######## i_decode ########
Figure 1. Cells colored by class (i_decode).
Scale: 1 px per um.
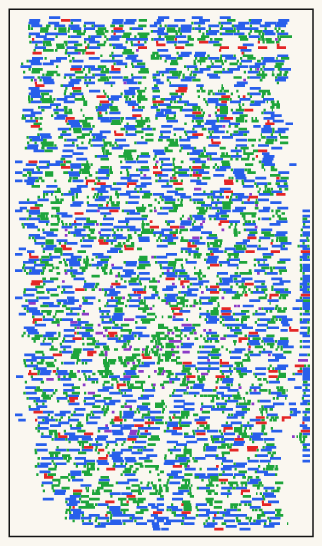

==> config.mk <==
export PLATFORM = sky130hd
export DESIGN_NAME = i_decode
export DESIGN_NICKNAME = d
export VERILOG_FILES = /design/src/rtl/i_decode.sv
export SDC_FILE = /design/constraint.sdc
export NUM_CORES = 2
export LEC_CHECK = 0
export CAP_MARGIN = 20
export CELL_PAD_IN_SITES_DETAIL_PLACEMENT = 0
export CELL_PAD_IN_SITES_GLOBAL_PLACEMENT = 2
export CORE_ASPECT_RATIO = 1.75
export CORE_MARGIN = 2
export CORE_UTILIZATION = 37
export DETAILED_ROUTE_END_ITERATION = 16
export DONT_BUFFER_PORTS = 1
export HOLD_SLACK_MARGIN = 0.06
export MAX_ROUTING_LAYER = met4
export PLACE_DENSITY_LB_ADDON = 0.1
export SYNTH_ARGS = -nofsm -noshare
export SYNTH_HDL_FRONTEND = slang
export SYNTH_SLANG_ARGS = --single-unit
==> constraint.sdc <==
create_clock -name clk -period 5.8 [get_ports clk]
set_input_delay 1.74 -clock clk [delete_from_list [all_inputs] [get_ports clk]]
set_output_delay 1.74 -clock clk [all_outputs]
set_load 0.03 [all_outputs]
==> src/rtl/i_decode.sv <==
// MIPS instruction-decode stage: register file, control decoder, sign extender and ID/EX latch.
// Optional load-use stall detection is built when LOAD_USE_HAZARD_EN is defined.
module i_decode #(
  parameter int unsigned NREGS = 32,
  parameter int unsigned WIDTH = 32
) (
  input  logic             clk,
  input  logic             rst_n,
  input  logic [WIDTH-1:0] IF_ID_instr,
  input  logic [WIDTH-1:0] IF_ID_npc,
  input  logic             MEM_WB_RegWrite,
  input  logic [4:0]       MEM_WB_WriteReg,
  input  logic [WIDTH-1:0] MEM_WB_WriteData,
  output logic [1:0]       ID_EX_wb,
  output logic [2:0]       ID_EX_m,
  output logic [3:0]       ID_EX_ex,
  output logic [WIDTH-1:0] ID_EX_npc,
  output logic [WIDTH-1:0] ID_EX_readdat1,
  output logic [WIDTH-1:0] ID_EX_readdat2,
  output logic [WIDTH-1:0] ID_EX_sign_ext,
  output logic [4:0]       ID_EX_rs,
  output logic [4:0]       ID_EX_rt,
  output logic [4:0]       ID_EX_rd,
  output logic             stall
);

  localparam int unsigned REG_AW = 5;
  localparam int unsigned IMM_W  = 16;
  localparam int unsigned OP_W   = 6;

  localparam logic [OP_W-1:0] OP_RTYPE = 6'h00;
  localparam logic [OP_W-1:0] OP_LW    = 6'h23;
  localparam logic [OP_W-1:0] OP_SW    = 6'h2B;
  localparam logic [OP_W-1:0] OP_BEQ   = 6'h04;

  // Instruction field split
  logic [OP_W-1:0]   opcode;
  logic [REG_AW-1:0] rs;
  logic [REG_AW-1:0] rt;
  logic [REG_AW-1:0] rd;
  logic [IMM_W-1:0]  imm;

  assign opcode = IF_ID_instr[31:26];
  assign rs     = IF_ID_instr[25:21];
  assign rt     = IF_ID_instr[20:16];
  assign rd     = IF_ID_instr[15:11];
  assign imm    = IF_ID_instr[15:0];

  // Register file; $0 is never written so it always reads zero
  logic [WIDTH-1:0] regs [NREGS];
  logic             wr_en;

  assign wr_en = MEM_WB_RegWrite && (MEM_WB_WriteReg != '0);

  always_ff @(posedge clk) begin
    if (!rst_n) begin
      for (int i = 0; i < int'(NREGS); i++) begin
        regs[i] <= '0;
      end
    end else if (wr_en) begin
      regs[MEM_WB_WriteReg] <= MEM_WB_WriteData;
    end
  end

  // Reads bypass a same-cycle writeback so WB->ID needs no extra forwarding
  logic [WIDTH-1:0] rd_data1;
  logic [WIDTH-1:0] rd_data2;

  always_comb begin
    rd_data1 = '0;
    rd_data2 = '0;
    if (wr_en && (MEM_WB_WriteReg == rs)) begin
      rd_data1 = MEM_WB_WriteData;
    end else if (rs != '0) begin
      rd_data1 = regs[rs];
    end
    if (wr_en && (MEM_WB_WriteReg == rt)) begin
      rd_data2 = MEM_WB_WriteData;
    end else if (rt != '0) begin
      rd_data2 = regs[rt];
    end
  end

  // Main control decoder; unknown opcodes become a bubble
  logic [1:0] wb_ctl;
  logic [2:0] m_ctl;
  logic [3:0] ex_ctl;

  always_comb begin
    wb_ctl = 2'b00;
    m_ctl  = 3'b000;
    ex_ctl = 4'b0000;
    unique case (opcode)
      OP_RTYPE: begin
        wb_ctl = 2'b10;
        m_ctl  = 3'b000;
        ex_ctl = 4'b1100;
      end
      OP_LW: begin
        wb_ctl = 2'b11;
        m_ctl  = 3'b010;
        ex_ctl = 4'b0001;
      end
      OP_SW: begin
        wb_ctl = 2'b00;
        m_ctl  = 3'b001;
        ex_ctl = 4'b0001;
      end
      OP_BEQ: begin
        wb_ctl = 2'b00;
        m_ctl  = 3'b100;
        ex_ctl = 4'b0010;
      end
      default: begin
        wb_ctl = 2'b00;
        m_ctl  = 3'b000;
        ex_ctl = 4'b0000;
      end
    endcase
  end

  logic [WIDTH-1:0] sign_ext;

  assign sign_ext = {{(WIDTH-IMM_W){imm[IMM_W-1]}}, imm};

`ifdef LOAD_USE_HAZARD_EN
  // A load in EX whose destination feeds the instruction in ID forces a one-cycle bubble
  assign stall = ID_EX_m[1] && (ID_EX_rt != '0) &&
                 ((ID_EX_rt == rs) || (ID_EX_rt == rt));
`else
  assign stall = 1'b0;
`endif

  // ID/EX pipeline latch
  always_ff @(posedge clk) begin
    if (!rst_n) begin
      ID_EX_wb       <= '0;
      ID_EX_m        <= '0;
      ID_EX_ex       <= '0;
      ID_EX_npc      <= '0;
      ID_EX_readdat1 <= '0;
      ID_EX_readdat2 <= '0;
      ID_EX_sign_ext <= '0;
      ID_EX_rs       <= '0;
      ID_EX_rt       <= '0;
      ID_EX_rd       <= '0;
    end else begin
      if (stall) begin
        ID_EX_wb <= '0;
        ID_EX_m  <= '0;
        ID_EX_ex <= '0;
      end else begin
        ID_EX_wb <= wb_ctl;
        ID_EX_m  <= m_ctl;
        ID_EX_ex <= ex_ctl;
      end
      ID_EX_npc      <= IF_ID_npc;
      ID_EX_readdat1 <= rd_data1;
      ID_EX_readdat2 <= rd_data2;
      ID_EX_sign_ext <= sign_ext;
      ID_EX_rs       <= rs;
      ID_EX_rt       <= rt;
      ID_EX_rd       <= rd;
    end
  end

endmodule

######## sklansky_all ########
==> src/rtl/sklansky_all.sv <==
// rtl/sklansky_all.sv - Sklansky parallel-prefix adder with combinational and registered sum
module sklansky_all #(
    parameter int WIDTH = 6
) (
    input  logic             clk,
    input  logic             rst_n,
    input  logic [WIDTH-1:0] a,
    input  logic [WIDTH-1:0] b,
    output logic [WIDTH-1:0] s,
    output logic             c6,
    output logic [WIDTH-1:0] s_q,
    output logic             c6_q
);

    localparam int LEVELS = $clog2(WIDTH);

    logic [WIDTH-1:0] g;
    logic [WIDTH-1:0] p;
    logic [WIDTH-1:0] g_grp;

    assign g = a & b;
    assign p = a ^ b;

    // Each level holds prefix groups; the group P is only carried forward when a later level needs it.
    for (genvar k = 0; k < LEVELS; k++) begin : lvl
        logic [WIDTH-1:0] g_in;
        logic [WIDTH-1:0] p_in;
        logic [WIDTH-1:0] g_out;

        if (k == 0) begin : src0
            assign g_in = g;
            assign p_in = p;
        end else begin : srcn
            assign g_in = lvl[k-1].g_out;
            assign p_in = lvl[k-1].pp.p_out;
        end

        for (genvar i = 0; i < WIDTH; i++) begin : gbit
            if (((i >> k) % 2) == 1) begin : comb
                localparam int J = ((i >> k) << k) - 1;
                assign g_out[i] = g_in[i] | (p_in[i] & g_in[J]);
            end else begin : pass
                assign g_out[i] = g_in[i];
            end
        end

        if (k < LEVELS - 1) begin : pp
            logic [WIDTH-1:0] p_out;
            for (genvar i = 0; i < WIDTH; i++) begin : pbit
                if (((i >> k) % 2) == 1) begin : comb
                    localparam int J = ((i >> k) << k) - 1;
                    assign p_out[i] = p_in[i] & p_in[J];
                end else begin : pass
                    assign p_out[i] = p_in[i];
                end
            end
        end
    end

    assign g_grp = lvl[LEVELS-1].g_out;

    // g_grp[i] is the carry out of bits i..0, i.e. the carry into bit i+1.
    assign s  = p ^ {g_grp[WIDTH-2:0], 1'b0};
    assign c6 = g_grp[WIDTH-1];

    always_ff @(posedge clk or negedge rst_n) begin
        if (!rst_n) begin
            s_q  <= '0;
            c6_q <= 1'b0;
        end else begin
            s_q  <= s;
            c6_q <= c6;
        end
    end

endmodule

==> config.mk <==
export PLATFORM = sky130hd
export DESIGN_NAME = sklansky_all
export DESIGN_NICKNAME = d
export VERILOG_FILES = /design/src/rtl/sklansky_all.sv
export SDC_FILE = /design/constraint.sdc
export NUM_CORES = 1
export LEC_CHECK = 0
export CAP_MARGIN = 40
export CELL_PAD_IN_SITES_DETAIL_PLACEMENT = 1
export CELL_PAD_IN_SITES_GLOBAL_PLACEMENT = 1
export CORE_MARGIN = 2
export CORE_UTILIZATION = 22
export CTS_CLUSTER_SIZE = 20
export DETAILED_ROUTE_END_ITERATION = 6
export PLACE_DENSITY = 0.76
export SKIP_CTS_REPAIR_TIMING = 1
export SYNTH_ARGS = -nofsm -noshare
export SYNTH_HDL_FRONTEND = slang
export SYNTH_SLANG_ARGS = --single-unit
export TNS_END_PERCENT = 1
==> constraint.sdc <==
create_clock -name clk -period 1.78 [get_ports clk]
set_input_delay 0.178 -clock clk [delete_from_list [all_inputs] [get_ports clk]]
set_output_delay 0.178 -clock clk [all_outputs]
set_load 0.005 [all_outputs]
######## sprite_anim_draw_flat ########
--- src/rtl/sprite_anim_draw_if.sv ---
// Sprite ROM bus: registered address out, synchronous 9-bit {mask, RRRGGGBB} data back.
interface sprite_anim_draw_if #(
  parameter int ADDR_W = 12
);
  logic [ADDR_W-1:0] rom_addr;
  logic [8:0]        rom_data;

  modport master (output rom_addr, input rom_data);
  modport slave  (input rom_addr, output rom_data);
endinterface

--- src/rtl/sprite_anim_draw.sv ---
// Animated, scalable, mirrorable sprite drawer with a fixed 3-cycle latency
// from VGA coordinate to drawing_request / mVGA_RGB.
module sprite_anim_draw #(
  parameter int OBJ_W      = 32,
  parameter int OBJ_H      = 32,
  parameter int NUM_FRAMES = 4,
  parameter int FRAME_HOLD = 8,
  parameter int ADDR_W     = 12,
  localparam int FW = (NUM_FRAMES > 1) ? $clog2(NUM_FRAMES) : 1
) (
  input  logic                 CLK,
  input  logic                 RESETn,
  input  logic [10:0]          oCoord_X,
  input  logic [10:0]          oCoord_Y,
  input  logic [10:0]          ObjectStartX,
  input  logic [10:0]          ObjectStartY,
  input  logic                 enable,
  input  logic                 flip_h,
  input  logic                 flip_v,
  input  logic [1:0]           scale,
  input  logic                 frame_tick,
  input  logic                 anim_en,
  input  logic                 anim_oneshot,
  input  logic                 anim_restart,
  sprite_anim_draw_if.master   rom,
  output logic                 drawing_request,
  output logic [7:0]           mVGA_RGB,
  output logic [FW-1:0]        frame_idx,
  output logic                 anim_done
);

  localparam int CW = $clog2(OBJ_W);
  localparam int RW = $clog2(OBJ_H);
  localparam int HW = (FRAME_HOLD > 1) ? $clog2(FRAME_HOLD) : 1;

  logic [1:0]        shift_s;
  logic [11:0]       x_s, y_s, sx_s, sy_s, ex_s, ey_s, dx_s, dy_s;
  logic [CW-1:0]     col_s;
  logic [RW-1:0]     row_s;
  logic              inside_s;
  logic [ADDR_W-1:0] addr_s;

  logic [ADDR_W-1:0] rom_addr_r;
  logic              inside_d1_r, enable_d1_r;
  logic              inside_d2_r, enable_d2_r;
  logic              req_r;
  logic [7:0]        rgb_r;
  logic              opaque_s;

  logic [FW-1:0]     frame_r, frame_nxt_s;
  logic [HW-1:0]     hold_r, hold_nxt_s;
  logic              done_r, done_nxt_s;

  // Sprite bounds, offsets and ROM address; 12-bit math keeps the right/bottom edge from wrapping.
  always_comb begin
    shift_s  = (scale == 2'd3) ? 2'd2 : scale;
    x_s      = {1'b0, oCoord_X};
    y_s      = {1'b0, oCoord_Y};
    sx_s     = {1'b0, ObjectStartX};
    sy_s     = {1'b0, ObjectStartY};
    ex_s     = sx_s + (12'(OBJ_W) << shift_s);
    ey_s     = sy_s + (12'(OBJ_H) << shift_s);
    inside_s = (x_s >= sx_s) && (x_s < ex_s) && (y_s >= sy_s) && (y_s < ey_s);
    dx_s     = x_s - sx_s;
    dy_s     = y_s - sy_s;
    // Power-of-two size: (OBJ_W-1-col) is just the bitwise complement.
    col_s    = CW'(dx_s >> shift_s);
    row_s    = RW'(dy_s >> shift_s);
    col_s    = inside_s ? (flip_h ? ~col_s : col_s) : {CW{1'b0}};
    row_s    = inside_s ? (flip_v ? ~row_s : row_s) : {RW{1'b0}};
    addr_s   = (ADDR_W'(frame_r) << (CW + RW)) | (ADDR_W'(row_s) << CW) | ADDR_W'(col_s);
  end

  // Stages 1 and 2: address out to the ROM, qualifiers follow the ROM read.
  always_ff @(posedge CLK or negedge RESETn) begin
    if (!RESETn) begin
      rom_addr_r  <= {ADDR_W{1'b0}};
      inside_d1_r <= 1'b0;
      enable_d1_r <= 1'b0;
      inside_d2_r <= 1'b0;
      enable_d2_r <= 1'b0;
    end else begin
      rom_addr_r  <= addr_s;
      inside_d1_r <= inside_s;
      enable_d1_r <= enable;
      inside_d2_r <= inside_d1_r;
      enable_d2_r <= enable_d1_r;
    end
  end

  assign rom.rom_addr = rom_addr_r;
  assign opaque_s     = inside_d2_r & rom.rom_data[8] & enable_d2_r;

  // Stage 3: registered pixel outputs; transparent or disabled pixels output black.
  always_ff @(posedge CLK or negedge RESETn) begin
    if (!RESETn) begin
      req_r <= 1'b0;
      rgb_r <= 8'h00;
    end else begin
      req_r <= opaque_s;
      rgb_r <= opaque_s ? rom.rom_data[7:0] : 8'h00;
    end
  end

  // Animation next state: restart wins, otherwise advance only on an enabled tick.
  always_comb begin
    frame_nxt_s = frame_r;
    hold_nxt_s  = hold_r;
    done_nxt_s  = done_r;
    if (anim_restart) begin
      frame_nxt_s = {FW{1'b0}};
      hold_nxt_s  = {HW{1'b0}};
      done_nxt_s  = 1'b0;
    end else if (frame_tick && anim_en && !done_r) begin
      if (hold_r == HW'(FRAME_HOLD - 1)) begin
        hold_nxt_s = {HW{1'b0}};
        if (frame_r < FW'(NUM_FRAMES - 1)) begin
          frame_nxt_s = frame_r + FW'(1);
        end else if (!anim_oneshot) begin
          frame_nxt_s = {FW{1'b0}};
        end else begin
          done_nxt_s = 1'b1;
        end
      end else begin
        hold_nxt_s = hold_r + HW'(1);
      end
    end else begin
      hold_nxt_s = hold_r;
    end
  end

  // Animation state registers.
  always_ff @(posedge CLK or negedge RESETn) begin
    if (!RESETn) begin
      frame_r <= {FW{1'b0}};
      hold_r  <= {HW{1'b0}};
      done_r  <= 1'b0;
    end else begin
      frame_r <= frame_nxt_s;
      hold_r  <= hold_nxt_s;
      done_r  <= done_nxt_s;
    end
  end

  assign drawing_request = req_r;
  assign mVGA_RGB        = rgb_r;
  assign frame_idx       = frame_r;
  assign anim_done       = done_r;

endmodule
--- src/flat_wrapper.sv ---
// flat-port wrapper written by rule: the top's interface ports become plain ports
module sprite_anim_draw_flat 
#(
  parameter int OBJ_W      = 32,
  parameter int OBJ_H      = 32,
  parameter int NUM_FRAMES = 4,
  parameter int FRAME_HOLD = 8,
  parameter int ADDR_W     = 12,
  localparam int FW = (NUM_FRAMES > 1) ? $clog2(NUM_FRAMES) : 1
)
  (CLK, RESETn, oCoord_X, oCoord_Y, ObjectStartX, ObjectStartY, enable, flip_h, flip_v, scale, frame_tick, anim_en, anim_oneshot, anim_restart, drawing_request, mVGA_RGB, frame_idx, anim_done, rom_rom_addr, rom_rom_data);
  sprite_anim_draw_if #(.ADDR_W(ADDR_W)) rom_i ();
  input  logic CLK;
  input  logic RESETn;
  input  logic [10:0] oCoord_X;
  input  logic [10:0] oCoord_Y;
  input  logic [10:0] ObjectStartX;
  input  logic [10:0] ObjectStartY;
  input  logic enable;
  input  logic flip_h;
  input  logic flip_v;
  input  logic [1:0] scale;
  input  logic frame_tick;
  input  logic anim_en;
  input  logic anim_oneshot;
  input  logic anim_restart;
  output logic drawing_request;
  output logic [7:0] mVGA_RGB;
  output logic [FW-1:0] frame_idx;
  output logic anim_done;
  output wire logic [$bits(rom_i.rom_addr)-1:0] rom_rom_addr;
  input wire logic [$bits(rom_i.rom_data)-1:0] rom_rom_data;
  assign rom_rom_addr = rom_i.rom_addr;
  assign rom_i.rom_data = rom_rom_data;
  sprite_anim_draw #(.OBJ_W(OBJ_W), .OBJ_H(OBJ_H), .NUM_FRAMES(NUM_FRAMES), .FRAME_HOLD(FRAME_HOLD), .ADDR_W(ADDR_W)) u_core (.CLK(CLK), .RESETn(RESETn), .oCoord_X(oCoord_X), .oCoord_Y(oCoord_Y), .ObjectStartX(ObjectStartX), .ObjectStartY(ObjectStartY), .enable(enable), .flip_h(flip_h), .flip_v(flip_v), .scale(scale), .frame_tick(frame_tick), .anim_en(anim_en), .anim_oneshot(anim_oneshot), .anim_restart(anim_restart), .rom(rom_i), .drawing_request(drawing_request), .mVGA_RGB(mVGA_RGB), .frame_idx(frame_idx), .anim_done(anim_done));
endmodule
--- config.mk ---
export PLATFORM = sky130hd
export DESIGN_NAME = sprite_anim_draw_flat
export DESIGN_NICKNAME = d
export VERILOG_FILES = /design/src/rtl/sprite_anim_draw_if.sv /design/src/rtl/sprite_anim_draw.sv /design/src/flat_wrapper.sv
export SDC_FILE = /design/constraint.sdc
export NUM_CORES = 1
export LEC_CHECK = 0
export CAP_MARGIN = 20
export CELL_PAD_IN_SITES_DETAIL_PLACEMENT = 1
export CELL_PAD_IN_SITES_GLOBAL_PLACEMENT = 1
export CORE_ASPECT_RATIO = 1.4
export CORE_UTILIZATION = 38
export DETAILED_ROUTE_END_ITERATION = 16
export GPL_TIMING_DRIVEN = 0
export PLACE_DENSITY_LB_ADDON = 0.15
export RECOVER_POWER = 50
export SLEW_MARGIN = 40
export SYNTH_ARGS = -nofsm -noshare
export SYNTH_HDL_FRONTEND = slang
export SYNTH_SLANG_ARGS = --single-unit
--- constraint.sdc ---
create_clock -name CLK -period 3.08 [get_ports CLK]
set_input_delay 0.616 -clock CLK [delete_from_list [all_inputs] [get_ports CLK]]
set_output_delay 0.616 -clock CLK [all_outputs]
set_load 0.01 [all_outputs]
Figure 2. Wires at chosen ports, followed through buffers (sprite_anim_draw_flat).
Scale: 4 px per um.
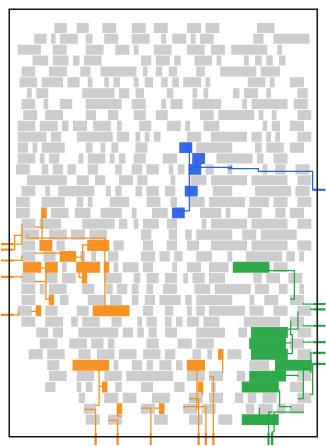
Key: `flip_h` = blue [bits 1, direction input, end cells 5, buffers 1, wire 60.9 um]; `mVGA_RGB` = green [bits 8, direction output, end cells 8, buffers 8, wire 105 um]; `ObjectStartY` = orange [bits 11, direction input, end cells 19, buffers 11, wire 216 um]
port bufs: 84
io pins: 88

==> results.json, sprite_anim_draw_flat <==
{
  "synth-compound-area-share_pct": 18.58,
  "cp_max_fo": 5,
  "setup_ws_ns": -0.3724,
  "maxCapViolCount": 1,
  "dp_slack_ns": -1.481,
  "powerSeq_mw": 0.425,
  "setup_viol": 11,
  "h-tree-depth": 2,
  "hp-start": "u_core.enable_d1_r",
  "clk-power_mw": 0.294,
  "yosysWarnings": 0,
  "slowest_stage": "or4_4",
  "synth_cell_type_count": 63,
  "violations": "max-capacitance violations, max-slew violations, negative setup slack",
  "ys_seq_share_pct": 26.18,
  "hpwl_mm": 6.429,
  "fin_crit_sh_pct": 112.1,
  "reg2reg_slack_ns": 1.58,
  "syn-mean-instance-area_um2": 9.088,
  "period_minus_slack_ns": 3.452,
  "outcome": "finished with violations",
  "drv_slew": 32,
  "r2r-start": "u_core.hold_r[0]",
  "ys_sh_adder_pct": 21.88,
  "syn_to_final_growth_pct": 48.35
}
Figure 3. Clock routing (i_decode).
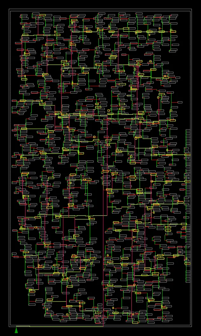
Clk power: 7.84 mW
clkbuf count: 142

## Picture notes: Figure 1
Key: clock drivers and dummy loads = red [cells 215, share of their area 6.3%]; other buffers and delay cells = purple [cells 123, share of their area 2.0%]; combinational and other logic = green [cells 2364, share of their area 37%]; flops = blue [cells 1153, share of their area 54%]
row cnt: 191
core area: 154600 um2
flop share of the area: 52.10%
post-layout util: 41.38%
fin area: 63980 um2

==> results.json, i_decode <==
{
  "cts_resized": 0,
  "ys_cells": 3921,
  "hold_class": "reg2reg",
  "netlist_instances": 3921,
  "nNonClkInverters": 3,
  "slowest_stage": "a21oi_4",
  "maxCapViolCount": 0,
  "clk_path_buf_depth": 3,
  "grt_use_met3_pct": 4.716,
  "power_leader": "sequential cells",
  "ys_async_sr_fraction_pct": 0,
  "mux_share_pct": 19.81,
  "taps": 2026,
  "grt_pass1_wl_mm": 310.3,
  "outcome": "complete, no violations",
  "r2r_cells": 5,
  "via_count": 36050,
  "finalPower_mw": 19.55,
  "path_buffers": 1,
  "synthXorXnorAreaFrac_pct": 0.1369,
  "max_stage_delay_ns": 0.93,
  "worstSetupPathType": "in2reg",
  "most_common_cell": "and2_1",
  "ant_nets": 0,
  "hp-start": "regs[19][0]",
  "synth-area-yosys_um2": 57570,
  "intPower_mw": 14.61,
  "area_dominant_class": "registers",
  "numPortBuffers": 0
}
Figure 4. Wires at chosen ports, followed through buffers (sklansky_all).
Scale: 12 px per um.
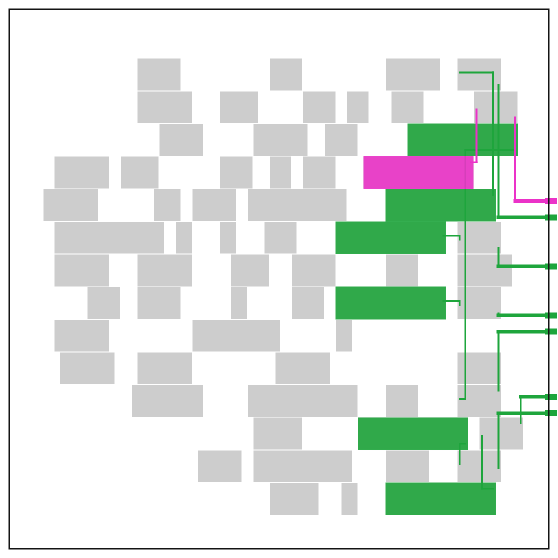
Key: `s_q` = green [bits 6, direction output, end cells 6, buffers 6, wire 95.3 um]; `c6_q` = magenta [bits 1, direction output, end cells 1, buffers 1, wire 14.4 um]
port bufs: 27
io pins: 28

Figure 5. M3 wires (sklansky_all).
Scale: 8 px per um. Cells faint in the background.
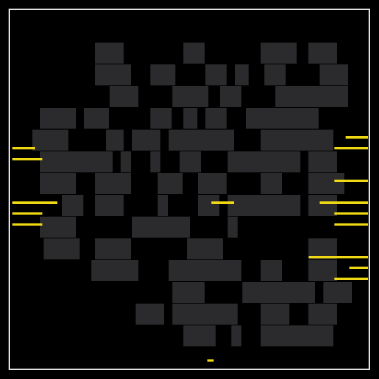
15 nets have wire on it. The layer holds 5.8% of the routed length. The layer carries 58.0 um of wire.
grt met3 use: 1.200%
routed wire length: 996 um
Vias: 338

==> results.json, sklansky_all <==
{
  "setup_ws_ns": -0.02995,
  "outcome": "finished with violations",
  "dieArea_um2": 2009,
  "core_area_um2": 1541,
  "worst_slew_margin_rel_pct": 79.43,
  "intPower_mw": 0.4338,
  "fp-utilization_pct": 23.78,
  "largest_reg_flops": 6,
  "violations": "negative setup slack",
  "flop-count": 7,
  "n_clock_buffer": 4,
  "setup_viol": 1,
  "maxCapViolCount": 0,
  "hp-start": "a[0]",
  "comb_area_share_pct": 27.60,
  "power_leakage_nw": 0.4356,
  "synth-compound-area-share_pct": 6.826,
  "place_area_um2": 686.9,
  "layout_top_cell": "clkdlybuf4s50_1",
  "ys_seq_share_pct": 47.78,
  "tns_ns": -0.02995
}

==> screenshots <==
Clock distribution.
shot_01.png
Scale: 12 px per um.
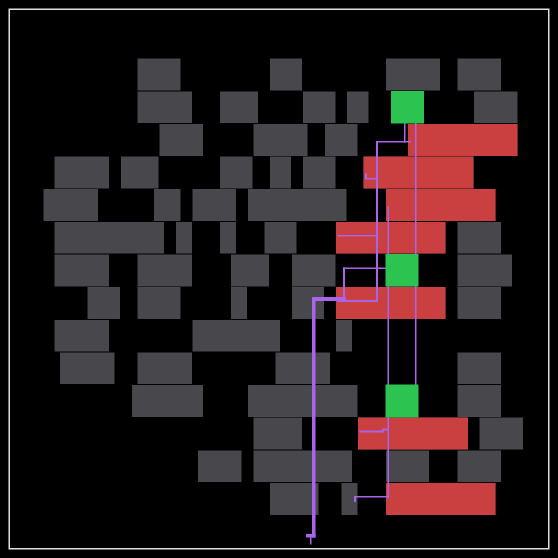
shot_02.png
Scale: 1 px per um.
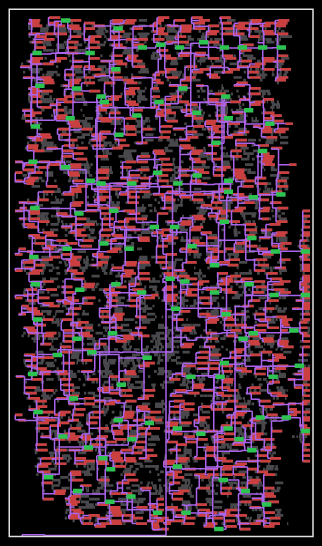
shot_03.png
Scale: 4 px per um.
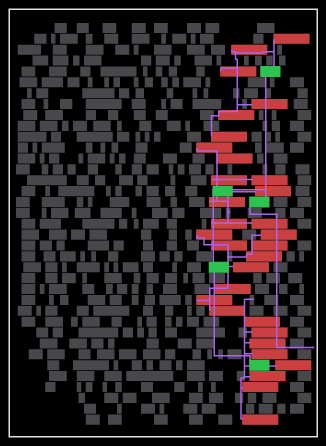
shot_01.png: sklansky_all
shot_03.png: sprite_anim_draw_flat
shot_02.png: i_decode
Of these, most sequential cells: shot_02.png
Of these, fewest sequential cells: shot_01.png


######## adc_seq_ctrl ########
Figure 6. Cells colored by class (adc_seq_ctrl).
Scale: 2 px per um.
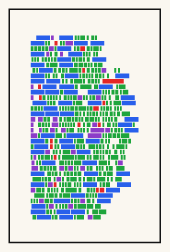

===== config.mk =====
export PLATFORM = sky130hd
export DESIGN_NAME = adc_seq_ctrl
export DESIGN_NICKNAME = d
export VERILOG_FILES = /design/src/rtl/adc_seq_ctrl.sv
export SDC_FILE = /design/constraint.sdc
export NUM_CORES = 1
export LEC_CHECK = 0
export ABC_AREA = 1
export CAP_MARGIN = 20
export CORE_ASPECT_RATIO = 1.75
export CORE_MARGIN = 10
export CORE_UTILIZATION = 62
export CTS_BUF_LIST = sky130_fd_sc_hd__clkbuf_2
export CTS_CLUSTER_SIZE = 16
export DETAILED_ROUTE_END_ITERATION = 10
export PLACE_DENSITY = 0.94
export SYNTH_ARGS = -nofsm -noshare
export SYNTH_HDL_FRONTEND = slang
export SYNTH_SLANG_ARGS = --single-unit

===== constraint.sdc =====
create_clock -name clk -period 1.6 [get_ports clk]
set_input_delay 0.4 -clock clk [delete_from_list [all_inputs] [get_ports clk]]
set_output_delay 0.4 -clock clk [all_outputs]
set_load 0.03 [all_outputs]

===== src/rtl/adc_seq_ctrl.sv =====
// Sequencer for an LT5534 detector feeding a serial 8-bit ADC: it powers up the detector,
// waits for it to settle, then clocks 16-bit frames out of the ADC and publishes the result byte.
module adc_seq_ctrl #(
  parameter int unsigned CLK_DIV       = 2,
  parameter int unsigned WARMUP_CYCLES = 50,
  parameter int unsigned QUIET_CYCLES  = 2
) (
  input  logic       clk,
  input  logic       reset,
  input  logic       run,
  output logic       lt5534_en,
  output logic       adc_cs,
  output logic       adc_clk,
  input  logic       adc_so,
  output logic [7:0] sample,
  output logic       sample_valid,
  output logic       busy
);

  typedef enum logic [2:0] {
    StIdle,
    StWarmup,
    StCsSetup,
    StShift,
    StQuiet
  } state_e;

  localparam logic [15:0] WarmLast  = 16'(WARMUP_CYCLES - 1);
  localparam logic [7:0]  HalfLast  = 8'(CLK_DIV - 1);
  localparam logic [7:0]  QuietLast = 8'(QUIET_CYCLES - 1);

  state_e      state_q, state_d;
  logic [15:0] warm_cnt_q, warm_cnt_d;
  logic [7:0]  half_cnt_q, half_cnt_d;
  logic [3:0]  bit_cnt_q, bit_cnt_d;
  logic [7:0]  quiet_cnt_q, quiet_cnt_d;
  logic [15:0] shift_q, shift_d;
  logic        en_q, en_d;
  logic        cs_q, cs_d;
  logic        aclk_q, aclk_d;
  logic [7:0]  sample_q, sample_d;
  logic        valid_q, valid_d;
  logic        busy_q, busy_d;

  always_comb begin
    state_d     = state_q;
    warm_cnt_d  = warm_cnt_q;
    half_cnt_d  = half_cnt_q;
    bit_cnt_d   = bit_cnt_q;
    quiet_cnt_d = quiet_cnt_q;
    shift_d     = shift_q;
    en_d        = en_q;
    cs_d        = cs_q;
    aclk_d      = aclk_q;
    sample_d    = sample_q;
    valid_d     = 1'b0;

    unique case (state_q)
      StIdle: begin
        if (run) begin
          state_d    = StWarmup;
          en_d       = 1'b1;
          warm_cnt_d = '0;
        end
      end

      StWarmup: begin
        if (!run) begin
          state_d    = StIdle;
          en_d       = 1'b0;
          warm_cnt_d = '0;
        end else if (warm_cnt_q == WarmLast) begin
          state_d    = StCsSetup;
          cs_d       = 1'b0;
          warm_cnt_d = '0;
        end else begin
          warm_cnt_d = warm_cnt_q + 16'd1;
        end
      end

      StCsSetup: begin
        state_d    = StShift;
        aclk_d     = 1'b0;
        half_cnt_d = '0;
        bit_cnt_d  = '0;
      end

      // adc_clk_q doubles as the phase flag: 0 = low half, 1 = high half.
      StShift: begin
        if (half_cnt_q != HalfLast) begin
          half_cnt_d = half_cnt_q + 8'd1;
        end else begin
          half_cnt_d = '0;
          if (!aclk_q) begin
            aclk_d  = 1'b1;
            shift_d = {shift_q[14:0], adc_so};
          end else if (bit_cnt_q == 4'd15) begin
            state_d     = StQuiet;
            cs_d        = 1'b1;
            bit_cnt_d   = '0;
            quiet_cnt_d = '0;
            // Frame is 3 leading zeros, 8 data bits, 5 trailing don't-care bits.
            sample_d    = shift_q[12:5];
            valid_d     = 1'b1;
          end else begin
            aclk_d    = 1'b0;
            bit_cnt_d = bit_cnt_q + 4'd1;
          end
        end
      end

      StQuiet: begin
        if (quiet_cnt_q != QuietLast) begin
          quiet_cnt_d = quiet_cnt_q + 8'd1;
        end else begin
          quiet_cnt_d = '0;
          if (run) begin
            state_d = StCsSetup;
            cs_d    = 1'b0;
          end else begin
            state_d = StIdle;
            en_d    = 1'b0;
          end
        end
      end

      default: begin
        state_d = StIdle;
        en_d    = 1'b0;
        cs_d    = 1'b1;
        aclk_d  = 1'b1;
      end
    endcase

    busy_d = (state_d != StIdle);
  end

  always_ff @(posedge clk) begin
    if (reset) begin
      state_q     <= StIdle;
      warm_cnt_q  <= '0;
      half_cnt_q  <= '0;
      bit_cnt_q   <= '0;
      quiet_cnt_q <= '0;
      shift_q     <= '0;
      en_q        <= 1'b0;
      cs_q        <= 1'b1;
      aclk_q      <= 1'b1;
      sample_q    <= '0;
      valid_q     <= 1'b0;
      busy_q      <= 1'b0;
    end else begin
      state_q     <= state_d;
      warm_cnt_q  <= warm_cnt_d;
      half_cnt_q  <= half_cnt_d;
      bit_cnt_q   <= bit_cnt_d;
      quiet_cnt_q <= quiet_cnt_d;
      shift_q     <= shift_d;
      en_q        <= en_d;
      cs_q        <= cs_d;
      aclk_q      <= aclk_d;
      sample_q    <= sample_d;
      valid_q     <= valid_d;
      busy_q      <= busy_d;
    end
  end

  assign lt5534_en    = en_q;
  assign adc_cs       = cs_q;
  assign adc_clk      = aclk_q;
  assign sample       = sample_q;
  assign sample_valid = valid_q;
  assign busy         = busy_q;

endmodule


######## uart_rx ########
==> config.mk <==
export PLATFORM = sky130hd
export DESIGN_NAME = uart_rx
export DESIGN_NICKNAME = d
export VERILOG_FILES = /design/src/rtl/uart_pkg.sv /design/src/rtl/baud_gen.sv /design/src/rtl/uart_rx.sv
export SDC_FILE = /design/constraint.sdc
export NUM_CORES = 1
export LEC_CHECK = 0
export CORE_MARGIN = 4
export CORE_UTILIZATION = 55
export DETAILED_ROUTE_END_ITERATION = 8
export GPL_TIMING_DRIVEN = 1
export PLACE_DENSITY = 0.76
export REMOVE_ABC_BUFFERS = 1
export SETUP_SLACK_MARGIN = 0.4
export SLEW_MARGIN = 30
export SYNTH_ARGS = -nofsm -noshare
export SYNTH_HDL_FRONTEND = slang
export SYNTH_SLANG_ARGS = --single-unit
==> constraint.sdc <==
create_clock -name clk -period 5.7 [get_ports clk]
set_input_delay 1.14 -clock clk [delete_from_list [all_inputs] [get_ports clk]]
set_output_delay 1.14 -clock clk [all_outputs]
set_load 0.005 [all_outputs]
==> src/rtl/uart_pkg.sv <==
// Shared UART definitions: receiver/transmitter FSM states and frame geometry.
package uart_pkg;

  typedef enum logic [1:0] {
    IDLE,
    START,
    DATA,
    STOP
  } uart_state_t;

  localparam int OVERSAMPLE = 16;
  localparam int DATA_BITS  = 8;

endpackage

==> src/rtl/baud_gen.sv <==
// Rate generator: one-clk tick every CLK_FREQ/BAUD clocks (integer division).
module baud_gen #(
  parameter int CLK_FREQ = 100_000_000,
  parameter int BAUD     = 9600
) (
  input  logic clk,
  input  logic rst,
  output logic tick
);

  localparam int DIV = (CLK_FREQ / BAUD) > 1 ? (CLK_FREQ / BAUD) : 2;
  localparam int W   = $clog2(DIV);

  logic [W-1:0] cnt;

  always_ff @(posedge clk or posedge rst) begin
    if (rst) begin
      cnt  <= '0;
      tick <= 1'b0;
    end else if (cnt == W'(DIV - 1)) begin
      cnt  <= '0;
      tick <= 1'b1;
    end else begin
      cnt  <= cnt + 1'b1;
      tick <= 1'b0;
    end
  end

endmodule

==> src/rtl/uart_rx.sv <==
// 8N1 UART receiver with 16x oversampling, mid-bit sampling and framing-error detection.
module uart_rx #(
  parameter int CLK_FREQ = 100_000_000,
  parameter int BAUD     = 9600
) (
  input  logic       clk,
  input  logic       rst,
  input  logic       rx,
  output logic [7:0] data_out,
  output logic       valid,
  output logic       busy,
  output logic       frame_err
);

  import uart_pkg::*;

  localparam logic [3:0] MID_TICK  = 4'(OVERSAMPLE / 2 - 1);
  localparam logic [3:0] LAST_TICK = 4'(OVERSAMPLE - 1);
  localparam logic [2:0] LAST_BIT  = 3'(DATA_BITS - 1);

  uart_state_t state, state_n;
  logic        rx_meta, rx_s, rx_prev;
  logic        os_tick;
  logic [3:0]  tick_cnt, tick_cnt_n;
  logic [2:0]  bit_idx, bit_idx_n;
  logic [7:0]  shift, shift_n;
  logic [7:0]  data_n;
  logic        valid_n, frame_err_n;

  baud_gen #(
    .CLK_FREQ (CLK_FREQ),
    .BAUD     (BAUD * OVERSAMPLE)
  ) u_baud_gen (
    .clk  (clk),
    .rst  (rst),
    .tick (os_tick)
  );

  // Synchronizer and edge-detect flops reset to the idle-line level.
  always_ff @(posedge clk or posedge rst) begin
    if (rst) begin
      rx_meta <= 1'b1;
      rx_s    <= 1'b1;
      rx_prev <= 1'b1;
    end else begin
      rx_meta <= rx;
      rx_s    <= rx_meta;
      rx_prev <= rx_s;
    end
  end

  always_ff @(posedge clk or posedge rst) begin
    if (rst) begin
      state     <= IDLE;
      tick_cnt  <= '0;
      bit_idx   <= '0;
      shift     <= '0;
      data_out  <= '0;
      valid     <= 1'b0;
      frame_err <= 1'b0;
    end else begin
      state     <= state_n;
      tick_cnt  <= tick_cnt_n;
      bit_idx   <= bit_idx_n;
      shift     <= shift_n;
      data_out  <= data_n;
      valid     <= valid_n;
      frame_err <= frame_err_n;
    end
  end

  // Start is armed only by a 1->0 transition, so a held-low line cannot retrigger.
  always_comb begin
    state_n     = state;
    tick_cnt_n  = tick_cnt;
    bit_idx_n   = bit_idx;
    shift_n     = shift;
    data_n      = data_out;
    valid_n     = 1'b0;
    frame_err_n = 1'b0;
    case (state)
      IDLE: begin
        if (rx_prev && !rx_s) begin
          state_n    = START;
          tick_cnt_n = '0;
        end
      end
      START: begin
        if (os_tick) begin
          if (tick_cnt == MID_TICK) begin
            tick_cnt_n = '0;
            bit_idx_n  = '0;
            state_n    = rx_s ? IDLE : DATA;
          end else begin
            tick_cnt_n = tick_cnt + 1'b1;
          end
        end
      end
      DATA: begin
        if (os_tick) begin
          if (tick_cnt == LAST_TICK) begin
            tick_cnt_n       = '0;
            shift_n[bit_idx] = rx_s;
            if (bit_idx == LAST_BIT) state_n = STOP;
            else bit_idx_n = bit_idx + 1'b1;
          end else begin
            tick_cnt_n = tick_cnt + 1'b1;
          end
        end
      end
      STOP: begin
        if (os_tick) begin
          if (tick_cnt == LAST_TICK) begin
            tick_cnt_n = '0;
            state_n    = IDLE;
            if (rx_s) begin
              data_n  = shift;
              valid_n = 1'b1;
            end else begin
              frame_err_n = 1'b1;
            end
          end else begin
            tick_cnt_n = tick_cnt + 1'b1;
          end
        end
      end
      default: state_n = IDLE;
    endcase
  end

  assign busy = (state != IDLE);

endmodule

######## sw_score_fill ########
## config.mk

```make
export PLATFORM = sky130hd
export DESIGN_NAME = sw_score_fill
export DESIGN_NICKNAME = d
export VERILOG_FILES = /design/src/rtl/sw_score_fill.sv
export SDC_FILE = /design/constraint.sdc
export NUM_CORES = 1
export LEC_CHECK = 0
export CAP_MARGIN = 20
export CELL_PAD_IN_SITES_DETAIL_PLACEMENT = 0
export CELL_PAD_IN_SITES_GLOBAL_PLACEMENT = 2
export CORE_ASPECT_RATIO = 0.6
export CORE_MARGIN = 5
export CORE_UTILIZATION = 43
export DETAILED_ROUTE_END_ITERATION = 10
export GPL_TIMING_DRIVEN = 0
export PLACE_DENSITY_LB_ADDON = 0.1
export REMOVE_ABC_BUFFERS = 1
export SLEW_MARGIN = 20
export SYNTH_ARGS = -nofsm -noshare
export SYNTH_HDL_FRONTEND = slang
export SYNTH_SLANG_ARGS = --single-unit
export TNS_END_PERCENT = 20
```

## constraint.sdc

```tcl
create_clock -name clk -period 21.9 [get_ports clk]
set_clock_uncertainty 0.15 [all_clocks]
set_input_delay 6.57 -clock clk [delete_from_list [all_inputs] [get_ports clk]]
set_output_delay 6.57 -clock clk [all_outputs]
set_load 0.005 [all_outputs]
```

## src/rtl/sw_score_fill.sv

```systemverilog
// sw_score_fill: Smith-Waterman forward-fill engine.
// Computes the (N+1)x(N+1) local-alignment score matrix one cell per clock in
// row-major order, streams every cell out of a write port, and reports the
// maximum score together with the linear index of its first occurrence.
// Neighbour values come from a previous-row buffer plus left/diag registers,
// so the score memory is never read back.
// Optional feature macro: SW_FILL_STALL_EN adds a wr_ready back-pressure input.
//
// Write handshake: wr_en is the valid. With SW_FILL_STALL_EN a cell is
// committed only on a cycle where wr_en && wr_ready; while wr_ready is low
// wr_en, wr_addr and wr_data hold steady and the fill pauses. Without the
// macro every cycle with wr_en high is a commit.
module sw_score_fill #(
    parameter int N        = 4,
    parameter int SW       = 32,
    parameter int AW       = 5,
    parameter int MATCH    = 2,
    parameter int MISMATCH = 1,
    parameter int GAP      = 1
) (
    input  logic            clk,
    input  logic            rst_n,
    input  logic            start,
    input  logic [2*N-1:0]  seq1,
    input  logic [2*N-1:0]  seq2,
`ifdef SW_FILL_STALL_EN
    input  logic            wr_ready,
`endif
    output logic            wr_en,
    output logic [AW-1:0]   wr_addr,
    output logic [SW-1:0]   wr_data,
    output logic            busy,
    output logic            done,
    output logic [SW-1:0]   max_score,
    output logic [AW-1:0]   max_index
);

    localparam int CW = (N < 1) ? 1 : $clog2(N + 1);
    localparam logic [CW-1:0] LAST       = CW'(N);
    localparam logic [SW-1:0] MATCH_V    = SW'(MATCH);
    localparam logic [SW-1:0] MISMATCH_V = SW'(MISMATCH);
    localparam logic [SW-1:0] GAP_V      = SW'(GAP);

    typedef enum logic [1:0] {
        IDLE = 2'd0,
        FILL = 2'd1,
        DONE = 2'd2
    } state_t;

    state_t          state_q, state_d;
    logic [2*N-1:0]  seq1_q, seq2_q;
    logic [CW-1:0]   i_q, j_q;
    logic [AW-1:0]   idx_q;
    logic [SW-1:0]   prev_row [0:N];
    logic [SW-1:0]   left_q, diag_q;

    logic            advance;
    logic [1:0]      base1, base2;
    logic [SW:0]     diag_sum;
    logic [SW-1:0]   top_val, diag_term, top_term, left_term, best_term, cell_score;

    // The output slot may be refilled when it is empty or its cell is being taken.
`ifdef SW_FILL_STALL_EN
    assign advance = !wr_en || wr_ready;
`else
    assign advance = 1'b1;
`endif

    // Pick the two bases compared for the current interior cell.
    always_comb begin
        base1 = 2'b00;
        base2 = 2'b00;
        for (int k = 0; k < N; k++) begin
            if (int'(j_q) == k + 1) base1 = seq1_q[2*k +: 2];
            if (int'(i_q) == k + 1) base2 = seq2_q[2*k +: 2];
        end
    end

    // Cell score: max of the three moves, each clamped to [0, 2^SW-1].
    always_comb begin
        top_val  = prev_row[j_q];
        diag_sum = {1'b0, diag_q} + {1'b0, MATCH_V};
        if (base1 == base2) begin
            diag_term = diag_sum[SW] ? {SW{1'b1}} : diag_sum[SW-1:0];
        end else begin
            diag_term = (diag_q >= MISMATCH_V) ? diag_q - MISMATCH_V : '0;
        end
        top_term  = (top_val >= GAP_V) ? top_val - GAP_V : '0;
        left_term = (left_q >= GAP_V) ? left_q - GAP_V : '0;
        best_term = diag_term;
        if (top_term > best_term)  best_term = top_term;
        if (left_term > best_term) best_term = left_term;
        cell_score = (i_q == '0 || j_q == '0) ? '0 : best_term;
    end

    // Next-state logic for IDLE -> FILL -> DONE -> IDLE.
    always_comb begin
        state_d = state_q;
        case (state_q)
            IDLE: if (start) state_d = FILL;
            FILL: if (advance && i_q == LAST && j_q == LAST) state_d = DONE;
            DONE: if (advance) state_d = IDLE;
            default: state_d = IDLE;
        endcase
    end

    // State register, fill datapath, registered write port and max tracking.
    always_ff @(posedge clk) begin
        if (!rst_n) begin
            state_q   <= IDLE;
            seq1_q    <= '0;
            seq2_q    <= '0;
            i_q       <= '0;
            j_q       <= '0;
            idx_q     <= '0;
            left_q    <= '0;
            diag_q    <= '0;
            wr_en     <= 1'b0;
            wr_addr   <= '0;
            wr_data   <= '0;
            busy      <= 1'b0;
            done      <= 1'b0;
            max_score <= '0;
            max_index <= '0;
            for (int k = 0; k <= N; k++) prev_row[k] <= '0;
        end else begin
            state_q <= state_d;
            case (state_q)
                IDLE: begin
                    wr_en <= 1'b0;
                    busy  <= 1'b0;
                    done  <= 1'b0;
                    if (start) begin
                        seq1_q    <= seq1;
                        seq2_q    <= seq2;
                        i_q       <= '0;
                        j_q       <= '0;
                        idx_q     <= '0;
                        max_score <= '0;
                        max_index <= '0;
                    end
                end
                FILL: begin
                    if (advance) begin
                        wr_en       <= 1'b1;
                        busy        <= 1'b1;
                        wr_addr     <= idx_q;
                        wr_data     <= cell_score;
                        prev_row[j_q] <= cell_score;
                        diag_q      <= top_val;
                        left_q      <= cell_score;
                        if (cell_score > max_score) begin
                            max_score <= cell_score;
                            max_index <= idx_q;
                        end
                        idx_q <= idx_q + AW'(1);
                        if (j_q == LAST) begin
                            j_q <= '0;
                            i_q <= i_q + CW'(1);
                        end else begin
                            j_q <= j_q + CW'(1);
                        end
                    end
                end
                DONE: begin
                    if (advance) begin
                        wr_en <= 1'b0;
                        busy  <= 1'b0;
                        done  <= 1'b1;
                    end
                end
                default: begin
                    wr_en <= 1'b0;
                    busy  <= 1'b0;
                    done  <= 1'b0;
                end
            endcase
        end
    end

endmodule

```


==> gallery <==
Wires at chosen ports, followed through buffers.
panel A
Scale: 4 px per um.
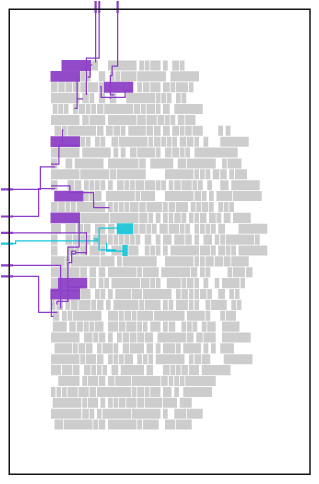
panel B
Scale: 8 px per um.
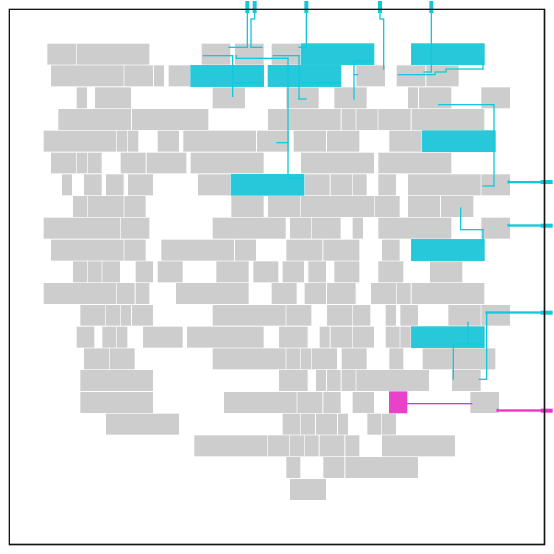
panel C
Scale: 2 px per um.
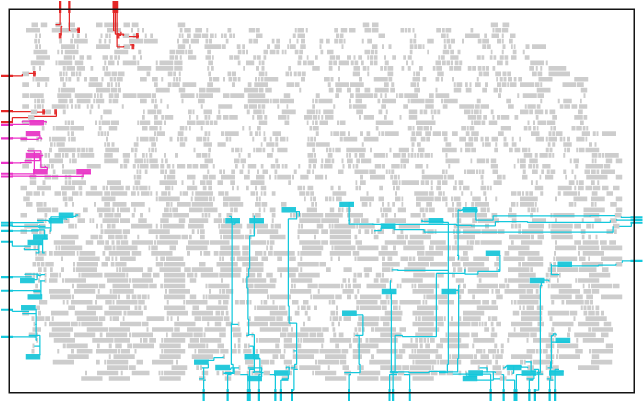
Panel A comes from adc_seq_ctrl.
Panel B comes from uart_rx.
Panel C comes from sw_score_fill.
Of these, fewest cells: panel B
Of these, smallest die: panel B

Key to panel B:
Key: `busy` = magenta [bits 1, direction output, end cells 1, buffers 1, wire 13.8 um]; `data_out` = cyan [bits 8, direction output, end cells 8, buffers 8, wire 166 um]

Figure 7. Cells colored by class (sw_score_fill).
Scale: 1 px per um.
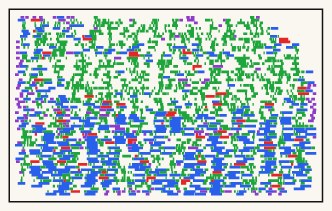
Key: combinational and other logic = green [cells 1903, share of their area 48%]; other buffers and delay cells = purple [cells 146, share of their area 6.3%]; flops = blue [cells 396, share of their area 40%]; clock drivers and dummy loads = red [cells 76, share of their area 5.5%]
fin area: 26960 um2
core area: 54090 um2
flop share of the area: 38.95%

==> results.json, sw_score_fill <==
{
  "p_per_area_nw_per_um2": 73.23,
  "clk-power_mw": 0.755,
  "hold_slack_ns": 0.3108,
  "ys_async_sr_fraction_pct": 0,
  "grt-ovfl-total": 0,
  "outcome": "complete, no violations",
  "arrival_ns": 17.05,
  "clk_latency_ns": 0.58,
  "fin_crit_sh_pct": 76.27,
  "instances_no_fill": 3235,
  "clk_path_buf_depth": 3,
  "pg_comb_mw": 0.387,
  "endpoint": "max_score[8]",
  "max_stage_delay_ns": 0.88,
  "busiest_layer": "met1"
}
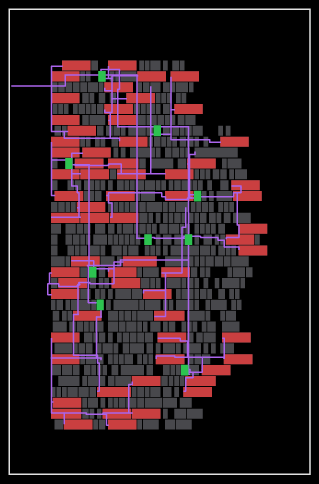
Figure 8: adc_seq_ctrl, clock distribution.
Scale: 4 px per um.
Key: clock drivers = green [count 9]; flip-flops = red [count 65]; clock wires = purple [length 829 um]
There are 10 routed clock nets.
Clock Skew: 0.02807 ns
Clk pwr share: 34.8%
Latency at later pin: 0.54 ns

Notes on Figure 6 above:
Key: flops = blue [cells 65, share of their area 35%]; clock drivers and dummy loads = red [cells 16, share of their area 3.0%]; other buffers and delay cells = purple [cells 41, share of their area 8.5%]; combinational and other logic = green [cells 391, share of their area 53%]
fin area: 3811 um2
core area: 5020 um2
flop share of the area: 34.47%
row cnt: 34

==> results.json, adc_seq_ctrl <==
{
  "outcome": "finished with violations",
  "violations": "negative setup slack",
  "p_comb_share_pct": 7.9,
  "arrival_ns": 2.11,
  "hpwl_mm": 5.529,
  "power_leader": "sequential cells",
  "min_to": "sample[5]",
  "clk_pin_slew_ns": 0.20,
  "setup_ws_ns": -0.05211,
  "max_stage_delay_ns": 0.37,
  "cp_top_family": "simple AND/OR/NAND/NOR gates",
  "cp_common_cell": "nand2_1",
  "cts_setup_buffers": 0,
  "worstSetupPathType": "reg2reg",
  "highest-signal-layer": "met4",
  "fin_crit_sh_pct": 103.3,
  "syn_to_final_growth_pct": 17.02,
  "largestRegisters": "warm_cnt_q: 16 flops, shift_q: 13 flops",
  "dp_slack_ns": -0.2451,
  "swShare_pct": 28.15,
  "ys_async_sr_fraction_pct": 0,
  "buffers": 41,
  "setup_viol": 6,
  "synth-simple-area-share_pct": 34.58,
  "timing_hold_violations_final": 0,
  "gp_congestion": 0.9518
}
Figure 9. M3 wires (uart_rx).
Scale: 6 px per um. Cells faint in the background.
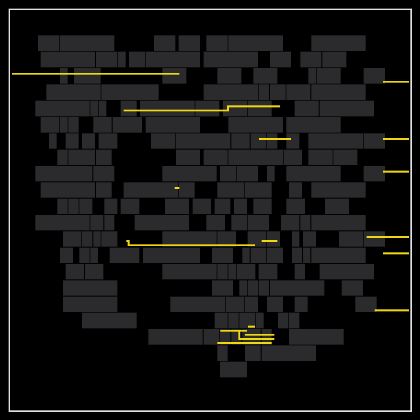
The layer carries 137 um of wire. 14 nets have wire on it. The wires run mostly horizontal. The layer holds 4.3% of the routed length. The longest straight run is 27.6 um.
grt met3 use: 6.577%
routed wire length: 3.157 mm

==> results.json, uart_rx <==
{
  "hold_slack_ns": 0.3716,
  "ys_cells": 160,
  "arrival_ns": 1.74,
  "edf_count": 0,
  "layout_top_cell": "dfrtp_1",
  "yosysWarnings": 0,
  "outcome": "complete, no violations",
  "clk_path_buf_depth": 2,
  "synthXorXnorAreaFrac_pct": 3.232,
  "timing_hold_violations_final": 0,
  "setup_ws_ns": 2.822,
  "maxCapViolCount": 0,
  "syn-mean-instance-area_um2": 11.86,
  "synth_cell_type_count": 44,
  "taps": 46,
  "clk_latency_ns": 0.34
}

######## serial_buff_ctrl ########
==> src/rtl/serial_buff_ctrl.sv <==
// rtl/serial_buff_ctrl.sv - sync-word hunt and NDATA-bit capture sequencer for serial_buff
// Bit strobe generator, sync detector and frame handshake in one registered FSM.
module serial_buff_ctrl #(
  parameter int               NDATA     = 128,
  parameter int               SYNCW     = 8,
  parameter logic [SYNCW-1:0] SYNC_WORD = 8'hA5,
  parameter int               CLKDIV    = 1,
  parameter bit               CONT      = 1'b0,
  parameter int               CW        = $clog2(NDATA + 1)
) (
  input  logic          clk_i,
  input  logic          rst_ni,
  input  logic          start_i,
  input  logic          abort_i,
  input  logic          din_i,
  output logic          buf_clr_o,
  output logic          shift_en_o,
  output logic [CW-1:0] bit_cnt_o,
  output logic          frame_valid_o,
  input  logic          frame_ready_i,
  output logic          busy_o,
  output logic [15:0]   frame_cnt_o
);

  localparam int             PW       = (CLKDIV > 1) ? $clog2(CLKDIV) : 1;
  localparam logic [PW-1:0]  PH_LAST  = PW'(CLKDIV - 1);
  localparam logic [CW-1:0]  CNT_LAST = CW'(NDATA - 1);

  typedef enum logic [1:0] {
    S_IDLE,
    S_HUNT,
    S_CAPTURE,
    S_HOLD
  } state_e;

  state_e          state_q;
  logic [PW-1:0]   phase_q;
  logic [SYNCW-1:0] sync_q;
  logic [CW-1:0]   bit_cnt_q;
  logic [15:0]     frame_cnt_q;
  logic            buf_clr_q;
  logic            frame_valid_q;
  logic            busy_q;

  logic            strobe;
  logic [PW-1:0]   phase_d;
  logic [SYNCW-1:0] sync_d;
  logic [CW-1:0]   bit_cnt_d;

  always_comb begin
    strobe    = (state_q != S_IDLE) && (phase_q == PH_LAST);
    phase_d   = strobe ? '0 : phase_q + PW'(1);
    sync_d    = {sync_q[SYNCW-2:0], din_i};
    bit_cnt_d = bit_cnt_q + CW'(1);
  end

  always_ff @(posedge clk_i or negedge rst_ni) begin
    if (!rst_ni) begin
      state_q       <= S_IDLE;
      phase_q       <= '0;
      sync_q        <= '0;
      bit_cnt_q     <= '0;
      frame_cnt_q   <= '0;
      buf_clr_q     <= 1'b0;
      frame_valid_q <= 1'b0;
      busy_q        <= 1'b0;
    end else begin
      buf_clr_q <= 1'b0;
      if (state_q != S_IDLE) begin
        phase_q <= phase_d;
      end
      // Abort wins over every transition, including a pending handshake.
      if (abort_i) begin
        state_q       <= S_IDLE;
        phase_q       <= '0;
        sync_q        <= '0;
        bit_cnt_q     <= '0;
        frame_valid_q <= 1'b0;
        busy_q        <= 1'b0;
      end else begin
        case (state_q)
          S_IDLE: begin
            sync_q    <= '0;
            bit_cnt_q <= '0;
            phase_q   <= '0;
            if (start_i) begin
              state_q   <= S_HUNT;
              buf_clr_q <= 1'b1;
              busy_q    <= 1'b1;
            end
          end
          S_HUNT: begin
            if (strobe) begin
              sync_q <= sync_d;
              if (sync_d == SYNC_WORD) begin
                state_q <= S_CAPTURE;
              end
            end
          end
          S_CAPTURE: begin
            if (strobe) begin
              bit_cnt_q <= bit_cnt_d;
              if (bit_cnt_q == CNT_LAST) begin
                state_q       <= S_HOLD;
                frame_valid_q <= 1'b1;
              end
            end
          end
          S_HOLD: begin
            if (frame_ready_i) begin
              frame_cnt_q   <= frame_cnt_q + 16'd1;
              frame_valid_q <= 1'b0;
              bit_cnt_q     <= '0;
              sync_q        <= '0;
              if (CONT) begin
                state_q   <= S_HUNT;
                buf_clr_q <= 1'b1;
                phase_q   <= '0;
              end else begin
                state_q <= S_IDLE;
                busy_q  <= 1'b0;
              end
            end
          end
          default: begin
            state_q <= S_IDLE;
            busy_q  <= 1'b0;
          end
        endcase
      end
    end
  end

  // The buffer must shift in the same cycle the strobe samples din.
  assign shift_en_o    = (state_q == S_CAPTURE) && strobe;
  assign buf_clr_o     = buf_clr_q;
  assign bit_cnt_o     = bit_cnt_q;
  assign frame_valid_o = frame_valid_q;
  assign busy_o        = busy_q;
  assign frame_cnt_o   = frame_cnt_q;

endmodule

==> config.mk <==
export PLATFORM = sky130hd
export DESIGN_NAME = serial_buff_ctrl
export DESIGN_NICKNAME = d
export VERILOG_FILES = /design/src/rtl/serial_buff_ctrl.sv
export SDC_FILE = /design/constraint.sdc
export NUM_CORES = 1
export LEC_CHECK = 0
export CORE_MARGIN = 1
export CORE_UTILIZATION = 45
export CTS_CLUSTER_SIZE = 24
export DETAILED_ROUTE_END_ITERATION = 10
export GPL_ROUTABILITY_DRIVEN = 0
export PLACE_DENSITY = 0.67
export SKIP_LAST_GASP = 1
export SLEW_MARGIN = 5
export SYNTH_ARGS = -nofsm -noshare
export SYNTH_HDL_FRONTEND = slang
export SYNTH_SLANG_ARGS = --single-unit
==> constraint.sdc <==
create_clock -name clk_i -period 3.26 [get_ports clk_i]
set_clock_uncertainty 0.2 [all_clocks]
set_input_delay 0.652 -clock clk_i [delete_from_list [all_inputs] [get_ports clk_i]]
set_output_delay 0.652 -clock clk_i [all_outputs]
set_load 0.02 [all_outputs]
######## mem_port_arbiter ########
## config.mk

```make
export PLATFORM = sky130hd
export DESIGN_NAME = mem_port_arbiter
export DESIGN_NICKNAME = d
export VERILOG_FILES = /design/src/rtl/mem_port_arbiter_pkg.sv /design/src/rtl/mem_port_arbiter_timer.sv /design/src/rtl/mem_port_arbiter.sv
export SDC_FILE = /design/constraint.sdc
export NUM_CORES = 1
export LEC_CHECK = 0
export ABC_AREA = 1
export CAP_MARGIN = 20
export CORE_ASPECT_RATIO = 0.5
export CORE_MARGIN = 10
export CORE_UTILIZATION = 45
export CTS_CLUSTER_SIZE = 14
export DETAILED_ROUTE_END_ITERATION = 10
export DONT_BUFFER_PORTS = 1
export PLACE_DENSITY = 0.67
export SYNTH_ARGS = -nofsm -noshare
export SYNTH_HDL_FRONTEND = slang
export SYNTH_SLANG_ARGS = --single-unit
```

## constraint.sdc

```tcl
create_clock -name clk -period 2.15 [get_ports clk]
set_input_delay 0.3225 -clock clk [delete_from_list [all_inputs] [get_ports clk]]
set_output_delay 0.3225 -clock clk [all_outputs]
set_load 0.01 [all_outputs]
```

## src/rtl/mem_port_arbiter_pkg.sv

```systemverilog
// Shared constants and types for the instruction/data memory port arbiter.
// FSM encodings are plain localparams so older tools and checkers can bind to them.
package mem_port_arbiter_pkg;

  localparam int MEM_LAT_DEF    = 2;
  localparam int STARVE_MAX_DEF = 4;
  localparam int LAT_CNT_W      = 3;
  localparam int STARVE_W       = 4;

  localparam logic [0:0] ARB_IDLE    = 1'b0;
  localparam logic [0:0] ARB_RD_WAIT = 1'b1;

  typedef enum logic {
    OWN_IF = 1'b0,
    OWN_DM = 1'b1
  } owner_e;

endpackage

```

## src/rtl/mem_port_arbiter_timer.sv

```systemverilog
// Loadable down-counter that times the outstanding memory read.
// done is high on the final cycle of the read wait, when mem_rdata is valid.
module mem_lat_timer
  import mem_port_arbiter_pkg::*;
(
  input  logic                 clk,
  input  logic                 rst,
  input  logic                 load,
  input  logic [LAT_CNT_W-1:0] load_val,
  input  logic                 run,
  output logic                 done
);

  logic [LAT_CNT_W-1:0] cnt_q;

  // A reload in the done cycle wins so back-to-back reads keep full throughput.
  always_ff @(posedge clk or negedge rst) begin
    if (!rst) begin
      cnt_q <= '0;
    end else if (load) begin
      cnt_q <= load_val;
    end else if (run && (cnt_q != '0)) begin
      cnt_q <= cnt_q - LAT_CNT_W'(1);
    end
  end

  assign done = run & (cnt_q == '0);

endmodule

```

## src/rtl/mem_port_arbiter.sv

```systemverilog
// Arbitrates the fetch (IF) and memory-stage (DM) ports onto one fixed-latency
// single-port memory, returns read data to the owner and raises pipeline stalls.
module mem_port_arbiter
  import mem_port_arbiter_pkg::*;
#(
  parameter int ADDR_W     = 32,
  parameter int DATA_W     = 32,
  parameter int MEM_LAT    = MEM_LAT_DEF,
  parameter int STARVE_MAX = STARVE_MAX_DEF
) (
  input  logic                clk,
  input  logic                rst,
  input  logic                if_req,
  input  logic [ADDR_W-1:0]   if_addr,
  output logic                if_gnt,
  output logic                if_rvalid,
  output logic [DATA_W-1:0]   if_rdata,
  input  logic                dm_req,
  input  logic                dm_we,
  input  logic [ADDR_W-1:0]   dm_addr,
  input  logic [DATA_W-1:0]   dm_wdata,
  output logic                dm_gnt,
  output logic                dm_rvalid,
  output logic [DATA_W-1:0]   dm_rdata,
  output logic                mem_en,
  output logic                mem_we,
  output logic [ADDR_W-1:0]   mem_addr,
  output logic [DATA_W-1:0]   mem_wdata,
  input  logic [DATA_W-1:0]   mem_rdata,
  output logic                stall_fe,
  output logic                stall_me,
  output logic [0:0]          dbg_state,
  output logic [STARVE_W-1:0] dbg_starve_cnt
);

  localparam logic [LAT_CNT_W-1:0] LAT_LOAD   = LAT_CNT_W'(MEM_LAT - 1);
  localparam logic [STARVE_W-1:0]  STARVE_LIM = STARVE_W'(STARVE_MAX);

  logic [0:0]          state_q;
  logic [0:0]          state_d;
  logic [STARVE_W-1:0] starve_q;
  owner_e              owner_q;
  logic                timer_done;
  logic                can_grant;
  logic                if_win;
  logic                dm_win;
  logic                rd_grant;
  logic [DATA_W-1:0]   if_rdata_q;
  logic [DATA_W-1:0]   dm_rdata_q;

  // Handshake: a requester holds req (and its address/data) until it sees gnt;
  // gnt is a single-cycle pulse in the cycle the access is put on the memory,
  // and a read returns exactly one rvalid pulse MEM_LAT cycles later.
  assign can_grant = rst & ((state_q == ARB_IDLE) | timer_done);
  assign if_win    = can_grant & if_req & (~dm_req | (starve_q == STARVE_LIM));
  assign dm_win    = can_grant & dm_req & ~if_win;
  assign rd_grant  = if_win | (dm_win & ~dm_we);

  assign if_gnt = if_win;
  assign dm_gnt = dm_win;

  always_comb begin
    mem_en    = if_win | dm_win;
    mem_we    = dm_win & dm_we;
    mem_addr  = '0;
    mem_wdata = '0;
    if (dm_win) begin
      mem_addr  = dm_addr;
      mem_wdata = dm_we ? dm_wdata : '0;
    end else if (if_win) begin
      mem_addr = if_addr;
    end
  end

  always_comb begin
    state_d = state_q;
    if (can_grant) begin
      state_d = rd_grant ? ARB_RD_WAIT : ARB_IDLE;
    end
  end

  mem_lat_timer u_timer (
    .clk      (clk),
    .rst      (rst),
    .load     (rd_grant),
    .load_val (LAT_LOAD),
    .run      (state_q == ARB_RD_WAIT),
    .done     (timer_done)
  );

  always_ff @(posedge clk or negedge rst) begin
    if (!rst) begin
      state_q  <= ARB_IDLE;
      owner_q  <= OWN_IF;
      starve_q <= '0;
    end else begin
      state_q <= state_d;
      if (rd_grant) begin
        owner_q <= if_win ? OWN_IF : OWN_DM;
      end
      // Only DM wins that leave IF waiting count toward forcing an IF grant.
      if (!if_req || if_win) begin
        starve_q <= '0;
      end else if (dm_win && (starve_q != STARVE_LIM)) begin
        starve_q <= starve_q + STARVE_W'(1);
      end
    end
  end

  assign if_rvalid = timer_done & (owner_q == OWN_IF);
  assign dm_rvalid = timer_done & (owner_q == OWN_DM);

  always_ff @(posedge clk or negedge rst) begin
    if (!rst) begin
      if_rdata_q <= '0;
      dm_rdata_q <= '0;
    end else begin
      if (if_rvalid) if_rdata_q <= mem_rdata;
      if (dm_rvalid) dm_rdata_q <= mem_rdata;
    end
  end

  assign if_rdata = if_rvalid ? mem_rdata : if_rdata_q;
  assign dm_rdata = dm_rvalid ? mem_rdata : dm_rdata_q;

  assign stall_fe = rst & if_req & ~if_rvalid;
  assign stall_me = rst & dm_req & ~(dm_we ? dm_gnt : dm_rvalid);

  assign dbg_state      = state_q;
  assign dbg_starve_cnt = starve_q;

endmodule
```

######## time_field_counter ########
## src/rtl/time_field_counter.sv

```systemverilog
// time_field_counter: one wall-clock field with tick carry, direct load and press-and-hold adjust
module time_field_counter #(
    parameter int MODULUS       = 60,
    parameter int WIDTH         = 7,
    parameter int SCALE         = 100,
    parameter int REPEAT_DELAY  = 500,
    parameter int REPEAT_PERIOD = 100
) (
    input  logic             clk,
    input  logic             reset,
    input  logic             enable,
    input  logic             tick_in,
    input  logic             up,
    input  logic             down,
    input  logic             load,
    input  logic [WIDTH-1:0] load_value,
    output logic [WIDTH-1:0] value,
    output logic [7:0]       bcd,
    output logic [31:0]      scaled,
    output logic             carry_out
);
    localparam int RMAX = (REPEAT_DELAY > REPEAT_PERIOD) ? REPEAT_DELAY : REPEAT_PERIOD;
    localparam int CW = $clog2(RMAX);
    localparam logic [WIDTH-1:0] TOP = WIDTH'(MODULUS - 1);

    typedef enum logic [1:0] {S_IDLE, S_DELAY, S_REPEAT} state_t;

    state_t           r_state, w_state_nxt;
    logic [CW-1:0]    r_cnt, w_cnt_nxt;
    logic             r_up_q, r_down_q, r_dir_dn, w_dir_nxt;
    logic             w_press_up, w_press_dn, w_exit, w_switch, w_hit;
    logic             w_step, w_step_dn, w_carry;
    logic [WIDTH-1:0] r_value, w_next;
    logic [7:0]       r_bcd;
    logic [31:0]      r_scaled, w_next32;
    logic             r_carry;

    assign w_press_up = up & ~down & ~r_up_q;
    assign w_press_dn = down & ~up & ~r_down_q;
    assign w_exit     = (r_dir_dn ? ~down : ~up) | (up & down);
    assign w_switch   = (r_state != S_IDLE) & (up ^ down) & (r_dir_dn ? up : down);
    assign w_hit      = (r_state == S_DELAY) ? (r_cnt == CW'(REPEAT_DELAY - 1))
                                             : (r_cnt == CW'(REPEAT_PERIOD - 1));
    assign w_next32   = 32'(w_next);

    // adjust FSM state, repeat counter and button history; a direct up/down switch
    // clears the history so the new button counts as a fresh press next cycle
    always_ff @(posedge clk) begin
        if (reset) begin
            r_state  <= S_IDLE;
            r_cnt    <= '0;
            r_dir_dn <= 1'b0;
            r_up_q   <= 1'b0;
            r_down_q <= 1'b0;
        end else begin
            r_state  <= w_state_nxt;
            r_cnt    <= w_cnt_nxt;
            r_dir_dn <= w_dir_nxt;
            r_up_q   <= up & ~w_switch;
            r_down_q <= down & ~w_switch;
        end
    end

    // next adjust state: press starts the hold, release or both-high aborts it
    always_comb begin
        w_state_nxt = r_state;
        w_cnt_nxt   = r_cnt + CW'(1);
        w_dir_nxt   = r_dir_dn;
        if (r_state == S_IDLE) begin
            w_cnt_nxt = '0;
            if (w_press_up | w_press_dn) begin
                w_state_nxt = S_DELAY;
                w_dir_nxt   = w_press_dn;
            end
        end else if (w_exit) begin
            w_state_nxt = S_IDLE;
            w_cnt_nxt   = '0;
        end else if (w_hit) begin
            w_state_nxt = S_REPEAT;
            w_cnt_nxt   = '0;
        end
    end

    // adjust step request and its direction
    always_comb begin
        w_step    = (r_state == S_IDLE) ? (w_press_up | w_press_dn) : (~w_exit & w_hit);
        w_step_dn = (r_state == S_IDLE) ? w_press_dn : r_dir_dn;
    end

    // next field value: load beats tick beats adjust; losing steps are dropped
    always_comb begin
        w_next  = r_value;
        w_carry = 1'b0;
        if (load) begin
            w_next = (32'(load_value) < 32'(MODULUS)) ? load_value : r_value;
        end else if (tick_in & enable) begin
            w_next  = (r_value == TOP) ? '0 : r_value + WIDTH'(1);
            w_carry = (r_value == TOP);
        end else if (w_step) begin
            w_next = w_step_dn ? ((r_value == '0) ? TOP : r_value - WIDTH'(1))
                               : ((r_value == TOP) ? '0 : r_value + WIDTH'(1));
        end
    end

    // all output forms registered from the same next value so they change together
    always_ff @(posedge clk) begin
        if (reset) begin
            r_value  <= '0;
            r_bcd    <= 8'h00;
            r_scaled <= '0;
            r_carry  <= 1'b0;
        end else begin
            r_value  <= w_next;
            r_bcd    <= {4'(w_next32 / 32'd10), 4'(w_next32 % 32'd10)};
            r_scaled <= w_next32 * 32'(SCALE);
            r_carry  <= w_carry;
        end
    end

    assign value     = r_value;
    assign bcd       = r_bcd;
    assign scaled    = r_scaled;
    assign carry_out = r_carry;
endmodule

```

## config.mk

```make
export PLATFORM = sky130hd
export DESIGN_NAME = time_field_counter
export DESIGN_NICKNAME = d
export VERILOG_FILES = /design/src/rtl/time_field_counter.sv
export SDC_FILE = /design/constraint.sdc
export NUM_CORES = 1
export LEC_CHECK = 0
export CAP_MARGIN = 10
export CELL_PAD_IN_SITES_DETAIL_PLACEMENT = 2
export CELL_PAD_IN_SITES_GLOBAL_PLACEMENT = 2
export CORE_ASPECT_RATIO = 0.7
export CORE_MARGIN = 5
export CORE_UTILIZATION = 32
export DETAILED_ROUTE_END_ITERATION = 16
export PLACE_DENSITY = 0.78
export SYNTH_ARGS = -nofsm -noshare
export SYNTH_HDL_FRONTEND = slang
export SYNTH_SLANG_ARGS = --single-unit
```

## constraint.sdc

```tcl
create_clock -name clk -period 7.3 [get_ports clk]
set_input_delay 0.73 -clock clk [delete_from_list [all_inputs] [get_ports clk]]
set_output_delay 0.73 -clock clk [all_outputs]
set_load 0.02 [all_outputs]
```

######## ram8_arbiter ########
## src/rtl/ram8_arbiter.sv

```systemverilog
// Round-robin arbiter between two requesters and a single-port RAM macro.
// Clears the RAM after reset, then issues one command per cycle and routes read data back.
module ram8_arbiter #(
  parameter int ADDR_W = 3,
  parameter int DATA_W = 8
) (
  input  logic                clk,
  input  logic                rst,
  input  logic [1:0]          req_valid,
  output logic [1:0]          req_ready,
  input  logic [1:0]          req_we,
  input  logic [2*ADDR_W-1:0] req_addr,
  input  logic [2*DATA_W-1:0] req_wdata,
  output logic [1:0]          rsp_valid,
  output logic [DATA_W-1:0]   rsp_rdata,
  output logic                ram_en,
  output logic                ram_we,
  output logic [ADDR_W-1:0]   ram_addr,
  output logic [DATA_W-1:0]   ram_wdata,
  input  logic [DATA_W-1:0]   ram_rdata,
  output logic                init_done
);

  // state  | meaning
  // S_INIT | clearing the RAM, one address per cycle, requesters held off
  // S_RUN  | arbitrating and issuing requester commands
  typedef enum logic {S_INIT, S_RUN} state_t;

  state_t            state, state_nxt;
  logic [ADDR_W-1:0] init_left;
  logic              last_grant;
  logic              grant;
  logic              xfer;
  logic              pipe0_vld, pipe1_vld;
  logic              pipe0_id, pipe1_id;

  always_ff @(posedge clk or posedge rst) begin
    if (rst) state <= S_INIT;
    else     state <= state_nxt;
  end

  always_comb begin
    state_nxt = state;
    if (state == S_INIT && init_left == '0) state_nxt = S_RUN;
  end

  always_comb begin
    grant     = 1'b0;
    req_ready = 2'b00;
    if (state == S_RUN) begin
      case (req_valid)
        2'b01:   begin grant = 1'b0;        req_ready = 2'b01; end
        2'b10:   begin grant = 1'b1;        req_ready = 2'b10; end
        2'b11:   begin grant = ~last_grant; req_ready = last_grant ? 2'b01 : 2'b10; end
        default: begin grant = 1'b0;        req_ready = 2'b00; end
      endcase
    end
  end

  assign xfer      = |(req_valid & req_ready);
  assign init_done = (state == S_RUN);

  // Down-counter from depth-1 to 0; its complement walks the addresses upward.
  always_ff @(posedge clk or posedge rst) begin
    if (rst)                                   init_left <= '1;
    else if (state == S_INIT && init_left != '0) init_left <= init_left - 1'b1;
  end

  always_ff @(posedge clk or posedge rst) begin
    if (rst) begin
      ram_en    <= 1'b0;
      ram_we    <= 1'b0;
      ram_addr  <= '0;
      ram_wdata <= '0;
    end else if (state == S_INIT) begin
      ram_en    <= 1'b1;
      ram_we    <= 1'b1;
      ram_addr  <= ~init_left;
      ram_wdata <= '0;
    end else if (xfer) begin
      ram_en    <= 1'b1;
      ram_we    <= grant ? req_we[1] : req_we[0];
      ram_addr  <= grant ? req_addr[2*ADDR_W-1:ADDR_W] : req_addr[ADDR_W-1:0];
      ram_wdata <= grant ? req_wdata[2*DATA_W-1:DATA_W] : req_wdata[DATA_W-1:0];
    end else begin
      ram_en    <= 1'b0;
    end
  end

  always_ff @(posedge clk or posedge rst) begin
    if (rst)       last_grant <= 1'b1;
    else if (xfer) last_grant <= grant;
  end

  // Read tracking: stage 0 aligns with the macro command, stage 1 with its data.
  always_ff @(posedge clk or posedge rst) begin
    if (rst) begin
      pipe0_vld <= 1'b0;
      pipe0_id  <= 1'b0;
      pipe1_vld <= 1'b0;
      pipe1_id  <= 1'b0;
      rsp_valid <= 2'b00;
      rsp_rdata <= '0;
    end else begin
      pipe0_vld <= xfer & ~(grant ? req_we[1] : req_we[0]);
      pipe0_id  <= grant;
      pipe1_vld <= pipe0_vld;
      pipe1_id  <= pipe0_id;
      rsp_valid <= {pipe1_vld & pipe1_id, pipe1_vld & ~pipe1_id};
      if (pipe1_vld) rsp_rdata <= ram_rdata;
    end
  end

endmodule

```

## config.mk

```make
export PLATFORM = sky130hd
export DESIGN_NAME = ram8_arbiter
export DESIGN_NICKNAME = d
export VERILOG_FILES = /design/src/rtl/ram8_arbiter.sv
export SDC_FILE = /design/constraint.sdc
export NUM_CORES = 1
export LEC_CHECK = 0
export ABC_CLOCK_PERIOD_IN_PS = 1550
export CORE_ASPECT_RATIO = 1.75
export CORE_UTILIZATION = 42
export DETAILED_ROUTE_END_ITERATION = 10
export PLACE_DENSITY = 0.79
export SLEW_MARGIN = 20
export SYNTH_ARGS = -nofsm -noshare
export SYNTH_HDL_FRONTEND = slang
export SYNTH_SLANG_ARGS = --single-unit
```

## constraint.sdc

```tcl
create_clock -name clk -period 1.55 [get_ports clk]
set_input_delay 0.31 -clock clk [delete_from_list [all_inputs] [get_ports clk]]
set_output_delay 0.31 -clock clk [all_outputs]
set_load 0.02 [all_outputs]
```

######## audio_energy_tracker ########
$ cat config.mk
export PLATFORM = sky130hd
export DESIGN_NAME = audio_energy_tracker
export DESIGN_NICKNAME = d
export VERILOG_FILES = /design/src/rtl/audio_energy_tracker.sv
export SDC_FILE = /design/constraint.sdc
export NUM_CORES = 1
export LEC_CHECK = 0
export CAP_MARGIN = 20
export CORE_MARGIN = 5
export CORE_UTILIZATION = 35
export DETAILED_ROUTE_END_ITERATION = 10
export SETUP_SLACK_MARGIN = 0.02
export SLEW_MARGIN = 5
export SYNTH_ARGS = -nofsm -noshare
export SYNTH_HDL_FRONTEND = slang
export SYNTH_SLANG_ARGS = --single-unit
export TNS_END_PERCENT = 1
$ cat constraint.sdc
create_clock -name clock -period 7.81 [get_ports clock]
set_input_delay 0.781 -clock clock [delete_from_list [all_inputs] [get_ports clock]]
set_output_delay 0.781 -clock clock [all_outputs]
set_load 0.1 [all_outputs]
$ cat src/rtl/audio_energy_tracker.sv
// Windowed per-channel energy estimator for AC97 samples: one shared squarer, one channel per cycle.
// Publishes thresholded, gain-scaled amplitudes with a done pulse; strobes arriving while busy are dropped.
module audio_energy_tracker #(
  parameter int WIDTH     = 8,
  parameter int CHANNELS  = 2,
  parameter int WINDOW    = 800,
  parameter int SHIFT     = 6,
  parameter int ACC_W     = 18,
  parameter int OUT_SHIFT = 2,
  parameter int THRESHOLD = 6500,
  parameter int GAIN      = 1,
  localparam int LW       = (CHANNELS > 1) ? $clog2(CHANNELS) : 1
) (
  input  logic                      clock,
  input  logic                      reset,
  input  logic                      ready,
  input  logic [CHANNELS*WIDTH-1:0] audio_in,
  output logic [CHANNELS*16-1:0]    amplitude,
  output logic [LW-1:0]             loudest,
  output logic                      active,
  output logic                      done,
  output logic                      overrun,
  output logic [CHANNELS-1:0]       saturated
);

  localparam int CNT_W = $clog2(WINDOW + 1);
  localparam int SUM_W = ((2 * WIDTH > ACC_W) ? 2 * WIDTH : ACC_W) + 1;
  localparam logic [ACC_W-1:0] ACC_MAX = '1;

  typedef enum logic [1:0] {IDLE, ACCUM, PUBLISH} state_t;

  state_t                      state_q;
  logic [CHANNELS*WIDTH-1:0]   hold_q;
  logic [LW-1:0]               ch_q;
  logic [CNT_W-1:0]            cnt_q;
  logic [ACC_W-1:0]            acc_q [CHANNELS];
  logic [CHANNELS-1:0]         sat_q;

  logic [WIDTH-1:0]            smp;
  logic [WIDTH-1:0]            mag;
  logic [2*WIDTH-1:0]          sq_full;
  logic [2*WIDTH-1:0]          sq;
  logic [SUM_W-1:0]            sum;
  logic                        clip;
  logic [ACC_W-1:0]            acc_d;

  logic [CHANNELS*16-1:0]      amp_d;
  logic [LW-1:0]               loudest_d;
  logic                        active_d;

  // Unsigned magnitude: the most-negative code negates to 2^(WIDTH-1), which fits WIDTH unsigned bits.
  always_comb begin
    smp     = hold_q[int'(ch_q)*WIDTH +: WIDTH];
    mag     = smp[WIDTH-1] ? (~smp + 1'b1) : smp;
    sq_full = (2*WIDTH)'(mag) * (2*WIDTH)'(mag);
    sq      = sq_full >> SHIFT;
    sum     = SUM_W'(acc_q[ch_q]) + SUM_W'(sq);
    clip    = sum > SUM_W'(ACC_MAX);
    acc_d   = clip ? ACC_MAX : sum[ACC_W-1:0];
  end

  always_comb begin
    logic [15:0] metric;
    logic [47:0] prod;
    logic [15:0] amp_c;
    logic [15:0] best;
    amp_d     = '0;
    loudest_d = '0;
    active_d  = 1'b0;
    best      = '0;
    for (int c = 0; c < CHANNELS; c++) begin
      metric = 16'(acc_q[c] >> OUT_SHIFT);
      prod   = 48'(metric) * 48'(GAIN);
      amp_c  = '0;
      if ({16'b0, metric} > 32'(THRESHOLD))
        amp_c = (prod > 48'd65535) ? 16'hFFFF : prod[15:0];
      amp_d[c*16 +: 16] = amp_c;
      // Strict greater-than keeps the lowest index on ties and 0 when all are zero.
      if (amp_c > best) begin
        best      = amp_c;
        loudest_d = LW'(c);
      end
      if (amp_c != 16'd0) active_d = 1'b1;
    end
  end

  always_ff @(posedge clock) begin
    if (reset) begin
      state_q   <= IDLE;
      hold_q    <= '0;
      ch_q      <= '0;
      cnt_q     <= '0;
      sat_q     <= '0;
      for (int c = 0; c < CHANNELS; c++) acc_q[c] <= '0;
      amplitude <= '0;
      loudest   <= '0;
      active    <= 1'b0;
      done      <= 1'b0;
      overrun   <= 1'b0;
      saturated <= '0;
    end else begin
      done    <= 1'b0;
      overrun <= 1'b0;
      case (state_q)
        IDLE: begin
          if (ready) begin
            hold_q  <= audio_in;
            ch_q    <= '0;
            state_q <= ACCUM;
          end
        end
        ACCUM: begin
          overrun      <= ready;
          acc_q[ch_q]  <= acc_d;
          if (clip) sat_q[ch_q] <= 1'b1;
          if (ch_q == LW'(CHANNELS - 1)) begin
            cnt_q   <= cnt_q + 1'b1;
            state_q <= (cnt_q == CNT_W'(WINDOW - 1)) ? PUBLISH : IDLE;
          end else begin
            ch_q <= ch_q + 1'b1;
          end
        end
        PUBLISH: begin
          overrun   <= ready;
          amplitude <= amp_d;
          loudest   <= loudest_d;
          active    <= active_d;
          saturated <= sat_q;
          done      <= 1'b1;
          sat_q     <= '0;
          cnt_q     <= '0;
          for (int c = 0; c < CHANNELS; c++) acc_q[c] <= '0;
          state_q   <= IDLE;
        end
        default: state_q <= IDLE;
      endcase
    end
  end

endmodule

Figure 10. Clock distribution (serial_buff_ctrl).
Scale: 8 px per um.
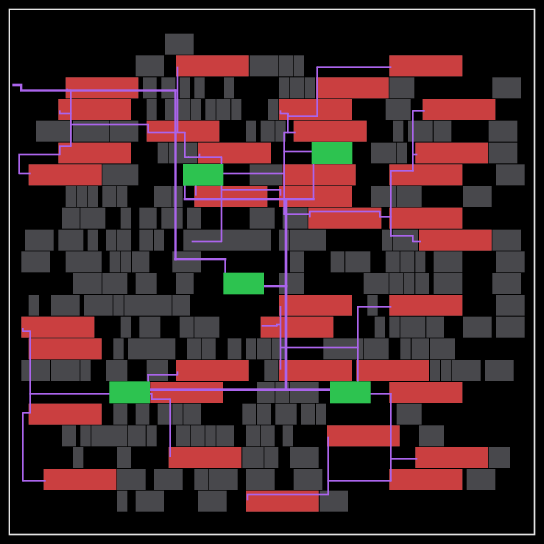
Key: clock wires = purple [length 435 um]; clock drivers = green [count 5]; flip-flops = red [count 37]
Position of the flops: spread over the die. There are 6 routed clock nets.
Clk power: 0.408 mW
Latency at later pin: 0.28 ns
Clk pwr share: 31.6%

==> results.json, serial_buff_ctrl <==
{
  "p_per_area_nw_per_um2": 554.9,
  "top_cell_area_share_pct": 51.07,
  "syn_area_um2": 1813,
  "cts_setup_buffers": 0,
  "place_area_um2": 2203,
  "logic_area_um2": 849.6,
  "via_per_inst": 5.333,
  "clk_path_buf_depth": 2,
  "instances_no_fill": 273,
  "worst_slew_margin_rel_pct": 54.86,
  "grt_util_met2_pct": 32.60,
  "highest-signal-layer": "met4",
  "outcome": "complete, no violations",
  "yosysWarnings": 0,
  "ys_ff": 37
}
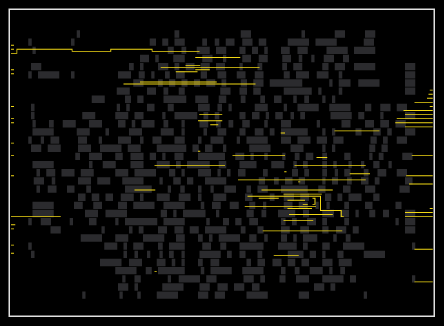
Figure 11: time_field_counter, M3 wires.
Scale: 3 px per um. Cells faint in the background.
The layer holds 5.0% of the routed length. 62 nets have wire on it.
routed wire length: 13.45 mm
Vias: 3663
grt met3 use: 3.181%

==> results.json, time_field_counter <==
{
  "dp_cells": 648,
  "maxCapViolCount": 0,
  "synth-simple-area-share_pct": 22.10,
  "route.met2.wl_mm": 6.240,
  "clk_path_buf_depth": 2,
  "max_stage_delay_ns": 0.54,
  "ctsHoldBuffers": 0,
  "outcome": "complete, no violations",
  "most_common_cell": "nor2_1",
  "buffers": 50,
  "rows": 33,
  "powerSeq_mw": 0.262,
  "antenna_found_initial": 0,
  "cts_resized": 0,
  "pin_count": 62,
  "grt_util_met2_pct": 31.47,
  "hpwl_mm": 10.12,
  "syn_to_final_growth_pct": 17.10,
  "required_ns": 7.47,
  "ys_sh_adder_pct": 14.67,
  "swShare_pct": 39.74
}
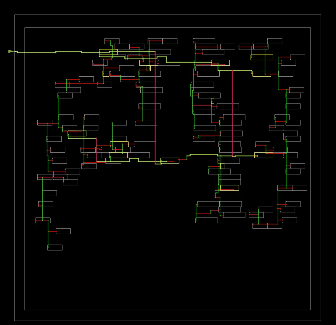
Figure 12: audio_energy_tracker, clock routing.
Clock Skew: 0.01150 ns
Num Clock Sinks: 106

Figure 13. Wires at chosen ports, followed through buffers (audio_energy_tracker).
Scale: 3 px per um.
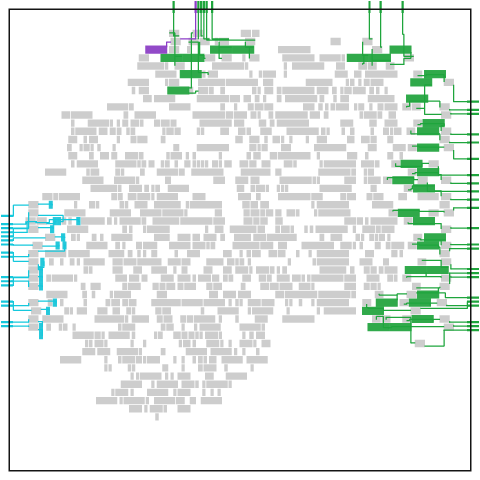
Key: `audio_in` = cyan [bits 16, direction input, end cells 16, buffers 16, wire 223 um]; `overrun` = purple [bits 1, direction output, end cells 1, buffers 1, wire 17.6 um]; `amplitude` = green [bits 32, direction output, end cells 32, buffers 32, wire 772 um]
port bufs: 56
io pins: 57

==> results.json, audio_energy_tracker <==
{
  "outcome": "complete, no violations",
  "largestRegisters": "acc_q: 36 flops, amplitude: 32 flops, hold_q: 16 flops",
  "fin_crit_sh_pct": 94.81,
  "fin_util_pct": 41.53,
  "die_w_um": 153.3,
  "logic_area_um2": 4393,
  "layout.nets": 919,
  "clk_path_buf_depth": 2,
  "setup_viol": 0,
  "period_minus_slack_ns": 7.405,
  "min_to": "hold_q[8]",
  "numCtsBuffers": 9,
  "ys_seq_share_pct": 34.53,
  "timing_hold_violations_final": 0,
  "top_cell_area_share_pct": 19.50,
  "nNonClkInverters": 57,
  "mux_share_pct": 6.458,
  "maxCapViolCount": 0,
  "pg_comb_mw": 0.494,
  "grt_util_met2_pct": 20.96,
  "powerSeq_mw": 0.621,
  "grt_pass1_vias": 5238,
  "comb_area_share_pct": 52.27,
  "taps": 270,
  "highest-signal-layer": "met4",
  "cp_top_family": "adder cells",
  "syn-mean-instance-area_um2": 9.372,
  "yosysTopAreaCell": "dfxtp_1",
  "power_leakage_nw": 3.438
}
Figure 14. Wires at chosen ports, followed through buffers (mem_port_arbiter).
Scale: 4 px per um.
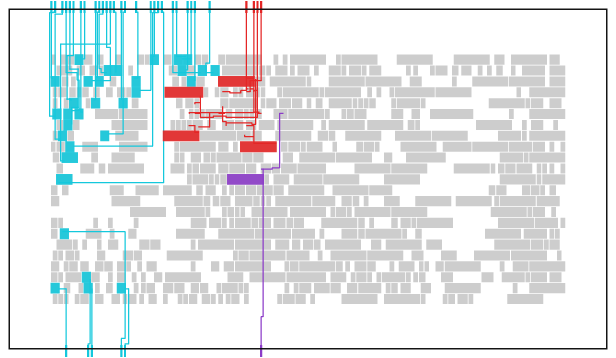
Key: `dbg_state` = purple [bits 1, direction output, end cells 1, buffers 0, wire 64.3 um]; `mem_addr` = cyan [bits 32, direction output, end cells 32, buffers 0, wire 799 um]; `dbg_starve_cnt` = red [bits 4, direction output, end cells 4, buffers 2, wire 201 um]
port bufs: 0
io pins: 274

Figure 15. M3 wires (mem_port_arbiter).
Scale: 3 px per um. Cells faint in the background.
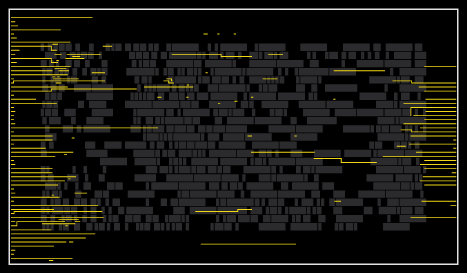
117 nets have wire on it. The longest straight run is 48.8 um.
routed wire length: 14.49 mm
Vias: 3618
grt met3 use: 9.315%

==> results.json, mem_port_arbiter <==
{
  "outcome": "finished with violations",
  "violations": "negative setup slack",
  "powerSeq_mw": 2.30,
  "ys_top_cells_by_count": "nand2_1 (181), dfrtp_1 (73), inv_1 (50)",
  "setup_viol": 87,
  "fin_util_pct": 69.83,
  "hp-start": "if_req",
  "layout_top_cell": "nand2_1",
  "cts_resized": 117,
  "setup_ws_ns": -0.08610,
  "rows": 23,
  "worstSetupPathType": "reg2out",
  "power.switching_mw": 3.029,
  "insertedDiodeCount": 0,
  "ir_worst_vdd_v": 0.0006578,
  "mostFrequentLayoutCells": "nand2_1 (120), dfrtp_1 (72), nand2_2 (54)",
  "area_leaders": "dfrtp_1 (49%), nand2_1 (18%), nand3_1 (5.5%), inv_1 (5.0%), o21ai_0 (4.8%)",
  "ys_cells": 502,
  "synthXorXnorAreaFrac_pct": 0.7019,
  "root_buffer": "clkbuf_16",
  "slowest_stage": "dfrtp_1",
  "fill_cells": 632,
  "synth-area-yosys_um2": 3744
}
Figure 16. Wires at chosen ports, followed through buffers (ram8_arbiter).
Scale: 8 px per um.
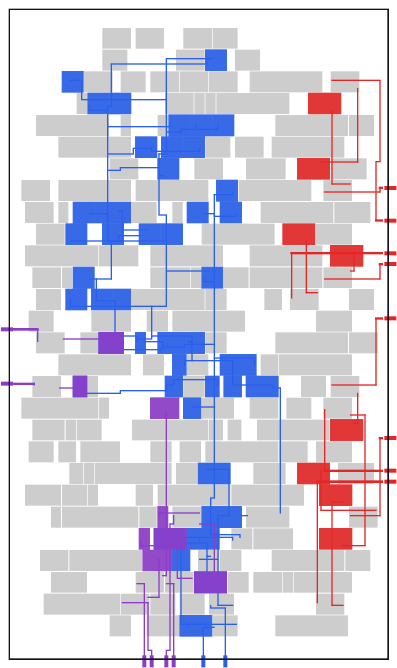
Key: `req_valid` = blue [bits 2, direction input, end cells 44, buffers 5, wire 417 um]; `ram_rdata` = red [bits 8, direction input, end cells 8, buffers 8, wire 213 um]; `req_addr` = purple [bits 6, direction input, end cells 8, buffers 6, wire 118 um]
io pins: 62
port bufs: 61

==> results.json, ram8_arbiter <==
{
  "fin_util_pct": 69.15,
  "outcome": "complete, no violations",
  "netlist_instances": 130,
  "via_count": 1271,
  "busiest_layer": "met2",
  "core_area_um2": 3398,
  "r2r_cells": 6,
  "seq-cell-share_pct": 34.35,
  "grt_pass1_wl_mm": 5.796,
  "synth_cell_type_count": 34,
  "floorplan.nets": 168,
  "syn-mean-instance-area_um2": 11.54,
  "rows": 28,
  "via_per_inst": 5.125,
  "crit_cells": 4,
  "taps": 45,
  "cts_resized": 36,
  "hold_slack_ns": 0.3552,
  "maxCapViolCount": 0,
  "setup_ws_ns": 0.003517
}

######## ahb3lite_apb_bridge ########
Figure 17. Clock routing (ahb3lite_apb_bridge).
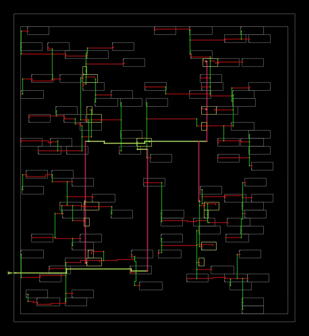

$ cat config.mk
export PLATFORM = sky130hd
export DESIGN_NAME = ahb3lite_apb_bridge
export DESIGN_NICKNAME = d
export VERILOG_FILES = /design/src/rtl/ahb3lite_apb_bridge.sv
export SDC_FILE = /design/constraint.sdc
export NUM_CORES = 1
export LEC_CHECK = 0
export ABC_AREA = 1
export CAP_MARGIN = 10
export CORE_ASPECT_RATIO = 1.1
export CORE_MARGIN = 2
export CORE_UTILIZATION = 38
export CTS_CLUSTER_DIAMETER = 40
export DETAILED_ROUTE_END_ITERATION = 10
export PLACE_DENSITY = 0.78
export SYNTH_ARGS = -nofsm -noshare
export SYNTH_HDL_FRONTEND = slang
export SYNTH_SLANG_ARGS = --single-unit
$ cat constraint.sdc
create_clock -name HCLK -period 1.55 [get_ports HCLK]
set_input_delay 0.31 -clock HCLK [delete_from_list [all_inputs] [get_ports HCLK]]
set_output_delay 0.31 -clock HCLK [all_outputs]
set_load 0.005 [all_outputs]
$ cat src/rtl/ahb3lite_apb_bridge.sv
// AHB3-Lite slave to APB bridge: one AHB transfer becomes one APB transfer.
// All bus-facing outputs are registered; unsupported sizes produce a two-cycle ERROR response.
module ahb3lite_apb_bridge #(
  parameter int HADDR_SIZE = 32,
  parameter int HDATA_SIZE = 32,
  parameter int PADDR_SIZE = 16
) (
  input  logic                  HCLK,
  input  logic                  HRESET,
  input  logic                  HSEL,
  input  logic [HADDR_SIZE-1:0] HADDR,
  input  logic [HDATA_SIZE-1:0] HWDATA,
  output logic [HDATA_SIZE-1:0] HRDATA,
  input  logic                  HWRITE,
  input  logic [2:0]            HSIZE,
  input  logic [2:0]            HBURST,
  input  logic [3:0]            HPROT,
  input  logic [1:0]            HTRANS,
  input  logic                  HMASTLOCK,
  input  logic                  HREADY,
  output logic                  HREADYOUT,
  output logic                  HRESP,
  output logic                  PSEL,
  output logic                  PENABLE,
  output logic [PADDR_SIZE-1:0] PADDR,
  output logic                  PWRITE,
  output logic [HDATA_SIZE-1:0] PWDATA,
  output logic [3:0]            PSTRB,
  output logic [2:0]            PPROT,
  input  logic [HDATA_SIZE-1:0] PRDATA,
  input  logic                  PREADY,
  input  logic                  PSLVERR
);

  typedef enum logic [2:0] {
    IDLE   = 3'd0,
    WDATA  = 3'd1,
    SETUP  = 3'd2,
    ACCESS = 3'd3,
    DONE   = 3'd4,
    ERR1   = 3'd5,
    ERR2   = 3'd6
  } state_t;

  state_t state_r;
  logic   accept;
  logic   unused_bits;

  function automatic logic [3:0] pstrb_for(input logic write, input logic [2:0] size,
                                           input logic [1:0] addr);
    logic [3:0] strb;
    strb = 4'b0000;
    if (write) begin
      case (size)
        3'b000:  strb = 4'b0001 << addr;
        3'b001:  strb = 4'b0011 << {addr[1], 1'b0};
        3'b010:  strb = 4'b1111;
        default: strb = 4'b0000;
      endcase
    end else begin
      strb = 4'b0000;
    end
    return strb;
  endfunction

  function automatic logic [2:0] pprot_for(input logic [3:0] prot);
    return {~prot[0], 1'b1, prot[1]};
  endfunction

  assign accept = HSEL & HREADY & HTRANS[1];

  // Burst, lock, HTRANS[0], upper address and cacheability bits carry no meaning for APB.
  assign unused_bits = ^{HBURST, HMASTLOCK, HADDR, HPROT[3:2], HTRANS[0]};

  // Bridge sequencer: state and every registered bus output.
  always_ff @(posedge HCLK) begin
    if (HRESET) begin
      state_r   <= IDLE;
      HREADYOUT <= 1'b1;
      HRESP     <= 1'b0;
      PSEL      <= 1'b0;
      PENABLE   <= 1'b0;
      PWRITE    <= 1'b0;
      HRDATA    <= {HDATA_SIZE{1'b0}};
      PADDR     <= {PADDR_SIZE{1'b0}};
      PWDATA    <= {HDATA_SIZE{1'b0}};
      PSTRB     <= 4'b0000;
      PPROT     <= 3'b000;
    end else begin
      case (state_r)
        IDLE, DONE: begin
          PENABLE <= 1'b0;
          if (accept) begin
            PADDR  <= HADDR[PADDR_SIZE-1:0];
            PWRITE <= HWRITE;
            PSTRB  <= pstrb_for(HWRITE, HSIZE, HADDR[1:0]);
            PPROT  <= pprot_for(HPROT);
            HREADYOUT <= 1'b0;
            if (HSIZE > 3'd2) begin
              state_r <= ERR1;
              HRESP   <= 1'b1;
              PSEL    <= 1'b0;
            end else if (HWRITE) begin
              state_r <= WDATA;
              HRESP   <= 1'b0;
              PSEL    <= 1'b0;
            end else begin
              state_r <= SETUP;
              HRESP   <= 1'b0;
              PSEL    <= 1'b1;
            end
          end else begin
            state_r   <= IDLE;
            HREADYOUT <= 1'b1;
            HRESP     <= 1'b0;
            PSEL      <= 1'b0;
          end
        end
        WDATA: begin
          // HWDATA is only valid in the data phase, one cycle after the address.
          PWDATA  <= HWDATA;
          PSEL    <= 1'b1;
          state_r <= SETUP;
        end
        SETUP: begin
          PENABLE <= 1'b1;
          state_r <= ACCESS;
        end
        ACCESS: begin
          if (PREADY) begin
            PSEL    <= 1'b0;
            PENABLE <= 1'b0;
            if (PSLVERR) begin
              state_r <= ERR1;
              HRESP   <= 1'b1;
            end else begin
              state_r   <= DONE;
              HREADYOUT <= 1'b1;
              HRESP     <= 1'b0;
              if (!PWRITE) begin
                HRDATA <= PRDATA;
              end else begin
                HRDATA <= HRDATA;
              end
            end
          end else begin
            state_r <= ACCESS;
          end
        end
        ERR1: begin
          HREADYOUT <= 1'b1;
          HRESP     <= 1'b1;
          state_r   <= ERR2;
        end
        ERR2: begin
          // Any address phase seen here is deliberately dropped.
          HREADYOUT <= 1'b1;
          HRESP     <= 1'b0;
          state_r   <= IDLE;
        end
        default: begin
          state_r   <= IDLE;
          HREADYOUT <= 1'b1;
          HRESP     <= 1'b0;
          PSEL      <= 1'b0;
          PENABLE   <= 1'b0;
        end
      endcase
    end
  end

endmodule

######## uart_msg_sender ########
[src/rtl/uart_msg_pkg.sv]
// rtl/uart_msg_pkg.sv - shared types and constants for the UART message sender
// Purpose: FSM state type, message ROM contents and ASCII codes used by
//          uart_msg_sender and its press counter. No ports.
package uart_msg_pkg;

  typedef enum logic [1:0] {
    IDLE = 2'd0,
    LOAD = 2'd1,
    SEND = 2'd2,
    WAIT = 2'd3
  } state_t;

  localparam int PREFIX_ROM_LEN = 7;
  localparam int DEF_DIGITS     = 3;
  // prefix + counter digits + CR + LF
  localparam int MSG_LEN        = PREFIX_ROM_LEN + DEF_DIGITS + 2;

  // "Press #"
  localparam logic [7:0] PREFIX [0:PREFIX_ROM_LEN-1] = '{
    8'h50, 8'h72, 8'h65, 8'h73, 8'h73, 8'h20, 8'h23
  };

  localparam logic [7:0] ASCII_ZERO = 8'h30;
  localparam logic [7:0] ASCII_CR   = 8'h0D;
  localparam logic [7:0] ASCII_LF   = 8'h0A;

endpackage

[src/rtl/uart_msg_sender_bcd_counter.sv]
// rtl/uart_msg_sender_bcd_counter.sv - multi-digit BCD counter with per-digit carry
// Purpose: counts inc pulses in decimal; all-9s + 1 wraps to all-0s silently.
// Ports:
//   clk      in   system clock
//   reset_n  in   synchronous active-low reset (clears to zero)
//   inc      in   one-cycle increment request
//   bcd      out  DIGITS packed BCD nibbles, least significant digit in bcd[3:0]
module bcd_counter #(
  parameter int DIGITS = 3
) (
  input  logic                  clk,
  input  logic                  reset_n,
  input  logic                  inc,
  output logic [4*DIGITS-1:0]   bcd
);

  logic [4*DIGITS-1:0] bcd_q;
  logic [4*DIGITS-1:0] bcd_next;
  logic                carry;

  // Ripple the increment upward: a digit at 9 rolls to 0 and passes the carry on.
  always_comb begin
    bcd_next = bcd_q;
    carry    = inc;
    for (int d = 0; d < DIGITS; d++) begin
      if (carry) begin
        if (bcd_q[4*d +: 4] == 4'd9) begin
          bcd_next[4*d +: 4] = 4'd0;
        end else begin
          bcd_next[4*d +: 4] = bcd_q[4*d +: 4] + 4'd1;
          carry              = 1'b0;
        end
      end
    end
  end

  always_ff @(posedge clk) begin
    if (!reset_n) begin
      bcd_q <= '0;
    end else begin
      bcd_q <= bcd_next;
    end
  end

  assign bcd = bcd_q;

endmodule

[src/rtl/uart_msg_sender.sv]
// rtl/uart_msg_sender.sv - streams "Press #NNN\r\n" to a UART TX on each trigger
// Purpose: on an accepted start_tick, bump the decimal press counter and hand the
//          message to the UART one byte at a time over tx_start/tx_done_tick.
// Ports:
//   clk           in   system clock
//   reset_n       in   synchronous active-low reset
//   start_tick    in   one-cycle trigger (debounced button tick)
//   tx_done_tick  in   one-cycle pulse from UART TX: current byte finished
//   tx_start      out  one-cycle pulse: UART TX loads tx_data
//   tx_data       out  byte being sent, held until its tx_done_tick
//   busy          out  high while a message is in progress
//   count_bcd     out  press count as BCD nibbles
module uart_msg_sender
  import uart_msg_pkg::*;
#(
  parameter int DIGITS     = 3,
  parameter int PREFIX_LEN = 7    // must not exceed the package prefix ROM
) (
  input  logic                 clk,
  input  logic                 reset_n,
  input  logic                 start_tick,
  input  logic                 tx_done_tick,
  output logic                 tx_start,
  output logic [7:0]           tx_data,
  output logic                 busy,
  output logic [4*DIGITS-1:0]  count_bcd
);

  localparam int MSG_BYTES = PREFIX_LEN + DIGITS + 2;
  localparam int IDX_W     = $clog2(MSG_BYTES);

  state_t           state;
  state_t           next_state;
  logic [IDX_W-1:0] idx;
  logic [7:0]       data_q;
  logic             busy_q;
  logic [7:0]       msg_byte;
  logic             accept;
  logic             last;

  // Triggers are only honoured in IDLE; anything else is dropped, not queued.
  assign accept = (state == IDLE) && start_tick;
  assign last   = (idx == IDX_W'(MSG_BYTES - 1));

  bcd_counter #(.DIGITS(DIGITS)) u_count (
    .clk     (clk),
    .reset_n (reset_n),
    .inc     (accept),
    .bcd     (count_bcd)
  );

  // State register
  always_ff @(posedge clk) begin
    if (!reset_n) begin
      state <= IDLE;
    end else begin
      state <= next_state;
    end
  end

  // Next-state logic
  always_comb begin
    next_state = state;
    case (state)
      IDLE: if (start_tick)   next_state = LOAD;
      LOAD:                   next_state = SEND;
      SEND:                   next_state = WAIT;
      WAIT: if (tx_done_tick) next_state = last ? IDLE : LOAD;
      default:                next_state = IDLE;
    endcase
  end

  // Message byte selection. Digits come from the live counter, which has
  // already absorbed the accepting increment by the time LOAD runs.
  always_comb begin
    msg_byte = 8'h00;
    for (int i = 0; i < PREFIX_LEN; i++) begin
      if (idx == IDX_W'(i)) msg_byte = PREFIX[i];
    end
    for (int d = 0; d < DIGITS; d++) begin
      if (idx == IDX_W'(PREFIX_LEN + d))
        msg_byte = ASCII_ZERO | {4'h0, count_bcd[4*(DIGITS-1-d) +: 4]};
    end
    if (idx == IDX_W'(MSG_BYTES - 2)) msg_byte = ASCII_CR;
    if (idx == IDX_W'(MSG_BYTES - 1)) msg_byte = ASCII_LF;
  end

  // Byte index, held data byte and registered busy
  always_ff @(posedge clk) begin
    if (!reset_n) begin
      idx    <= '0;
      data_q <= 8'h00;
      busy_q <= 1'b0;
    end else begin
      // Decoding next_state makes busy rise the cycle after acceptance.
      busy_q <= (next_state != IDLE);
      if (accept) begin
        idx <= '0;
      end else if ((state == WAIT) && tx_done_tick && !last) begin
        idx <= idx + 1'b1;
      end
      if (state == LOAD) begin
        data_q <= msg_byte;
      end
    end
  end

  // Outputs
  always_comb begin
    tx_start = (state == SEND);
    tx_data  = data_q;
    busy     = busy_q;
  end

endmodule

[config.mk]
export PLATFORM = sky130hd
export DESIGN_NAME = uart_msg_sender
export DESIGN_NICKNAME = d
export VERILOG_FILES = /design/src/rtl/uart_msg_pkg.sv /design/src/rtl/uart_msg_sender_bcd_counter.sv /design/src/rtl/uart_msg_sender.sv
export SDC_FILE = /design/constraint.sdc
export NUM_CORES = 1
export LEC_CHECK = 0
export ABC_AREA = 1
export CAP_MARGIN = 20
export CORE_MARGIN = 2
export CORE_UTILIZATION = 35
export CTS_BUF_LIST = sky130_fd_sc_hd__clkbuf_8
export DETAILED_ROUTE_END_ITERATION = 7
export GPL_TIMING_DRIVEN = 0
export PLACE_DENSITY = 0.56
export SYNTH_ARGS = -nofsm -noshare
export SYNTH_HDL_FRONTEND = slang
export SYNTH_HIERARCHICAL = 1
export SYNTH_SLANG_ARGS = --single-unit
[constraint.sdc]
create_clock -name clk -period 3.4 [get_ports clk]
set_clock_uncertainty 0.15 [all_clocks]
set_input_delay 0.34 -clock clk [delete_from_list [all_inputs] [get_ports clk]]
set_output_delay 0.34 -clock clk [all_outputs]
set_load 0.02 [all_outputs]
######## tr_p_avalon ########
===== config.mk =====
export PLATFORM = sky130hd
export DESIGN_NAME = tr_p_avalon
export DESIGN_NICKNAME = d
export VERILOG_FILES = /design/src/rtl/tr_p_pkg.sv /design/src/rtl/tr_p_core.sv /design/src/rtl/tr_p_avalon.sv
export SDC_FILE = /design/constraint.sdc
export NUM_CORES = 1
export LEC_CHECK = 0
export CORE_UTILIZATION = 35
export DETAILED_ROUTE_END_ITERATION = 6
export HOLD_SLACK_MARGIN = 0.03
export MAX_ROUTING_LAYER = met4
export SETUP_SLACK_MARGIN = 0.1
export SLEW_MARGIN = 20
export SYNTH_ARGS = -nofsm -noshare
export SYNTH_HDL_FRONTEND = slang
export SYNTH_SLANG_ARGS = --single-unit

===== constraint.sdc =====
create_clock -name clk -period 3.8 [get_ports clk]
set_clock_uncertainty 0.1 [all_clocks]
set_input_delay 1.14 -clock clk [delete_from_list [all_inputs] [get_ports clk]]
set_output_delay 1.14 -clock clk [all_outputs]
set_load 0.02 [all_outputs]

===== src/rtl/tr_p_pkg.sv =====
// tr_p_pkg: shared register map, CTRL bit indices, core states and ID constant
package tr_p_pkg;
   localparam logic [3:0]  ADDR_CTRL   = 4'h0;
   localparam logic [3:0]  ADDR_NLEN   = 4'h1;
   localparam logic [3:0]  ADDR_STATUS = 4'h2;
   localparam logic [3:0]  ADDR_COUNT  = 4'h3;
   localparam logic [3:0]  ADDR_ID     = 4'hF;
   localparam int          CTRL_START   = 0;
   localparam int          CTRL_START_N = 1;
   localparam int          CTRL_STOP    = 2;
   localparam logic [31:0] ID_VALUE    = 32'h5452_5001;
   typedef enum logic [1:0] {IDLE, RUN, RUN_N} state_t;
endpackage


===== src/rtl/tr_p_core.sv =====
// tr_p_core: run-control FSM with elapsed-cycle counter and sticky done
module tr_p_core #(
   parameter int DW = 32
) (
   input  logic          clk,
   input  logic          rst,
   input  logic          start,
   input  logic          start_n,
   input  logic          stop,
   input  logic          avto,
   input  logic [DW-1:0] nlen,
   output logic          run,
   output logic          mode,
   output logic          done,
   output logic [DW-1:0] count
);
   import tr_p_pkg::*;
   state_t        state, state_n;
   logic [DW-1:0] count_n, nlat, nlat_n;
   logic          done_n;
   always_ff @(posedge clk or negedge rst) begin
      if (!rst) begin
         state <= IDLE;
         count <= '0;
         nlat  <= '0;
         done  <= 1'b0;
      end else begin
         state <= state_n;
         count <= count_n;
         nlat  <= nlat_n;
         done  <= done_n;
      end
   end
   // count only advances on cycles that stay in the run state, so an N-run ends at N-1
   always_comb begin
      state_n = state;
      count_n = count;
      nlat_n  = nlat;
      done_n  = done;
      case (state)
         IDLE:
            if (stop) begin
            end else if (start_n) begin
               count_n = '0;
               nlat_n  = nlen;
               done_n  = (nlen == '0);
               state_n = (nlen == '0) ? IDLE : RUN_N;
            end else if (start || avto) begin
               count_n = '0;
               done_n  = 1'b0;
               state_n = RUN;
            end
         RUN:
            if (stop) state_n = IDLE;
            else count_n = (&count) ? count : count + 1'b1;
         RUN_N:
            if (stop) state_n = IDLE;
            else if (count == nlat - 1'b1) begin
               state_n = IDLE;
               done_n  = 1'b1;
            end else count_n = count + 1'b1;
         default: state_n = IDLE;
      endcase
   end
   always_comb begin
      run  = (state == RUN) || (state == RUN_N);
      mode = (state == RUN_N);
   end
endmodule


===== src/rtl/tr_p_avalon.sv =====
// tr_p_avalon: Avalon-MM register file issuing run-control commands to tr_p_core
module tr_p_avalon #(
   parameter int                DW       = 32,
   parameter int                AW       = 4,
   parameter logic [DW-1:0]     ID_VALUE = tr_p_pkg::ID_VALUE
) (
   input  logic          clk,
   input  logic          rst,
   input  logic [AW-1:0] avs_s0_address,
   input  logic          avs_s0_write,
   input  logic [DW-1:0] avs_s0_writedata,
   input  logic          avs_s0_read,
   output logic [DW-1:0] avs_s0_readdata,
   input  logic          avto,
   output logic          run,
   output logic          done
);
   import tr_p_pkg::*;
   logic          start_p, start_n_p, stop_p, mode, wr_ctrl;
   logic [DW-1:0] nlen, count, status, rdata;
   assign wr_ctrl = avs_s0_write && (avs_s0_address == ADDR_CTRL);
   always_ff @(posedge clk or negedge rst) begin
      if (!rst) begin
         start_p         <= 1'b0;
         start_n_p       <= 1'b0;
         stop_p          <= 1'b0;
         nlen            <= '0;
         avs_s0_readdata <= '0;
      end else begin
         start_p   <= wr_ctrl && avs_s0_writedata[CTRL_START];
         start_n_p <= wr_ctrl && avs_s0_writedata[CTRL_START_N];
         stop_p    <= wr_ctrl && avs_s0_writedata[CTRL_STOP];
         if (avs_s0_write && (avs_s0_address == ADDR_NLEN)) nlen <= avs_s0_writedata;
         if (avs_s0_read) avs_s0_readdata <= rdata;
      end
   end
   always_comb begin
      status = {{(DW-3){1'b0}}, done, mode, run};
      rdata  = (avs_s0_address == ADDR_NLEN)   ? nlen     :
               (avs_s0_address == ADDR_STATUS) ? status   :
               (avs_s0_address == ADDR_COUNT)  ? count    :
               (avs_s0_address == ADDR_ID)     ? ID_VALUE : '0;
   end
   tr_p_core #(.DW(DW)) u_core (
      .clk     (clk),
      .rst     (rst),
      .start   (start_p),
      .start_n (start_n_p),
      .stop    (stop_p),
      .avto    (avto),
      .nlen    (nlen),
      .run     (run),
      .mode    (mode),
      .done    (done),
      .count   (count)
   );
endmodule


Figure 18. Clock routing (uart_msg_sender).
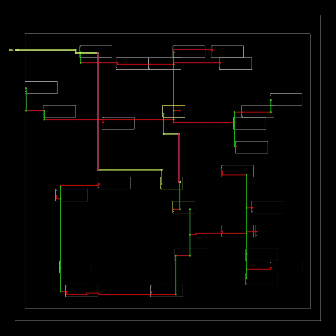
Num Clock Sinks: 26
Latency at later pin: 0.27 ns
seq_cells: 26
clkbuf count: 3

==> results.json, uart_msg_sender <==
{
  "dr.pass1.iters": 4,
  "place_area_um2": 1805,
  "cts_tree": "built",
  "dr_wl_met3_um": 161,
  "dp_cells": 308,
  "yosysWarnings": 6,
  "busiest_layer": "met2",
  "outcome": "complete, no violations",
  "floorplan.nets": 242,
  "endpoint": "tx_start",
  "ys_sh_adder_pct": 3.331,
  "synth-area-yosys_um2": 1503,
  "h-tree-depth": 1,
  "cp_max_fo": 6,
  "drc": 0,
  "cp-start-kind": "flip-flop",
  "wl_per_cell_um": 10.60,
  "clk_path_buf_depth": 2
}
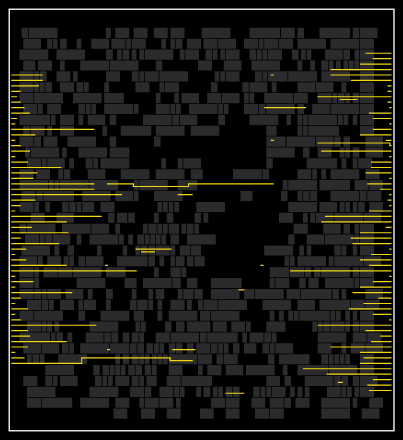
Figure 19: ahb3lite_apb_bridge, M3 wires.
Scale: 4 px per um. Cells faint in the background.
125 nets have wire on it. The longest straight run is 31.1 um. The layer holds 9.1% of the routed length. The layer carries 951 um of wire. The wires run mostly horizontal.
routed wire length: 10.47 mm
Vias: 3705
grt met3 use: 6.489%

Figure 20. Clock distribution (ahb3lite_apb_bridge).
Scale: 4 px per um.
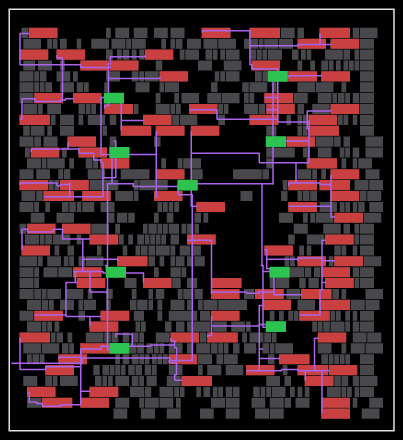
Key: clock wires = purple [length 1140 um]; flip-flops = red [count 95]; clock drivers = green [count 9]
Position of the flops: spread over the die.
Clk pwr share: 29.4%
Clock Skew: 0.005316 ns
Clk power: 1.38 mW
Latency at later pin: 0.35 ns

About Figure 17:
clkbuf count: 11
total CTS buffers: 9
seq_cells: 95
Num Clock Sinks: 95

==> results.json, ahb3lite_apb_bridge <==
{
  "outcome": "complete, no violations",
  "layout_top_cell": "clkdlybuf4s50_1",
  "area_leaders": "dfxtp_1 (54%), nor2_1 (12%), nand2_1 (9.2%), o21ai_0 (7.4%), a21oi_1 (6.1%)",
  "ant_nets": 0,
  "power_leader": "sequential cells",
  "clk_share_pct": 2.660,
  "tns_ns": 0,
  "setup.worst_path.end_class": "output pin",
  "clk_path_buf_depth": 2,
  "die_y_um": 105.0,
  "finalPower_mw": 4.703,
  "mostFrequentLayoutCells": "clkdlybuf4s50_1 (133), nor2_1 (114), nand2_1 (86)",
  "taps": 114,
  "cp_max_fo": 2,
  "ys_sh_adder_pct": 0,
  "setup_viol": 0,
  "most_common_cell": "nor2_1",
  "pin_count": 208,
  "ys_top_cells_by_count": "nor2_1 (114), dfxtp_1 (95), nand2_1 (86)",
  "syn_to_final_growth_pct": 66.87,
  "crit_start": "PWDATA[28]",
  "fill_cells": 747,
  "floorplan.nets": 580
}
Figure 21. Wires at chosen ports, followed through buffers (tr_p_avalon).
Scale: 3 px per um.
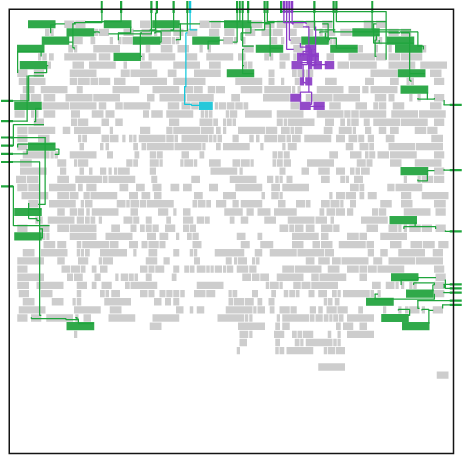
Key: `run` = cyan [bits 1, direction output, end cells 1, buffers 1, wire 38.7 um]; `avs_s0_readdata` = green [bits 32, direction output, end cells 32, buffers 32, wire 930 um]; `avs_s0_address` = purple [bits 4, direction input, end cells 12, buffers 4, wire 149 um]
io pins: 75
port bufs: 74

Figure 22. M3 wires (tr_p_avalon).
Scale: 2 px per um. Cells faint in the background.
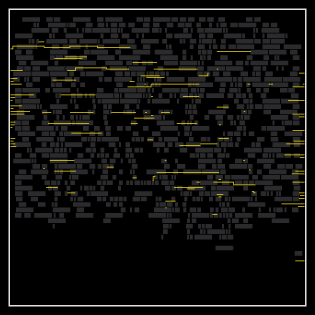
The layer carries 690 um of wire. The wires run mostly horizontal. The layer holds 3.3% of the routed length. 73 nets have wire on it.
routed wire length: 20.75 mm
grt met3 use: 4.105%
Vias: 6024

==> results.json, tr_p_avalon <==
{
  "root_buffer": "clkbuf_16",
  "cp_top_family": "simple AND/OR/NAND/NOR gates",
  "floorplan.nets": 791,
  "synth-compound-area-share_pct": 11.02,
  "syn_area_um2": 7416,
  "area_leaders": "dfrtp_1 (45%), mux2_2 (9.9%), nor2_1 (4.0%), xnor2_1 (3.4%), nand2_1 (2.8%)",
  "setup_viol": 0,
  "fill_cells": 1972,
  "comb_area_share_pct": 41.15,
  "reg2reg_slack_ns": 0.31,
  "syn-mean-instance-area_um2": 9.954,
  "antenna_found_initial": 0,
  "period_minus_slack_ns": 3.491,
  "nNonClkInverters": 14,
  "synth_cell_type_count": 70,
  "required_ns": 4.02,
  "fmax_mhz": 286.4,
  "outcome": "complete, no violations",
  "numCtsBuffers": 17,
  "grt_setup_unrepaired": "true",
  "seq-cell-share_pct": 36.77,
  "hold_depth": 2,
  "slowest_stage": "or4_4",
  "drc": 0,
  "finalPower_mw": 6.232,
  "taps": 270,
  "ir_worst_vdd_v": 0.0003153,
  "clk_latency_ns": 0.43
}

## Gallery

Cells colored by class.
(a)
Scale: 2 px per um.
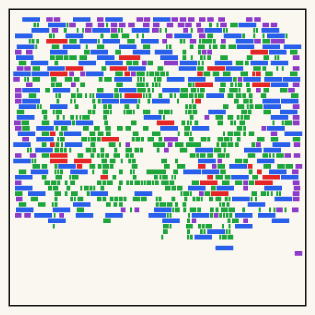
(b)
Scale: 4 px per um.
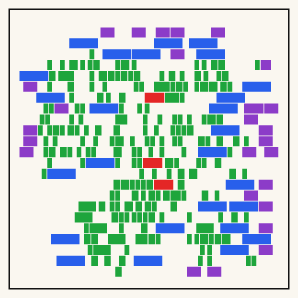
(c)
Scale: 3 px per um.
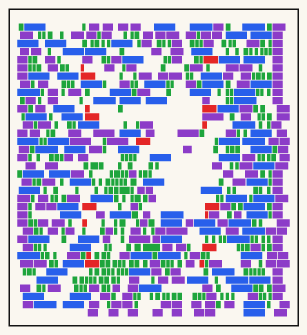
- (b) = uart_msg_sender
- (c) = ahb3lite_apb_bridge
- (a) = tr_p_avalon
The one with the smallest die is (b).
The one with the highest utilization is (c).

Key to (a):
Key: flops = blue [cells 134, share of their area 38%]; combinational and other logic = green [cells 552, share of their area 43%]; clock drivers and dummy loads = red [cells 32, share of their area 6.8%]; other buffers and delay cells = purple [cells 107, share of their area 12%]



==> layout pictures side by side <==
Clock routing.
image #1
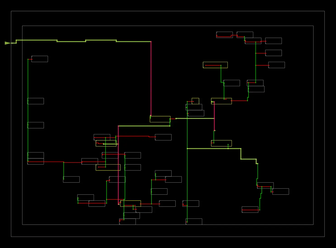
image #2
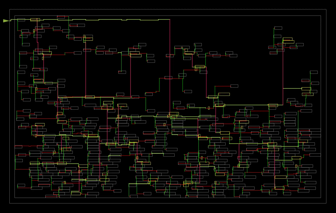
image #3
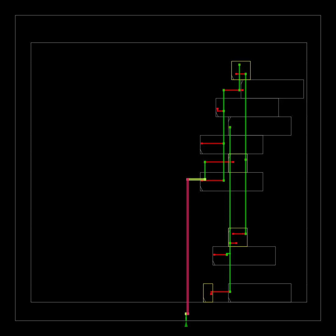
image #4
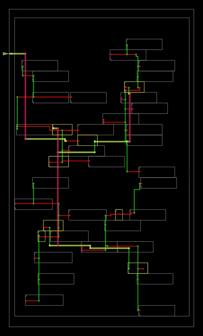
image #5
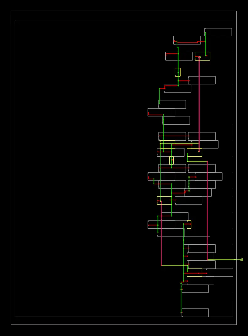
image #6
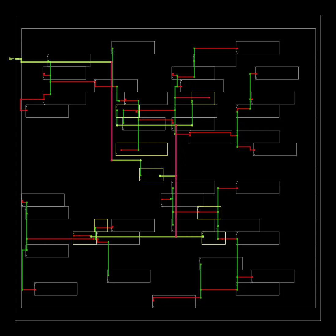
- serial_buff_ctrl = image #6
- sw_score_fill = image #2
- time_field_counter = image #1
- sklansky_all = image #3
- ram8_arbiter = image #4
- sprite_anim_draw_flat = image #5


==> notes/layouts.md <==
Pictures saved along the way, in no particular order.

M3 wires.
Plate I
Scale: 1 px per um. Cells faint in the background.
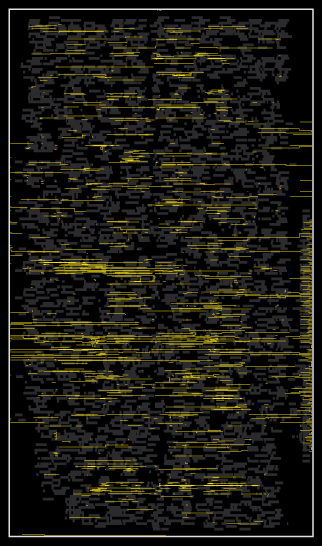
Plate II
Scale: 3 px per um. Cells faint in the background.
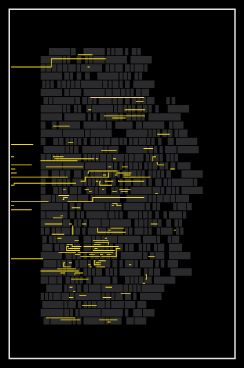
Plate III
Scale: 6 px per um. Cells faint in the background.
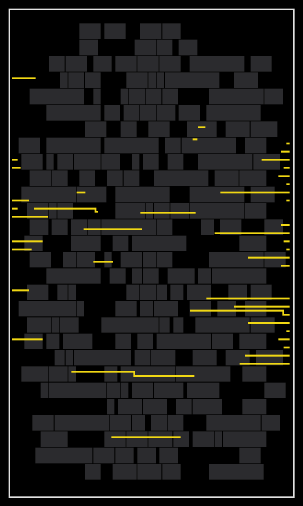
Plate IV
Scale: 6 px per um. Cells faint in the background.
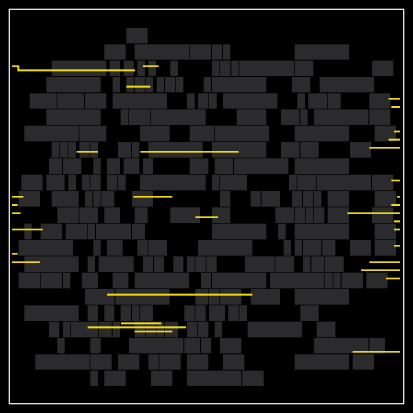
Plate V
Scale: 1.5 px per um. Cells faint in the background.
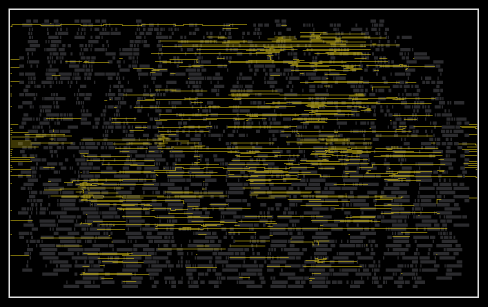
Plate VI
Scale: 2 px per um. Cells faint in the background.
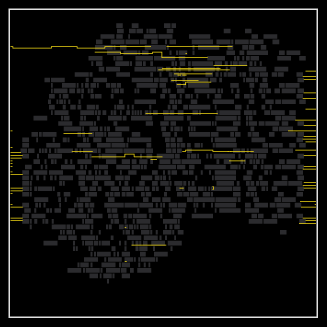
Of these, largest die: Plate I
- Plate I = i_decode
- Plate V = sw_score_fill
- Plate III = ram8_arbiter
- Plate IV = serial_buff_ctrl
- Plate II = adc_seq_ctrl
- Plate VI = audio_energy_tracker

Key to Plate III:
36 nets have wire on it. The layer holds 5.4% of the routed length. The layer carries 202 um of wire.

Power and IR drop assume default switching activity.
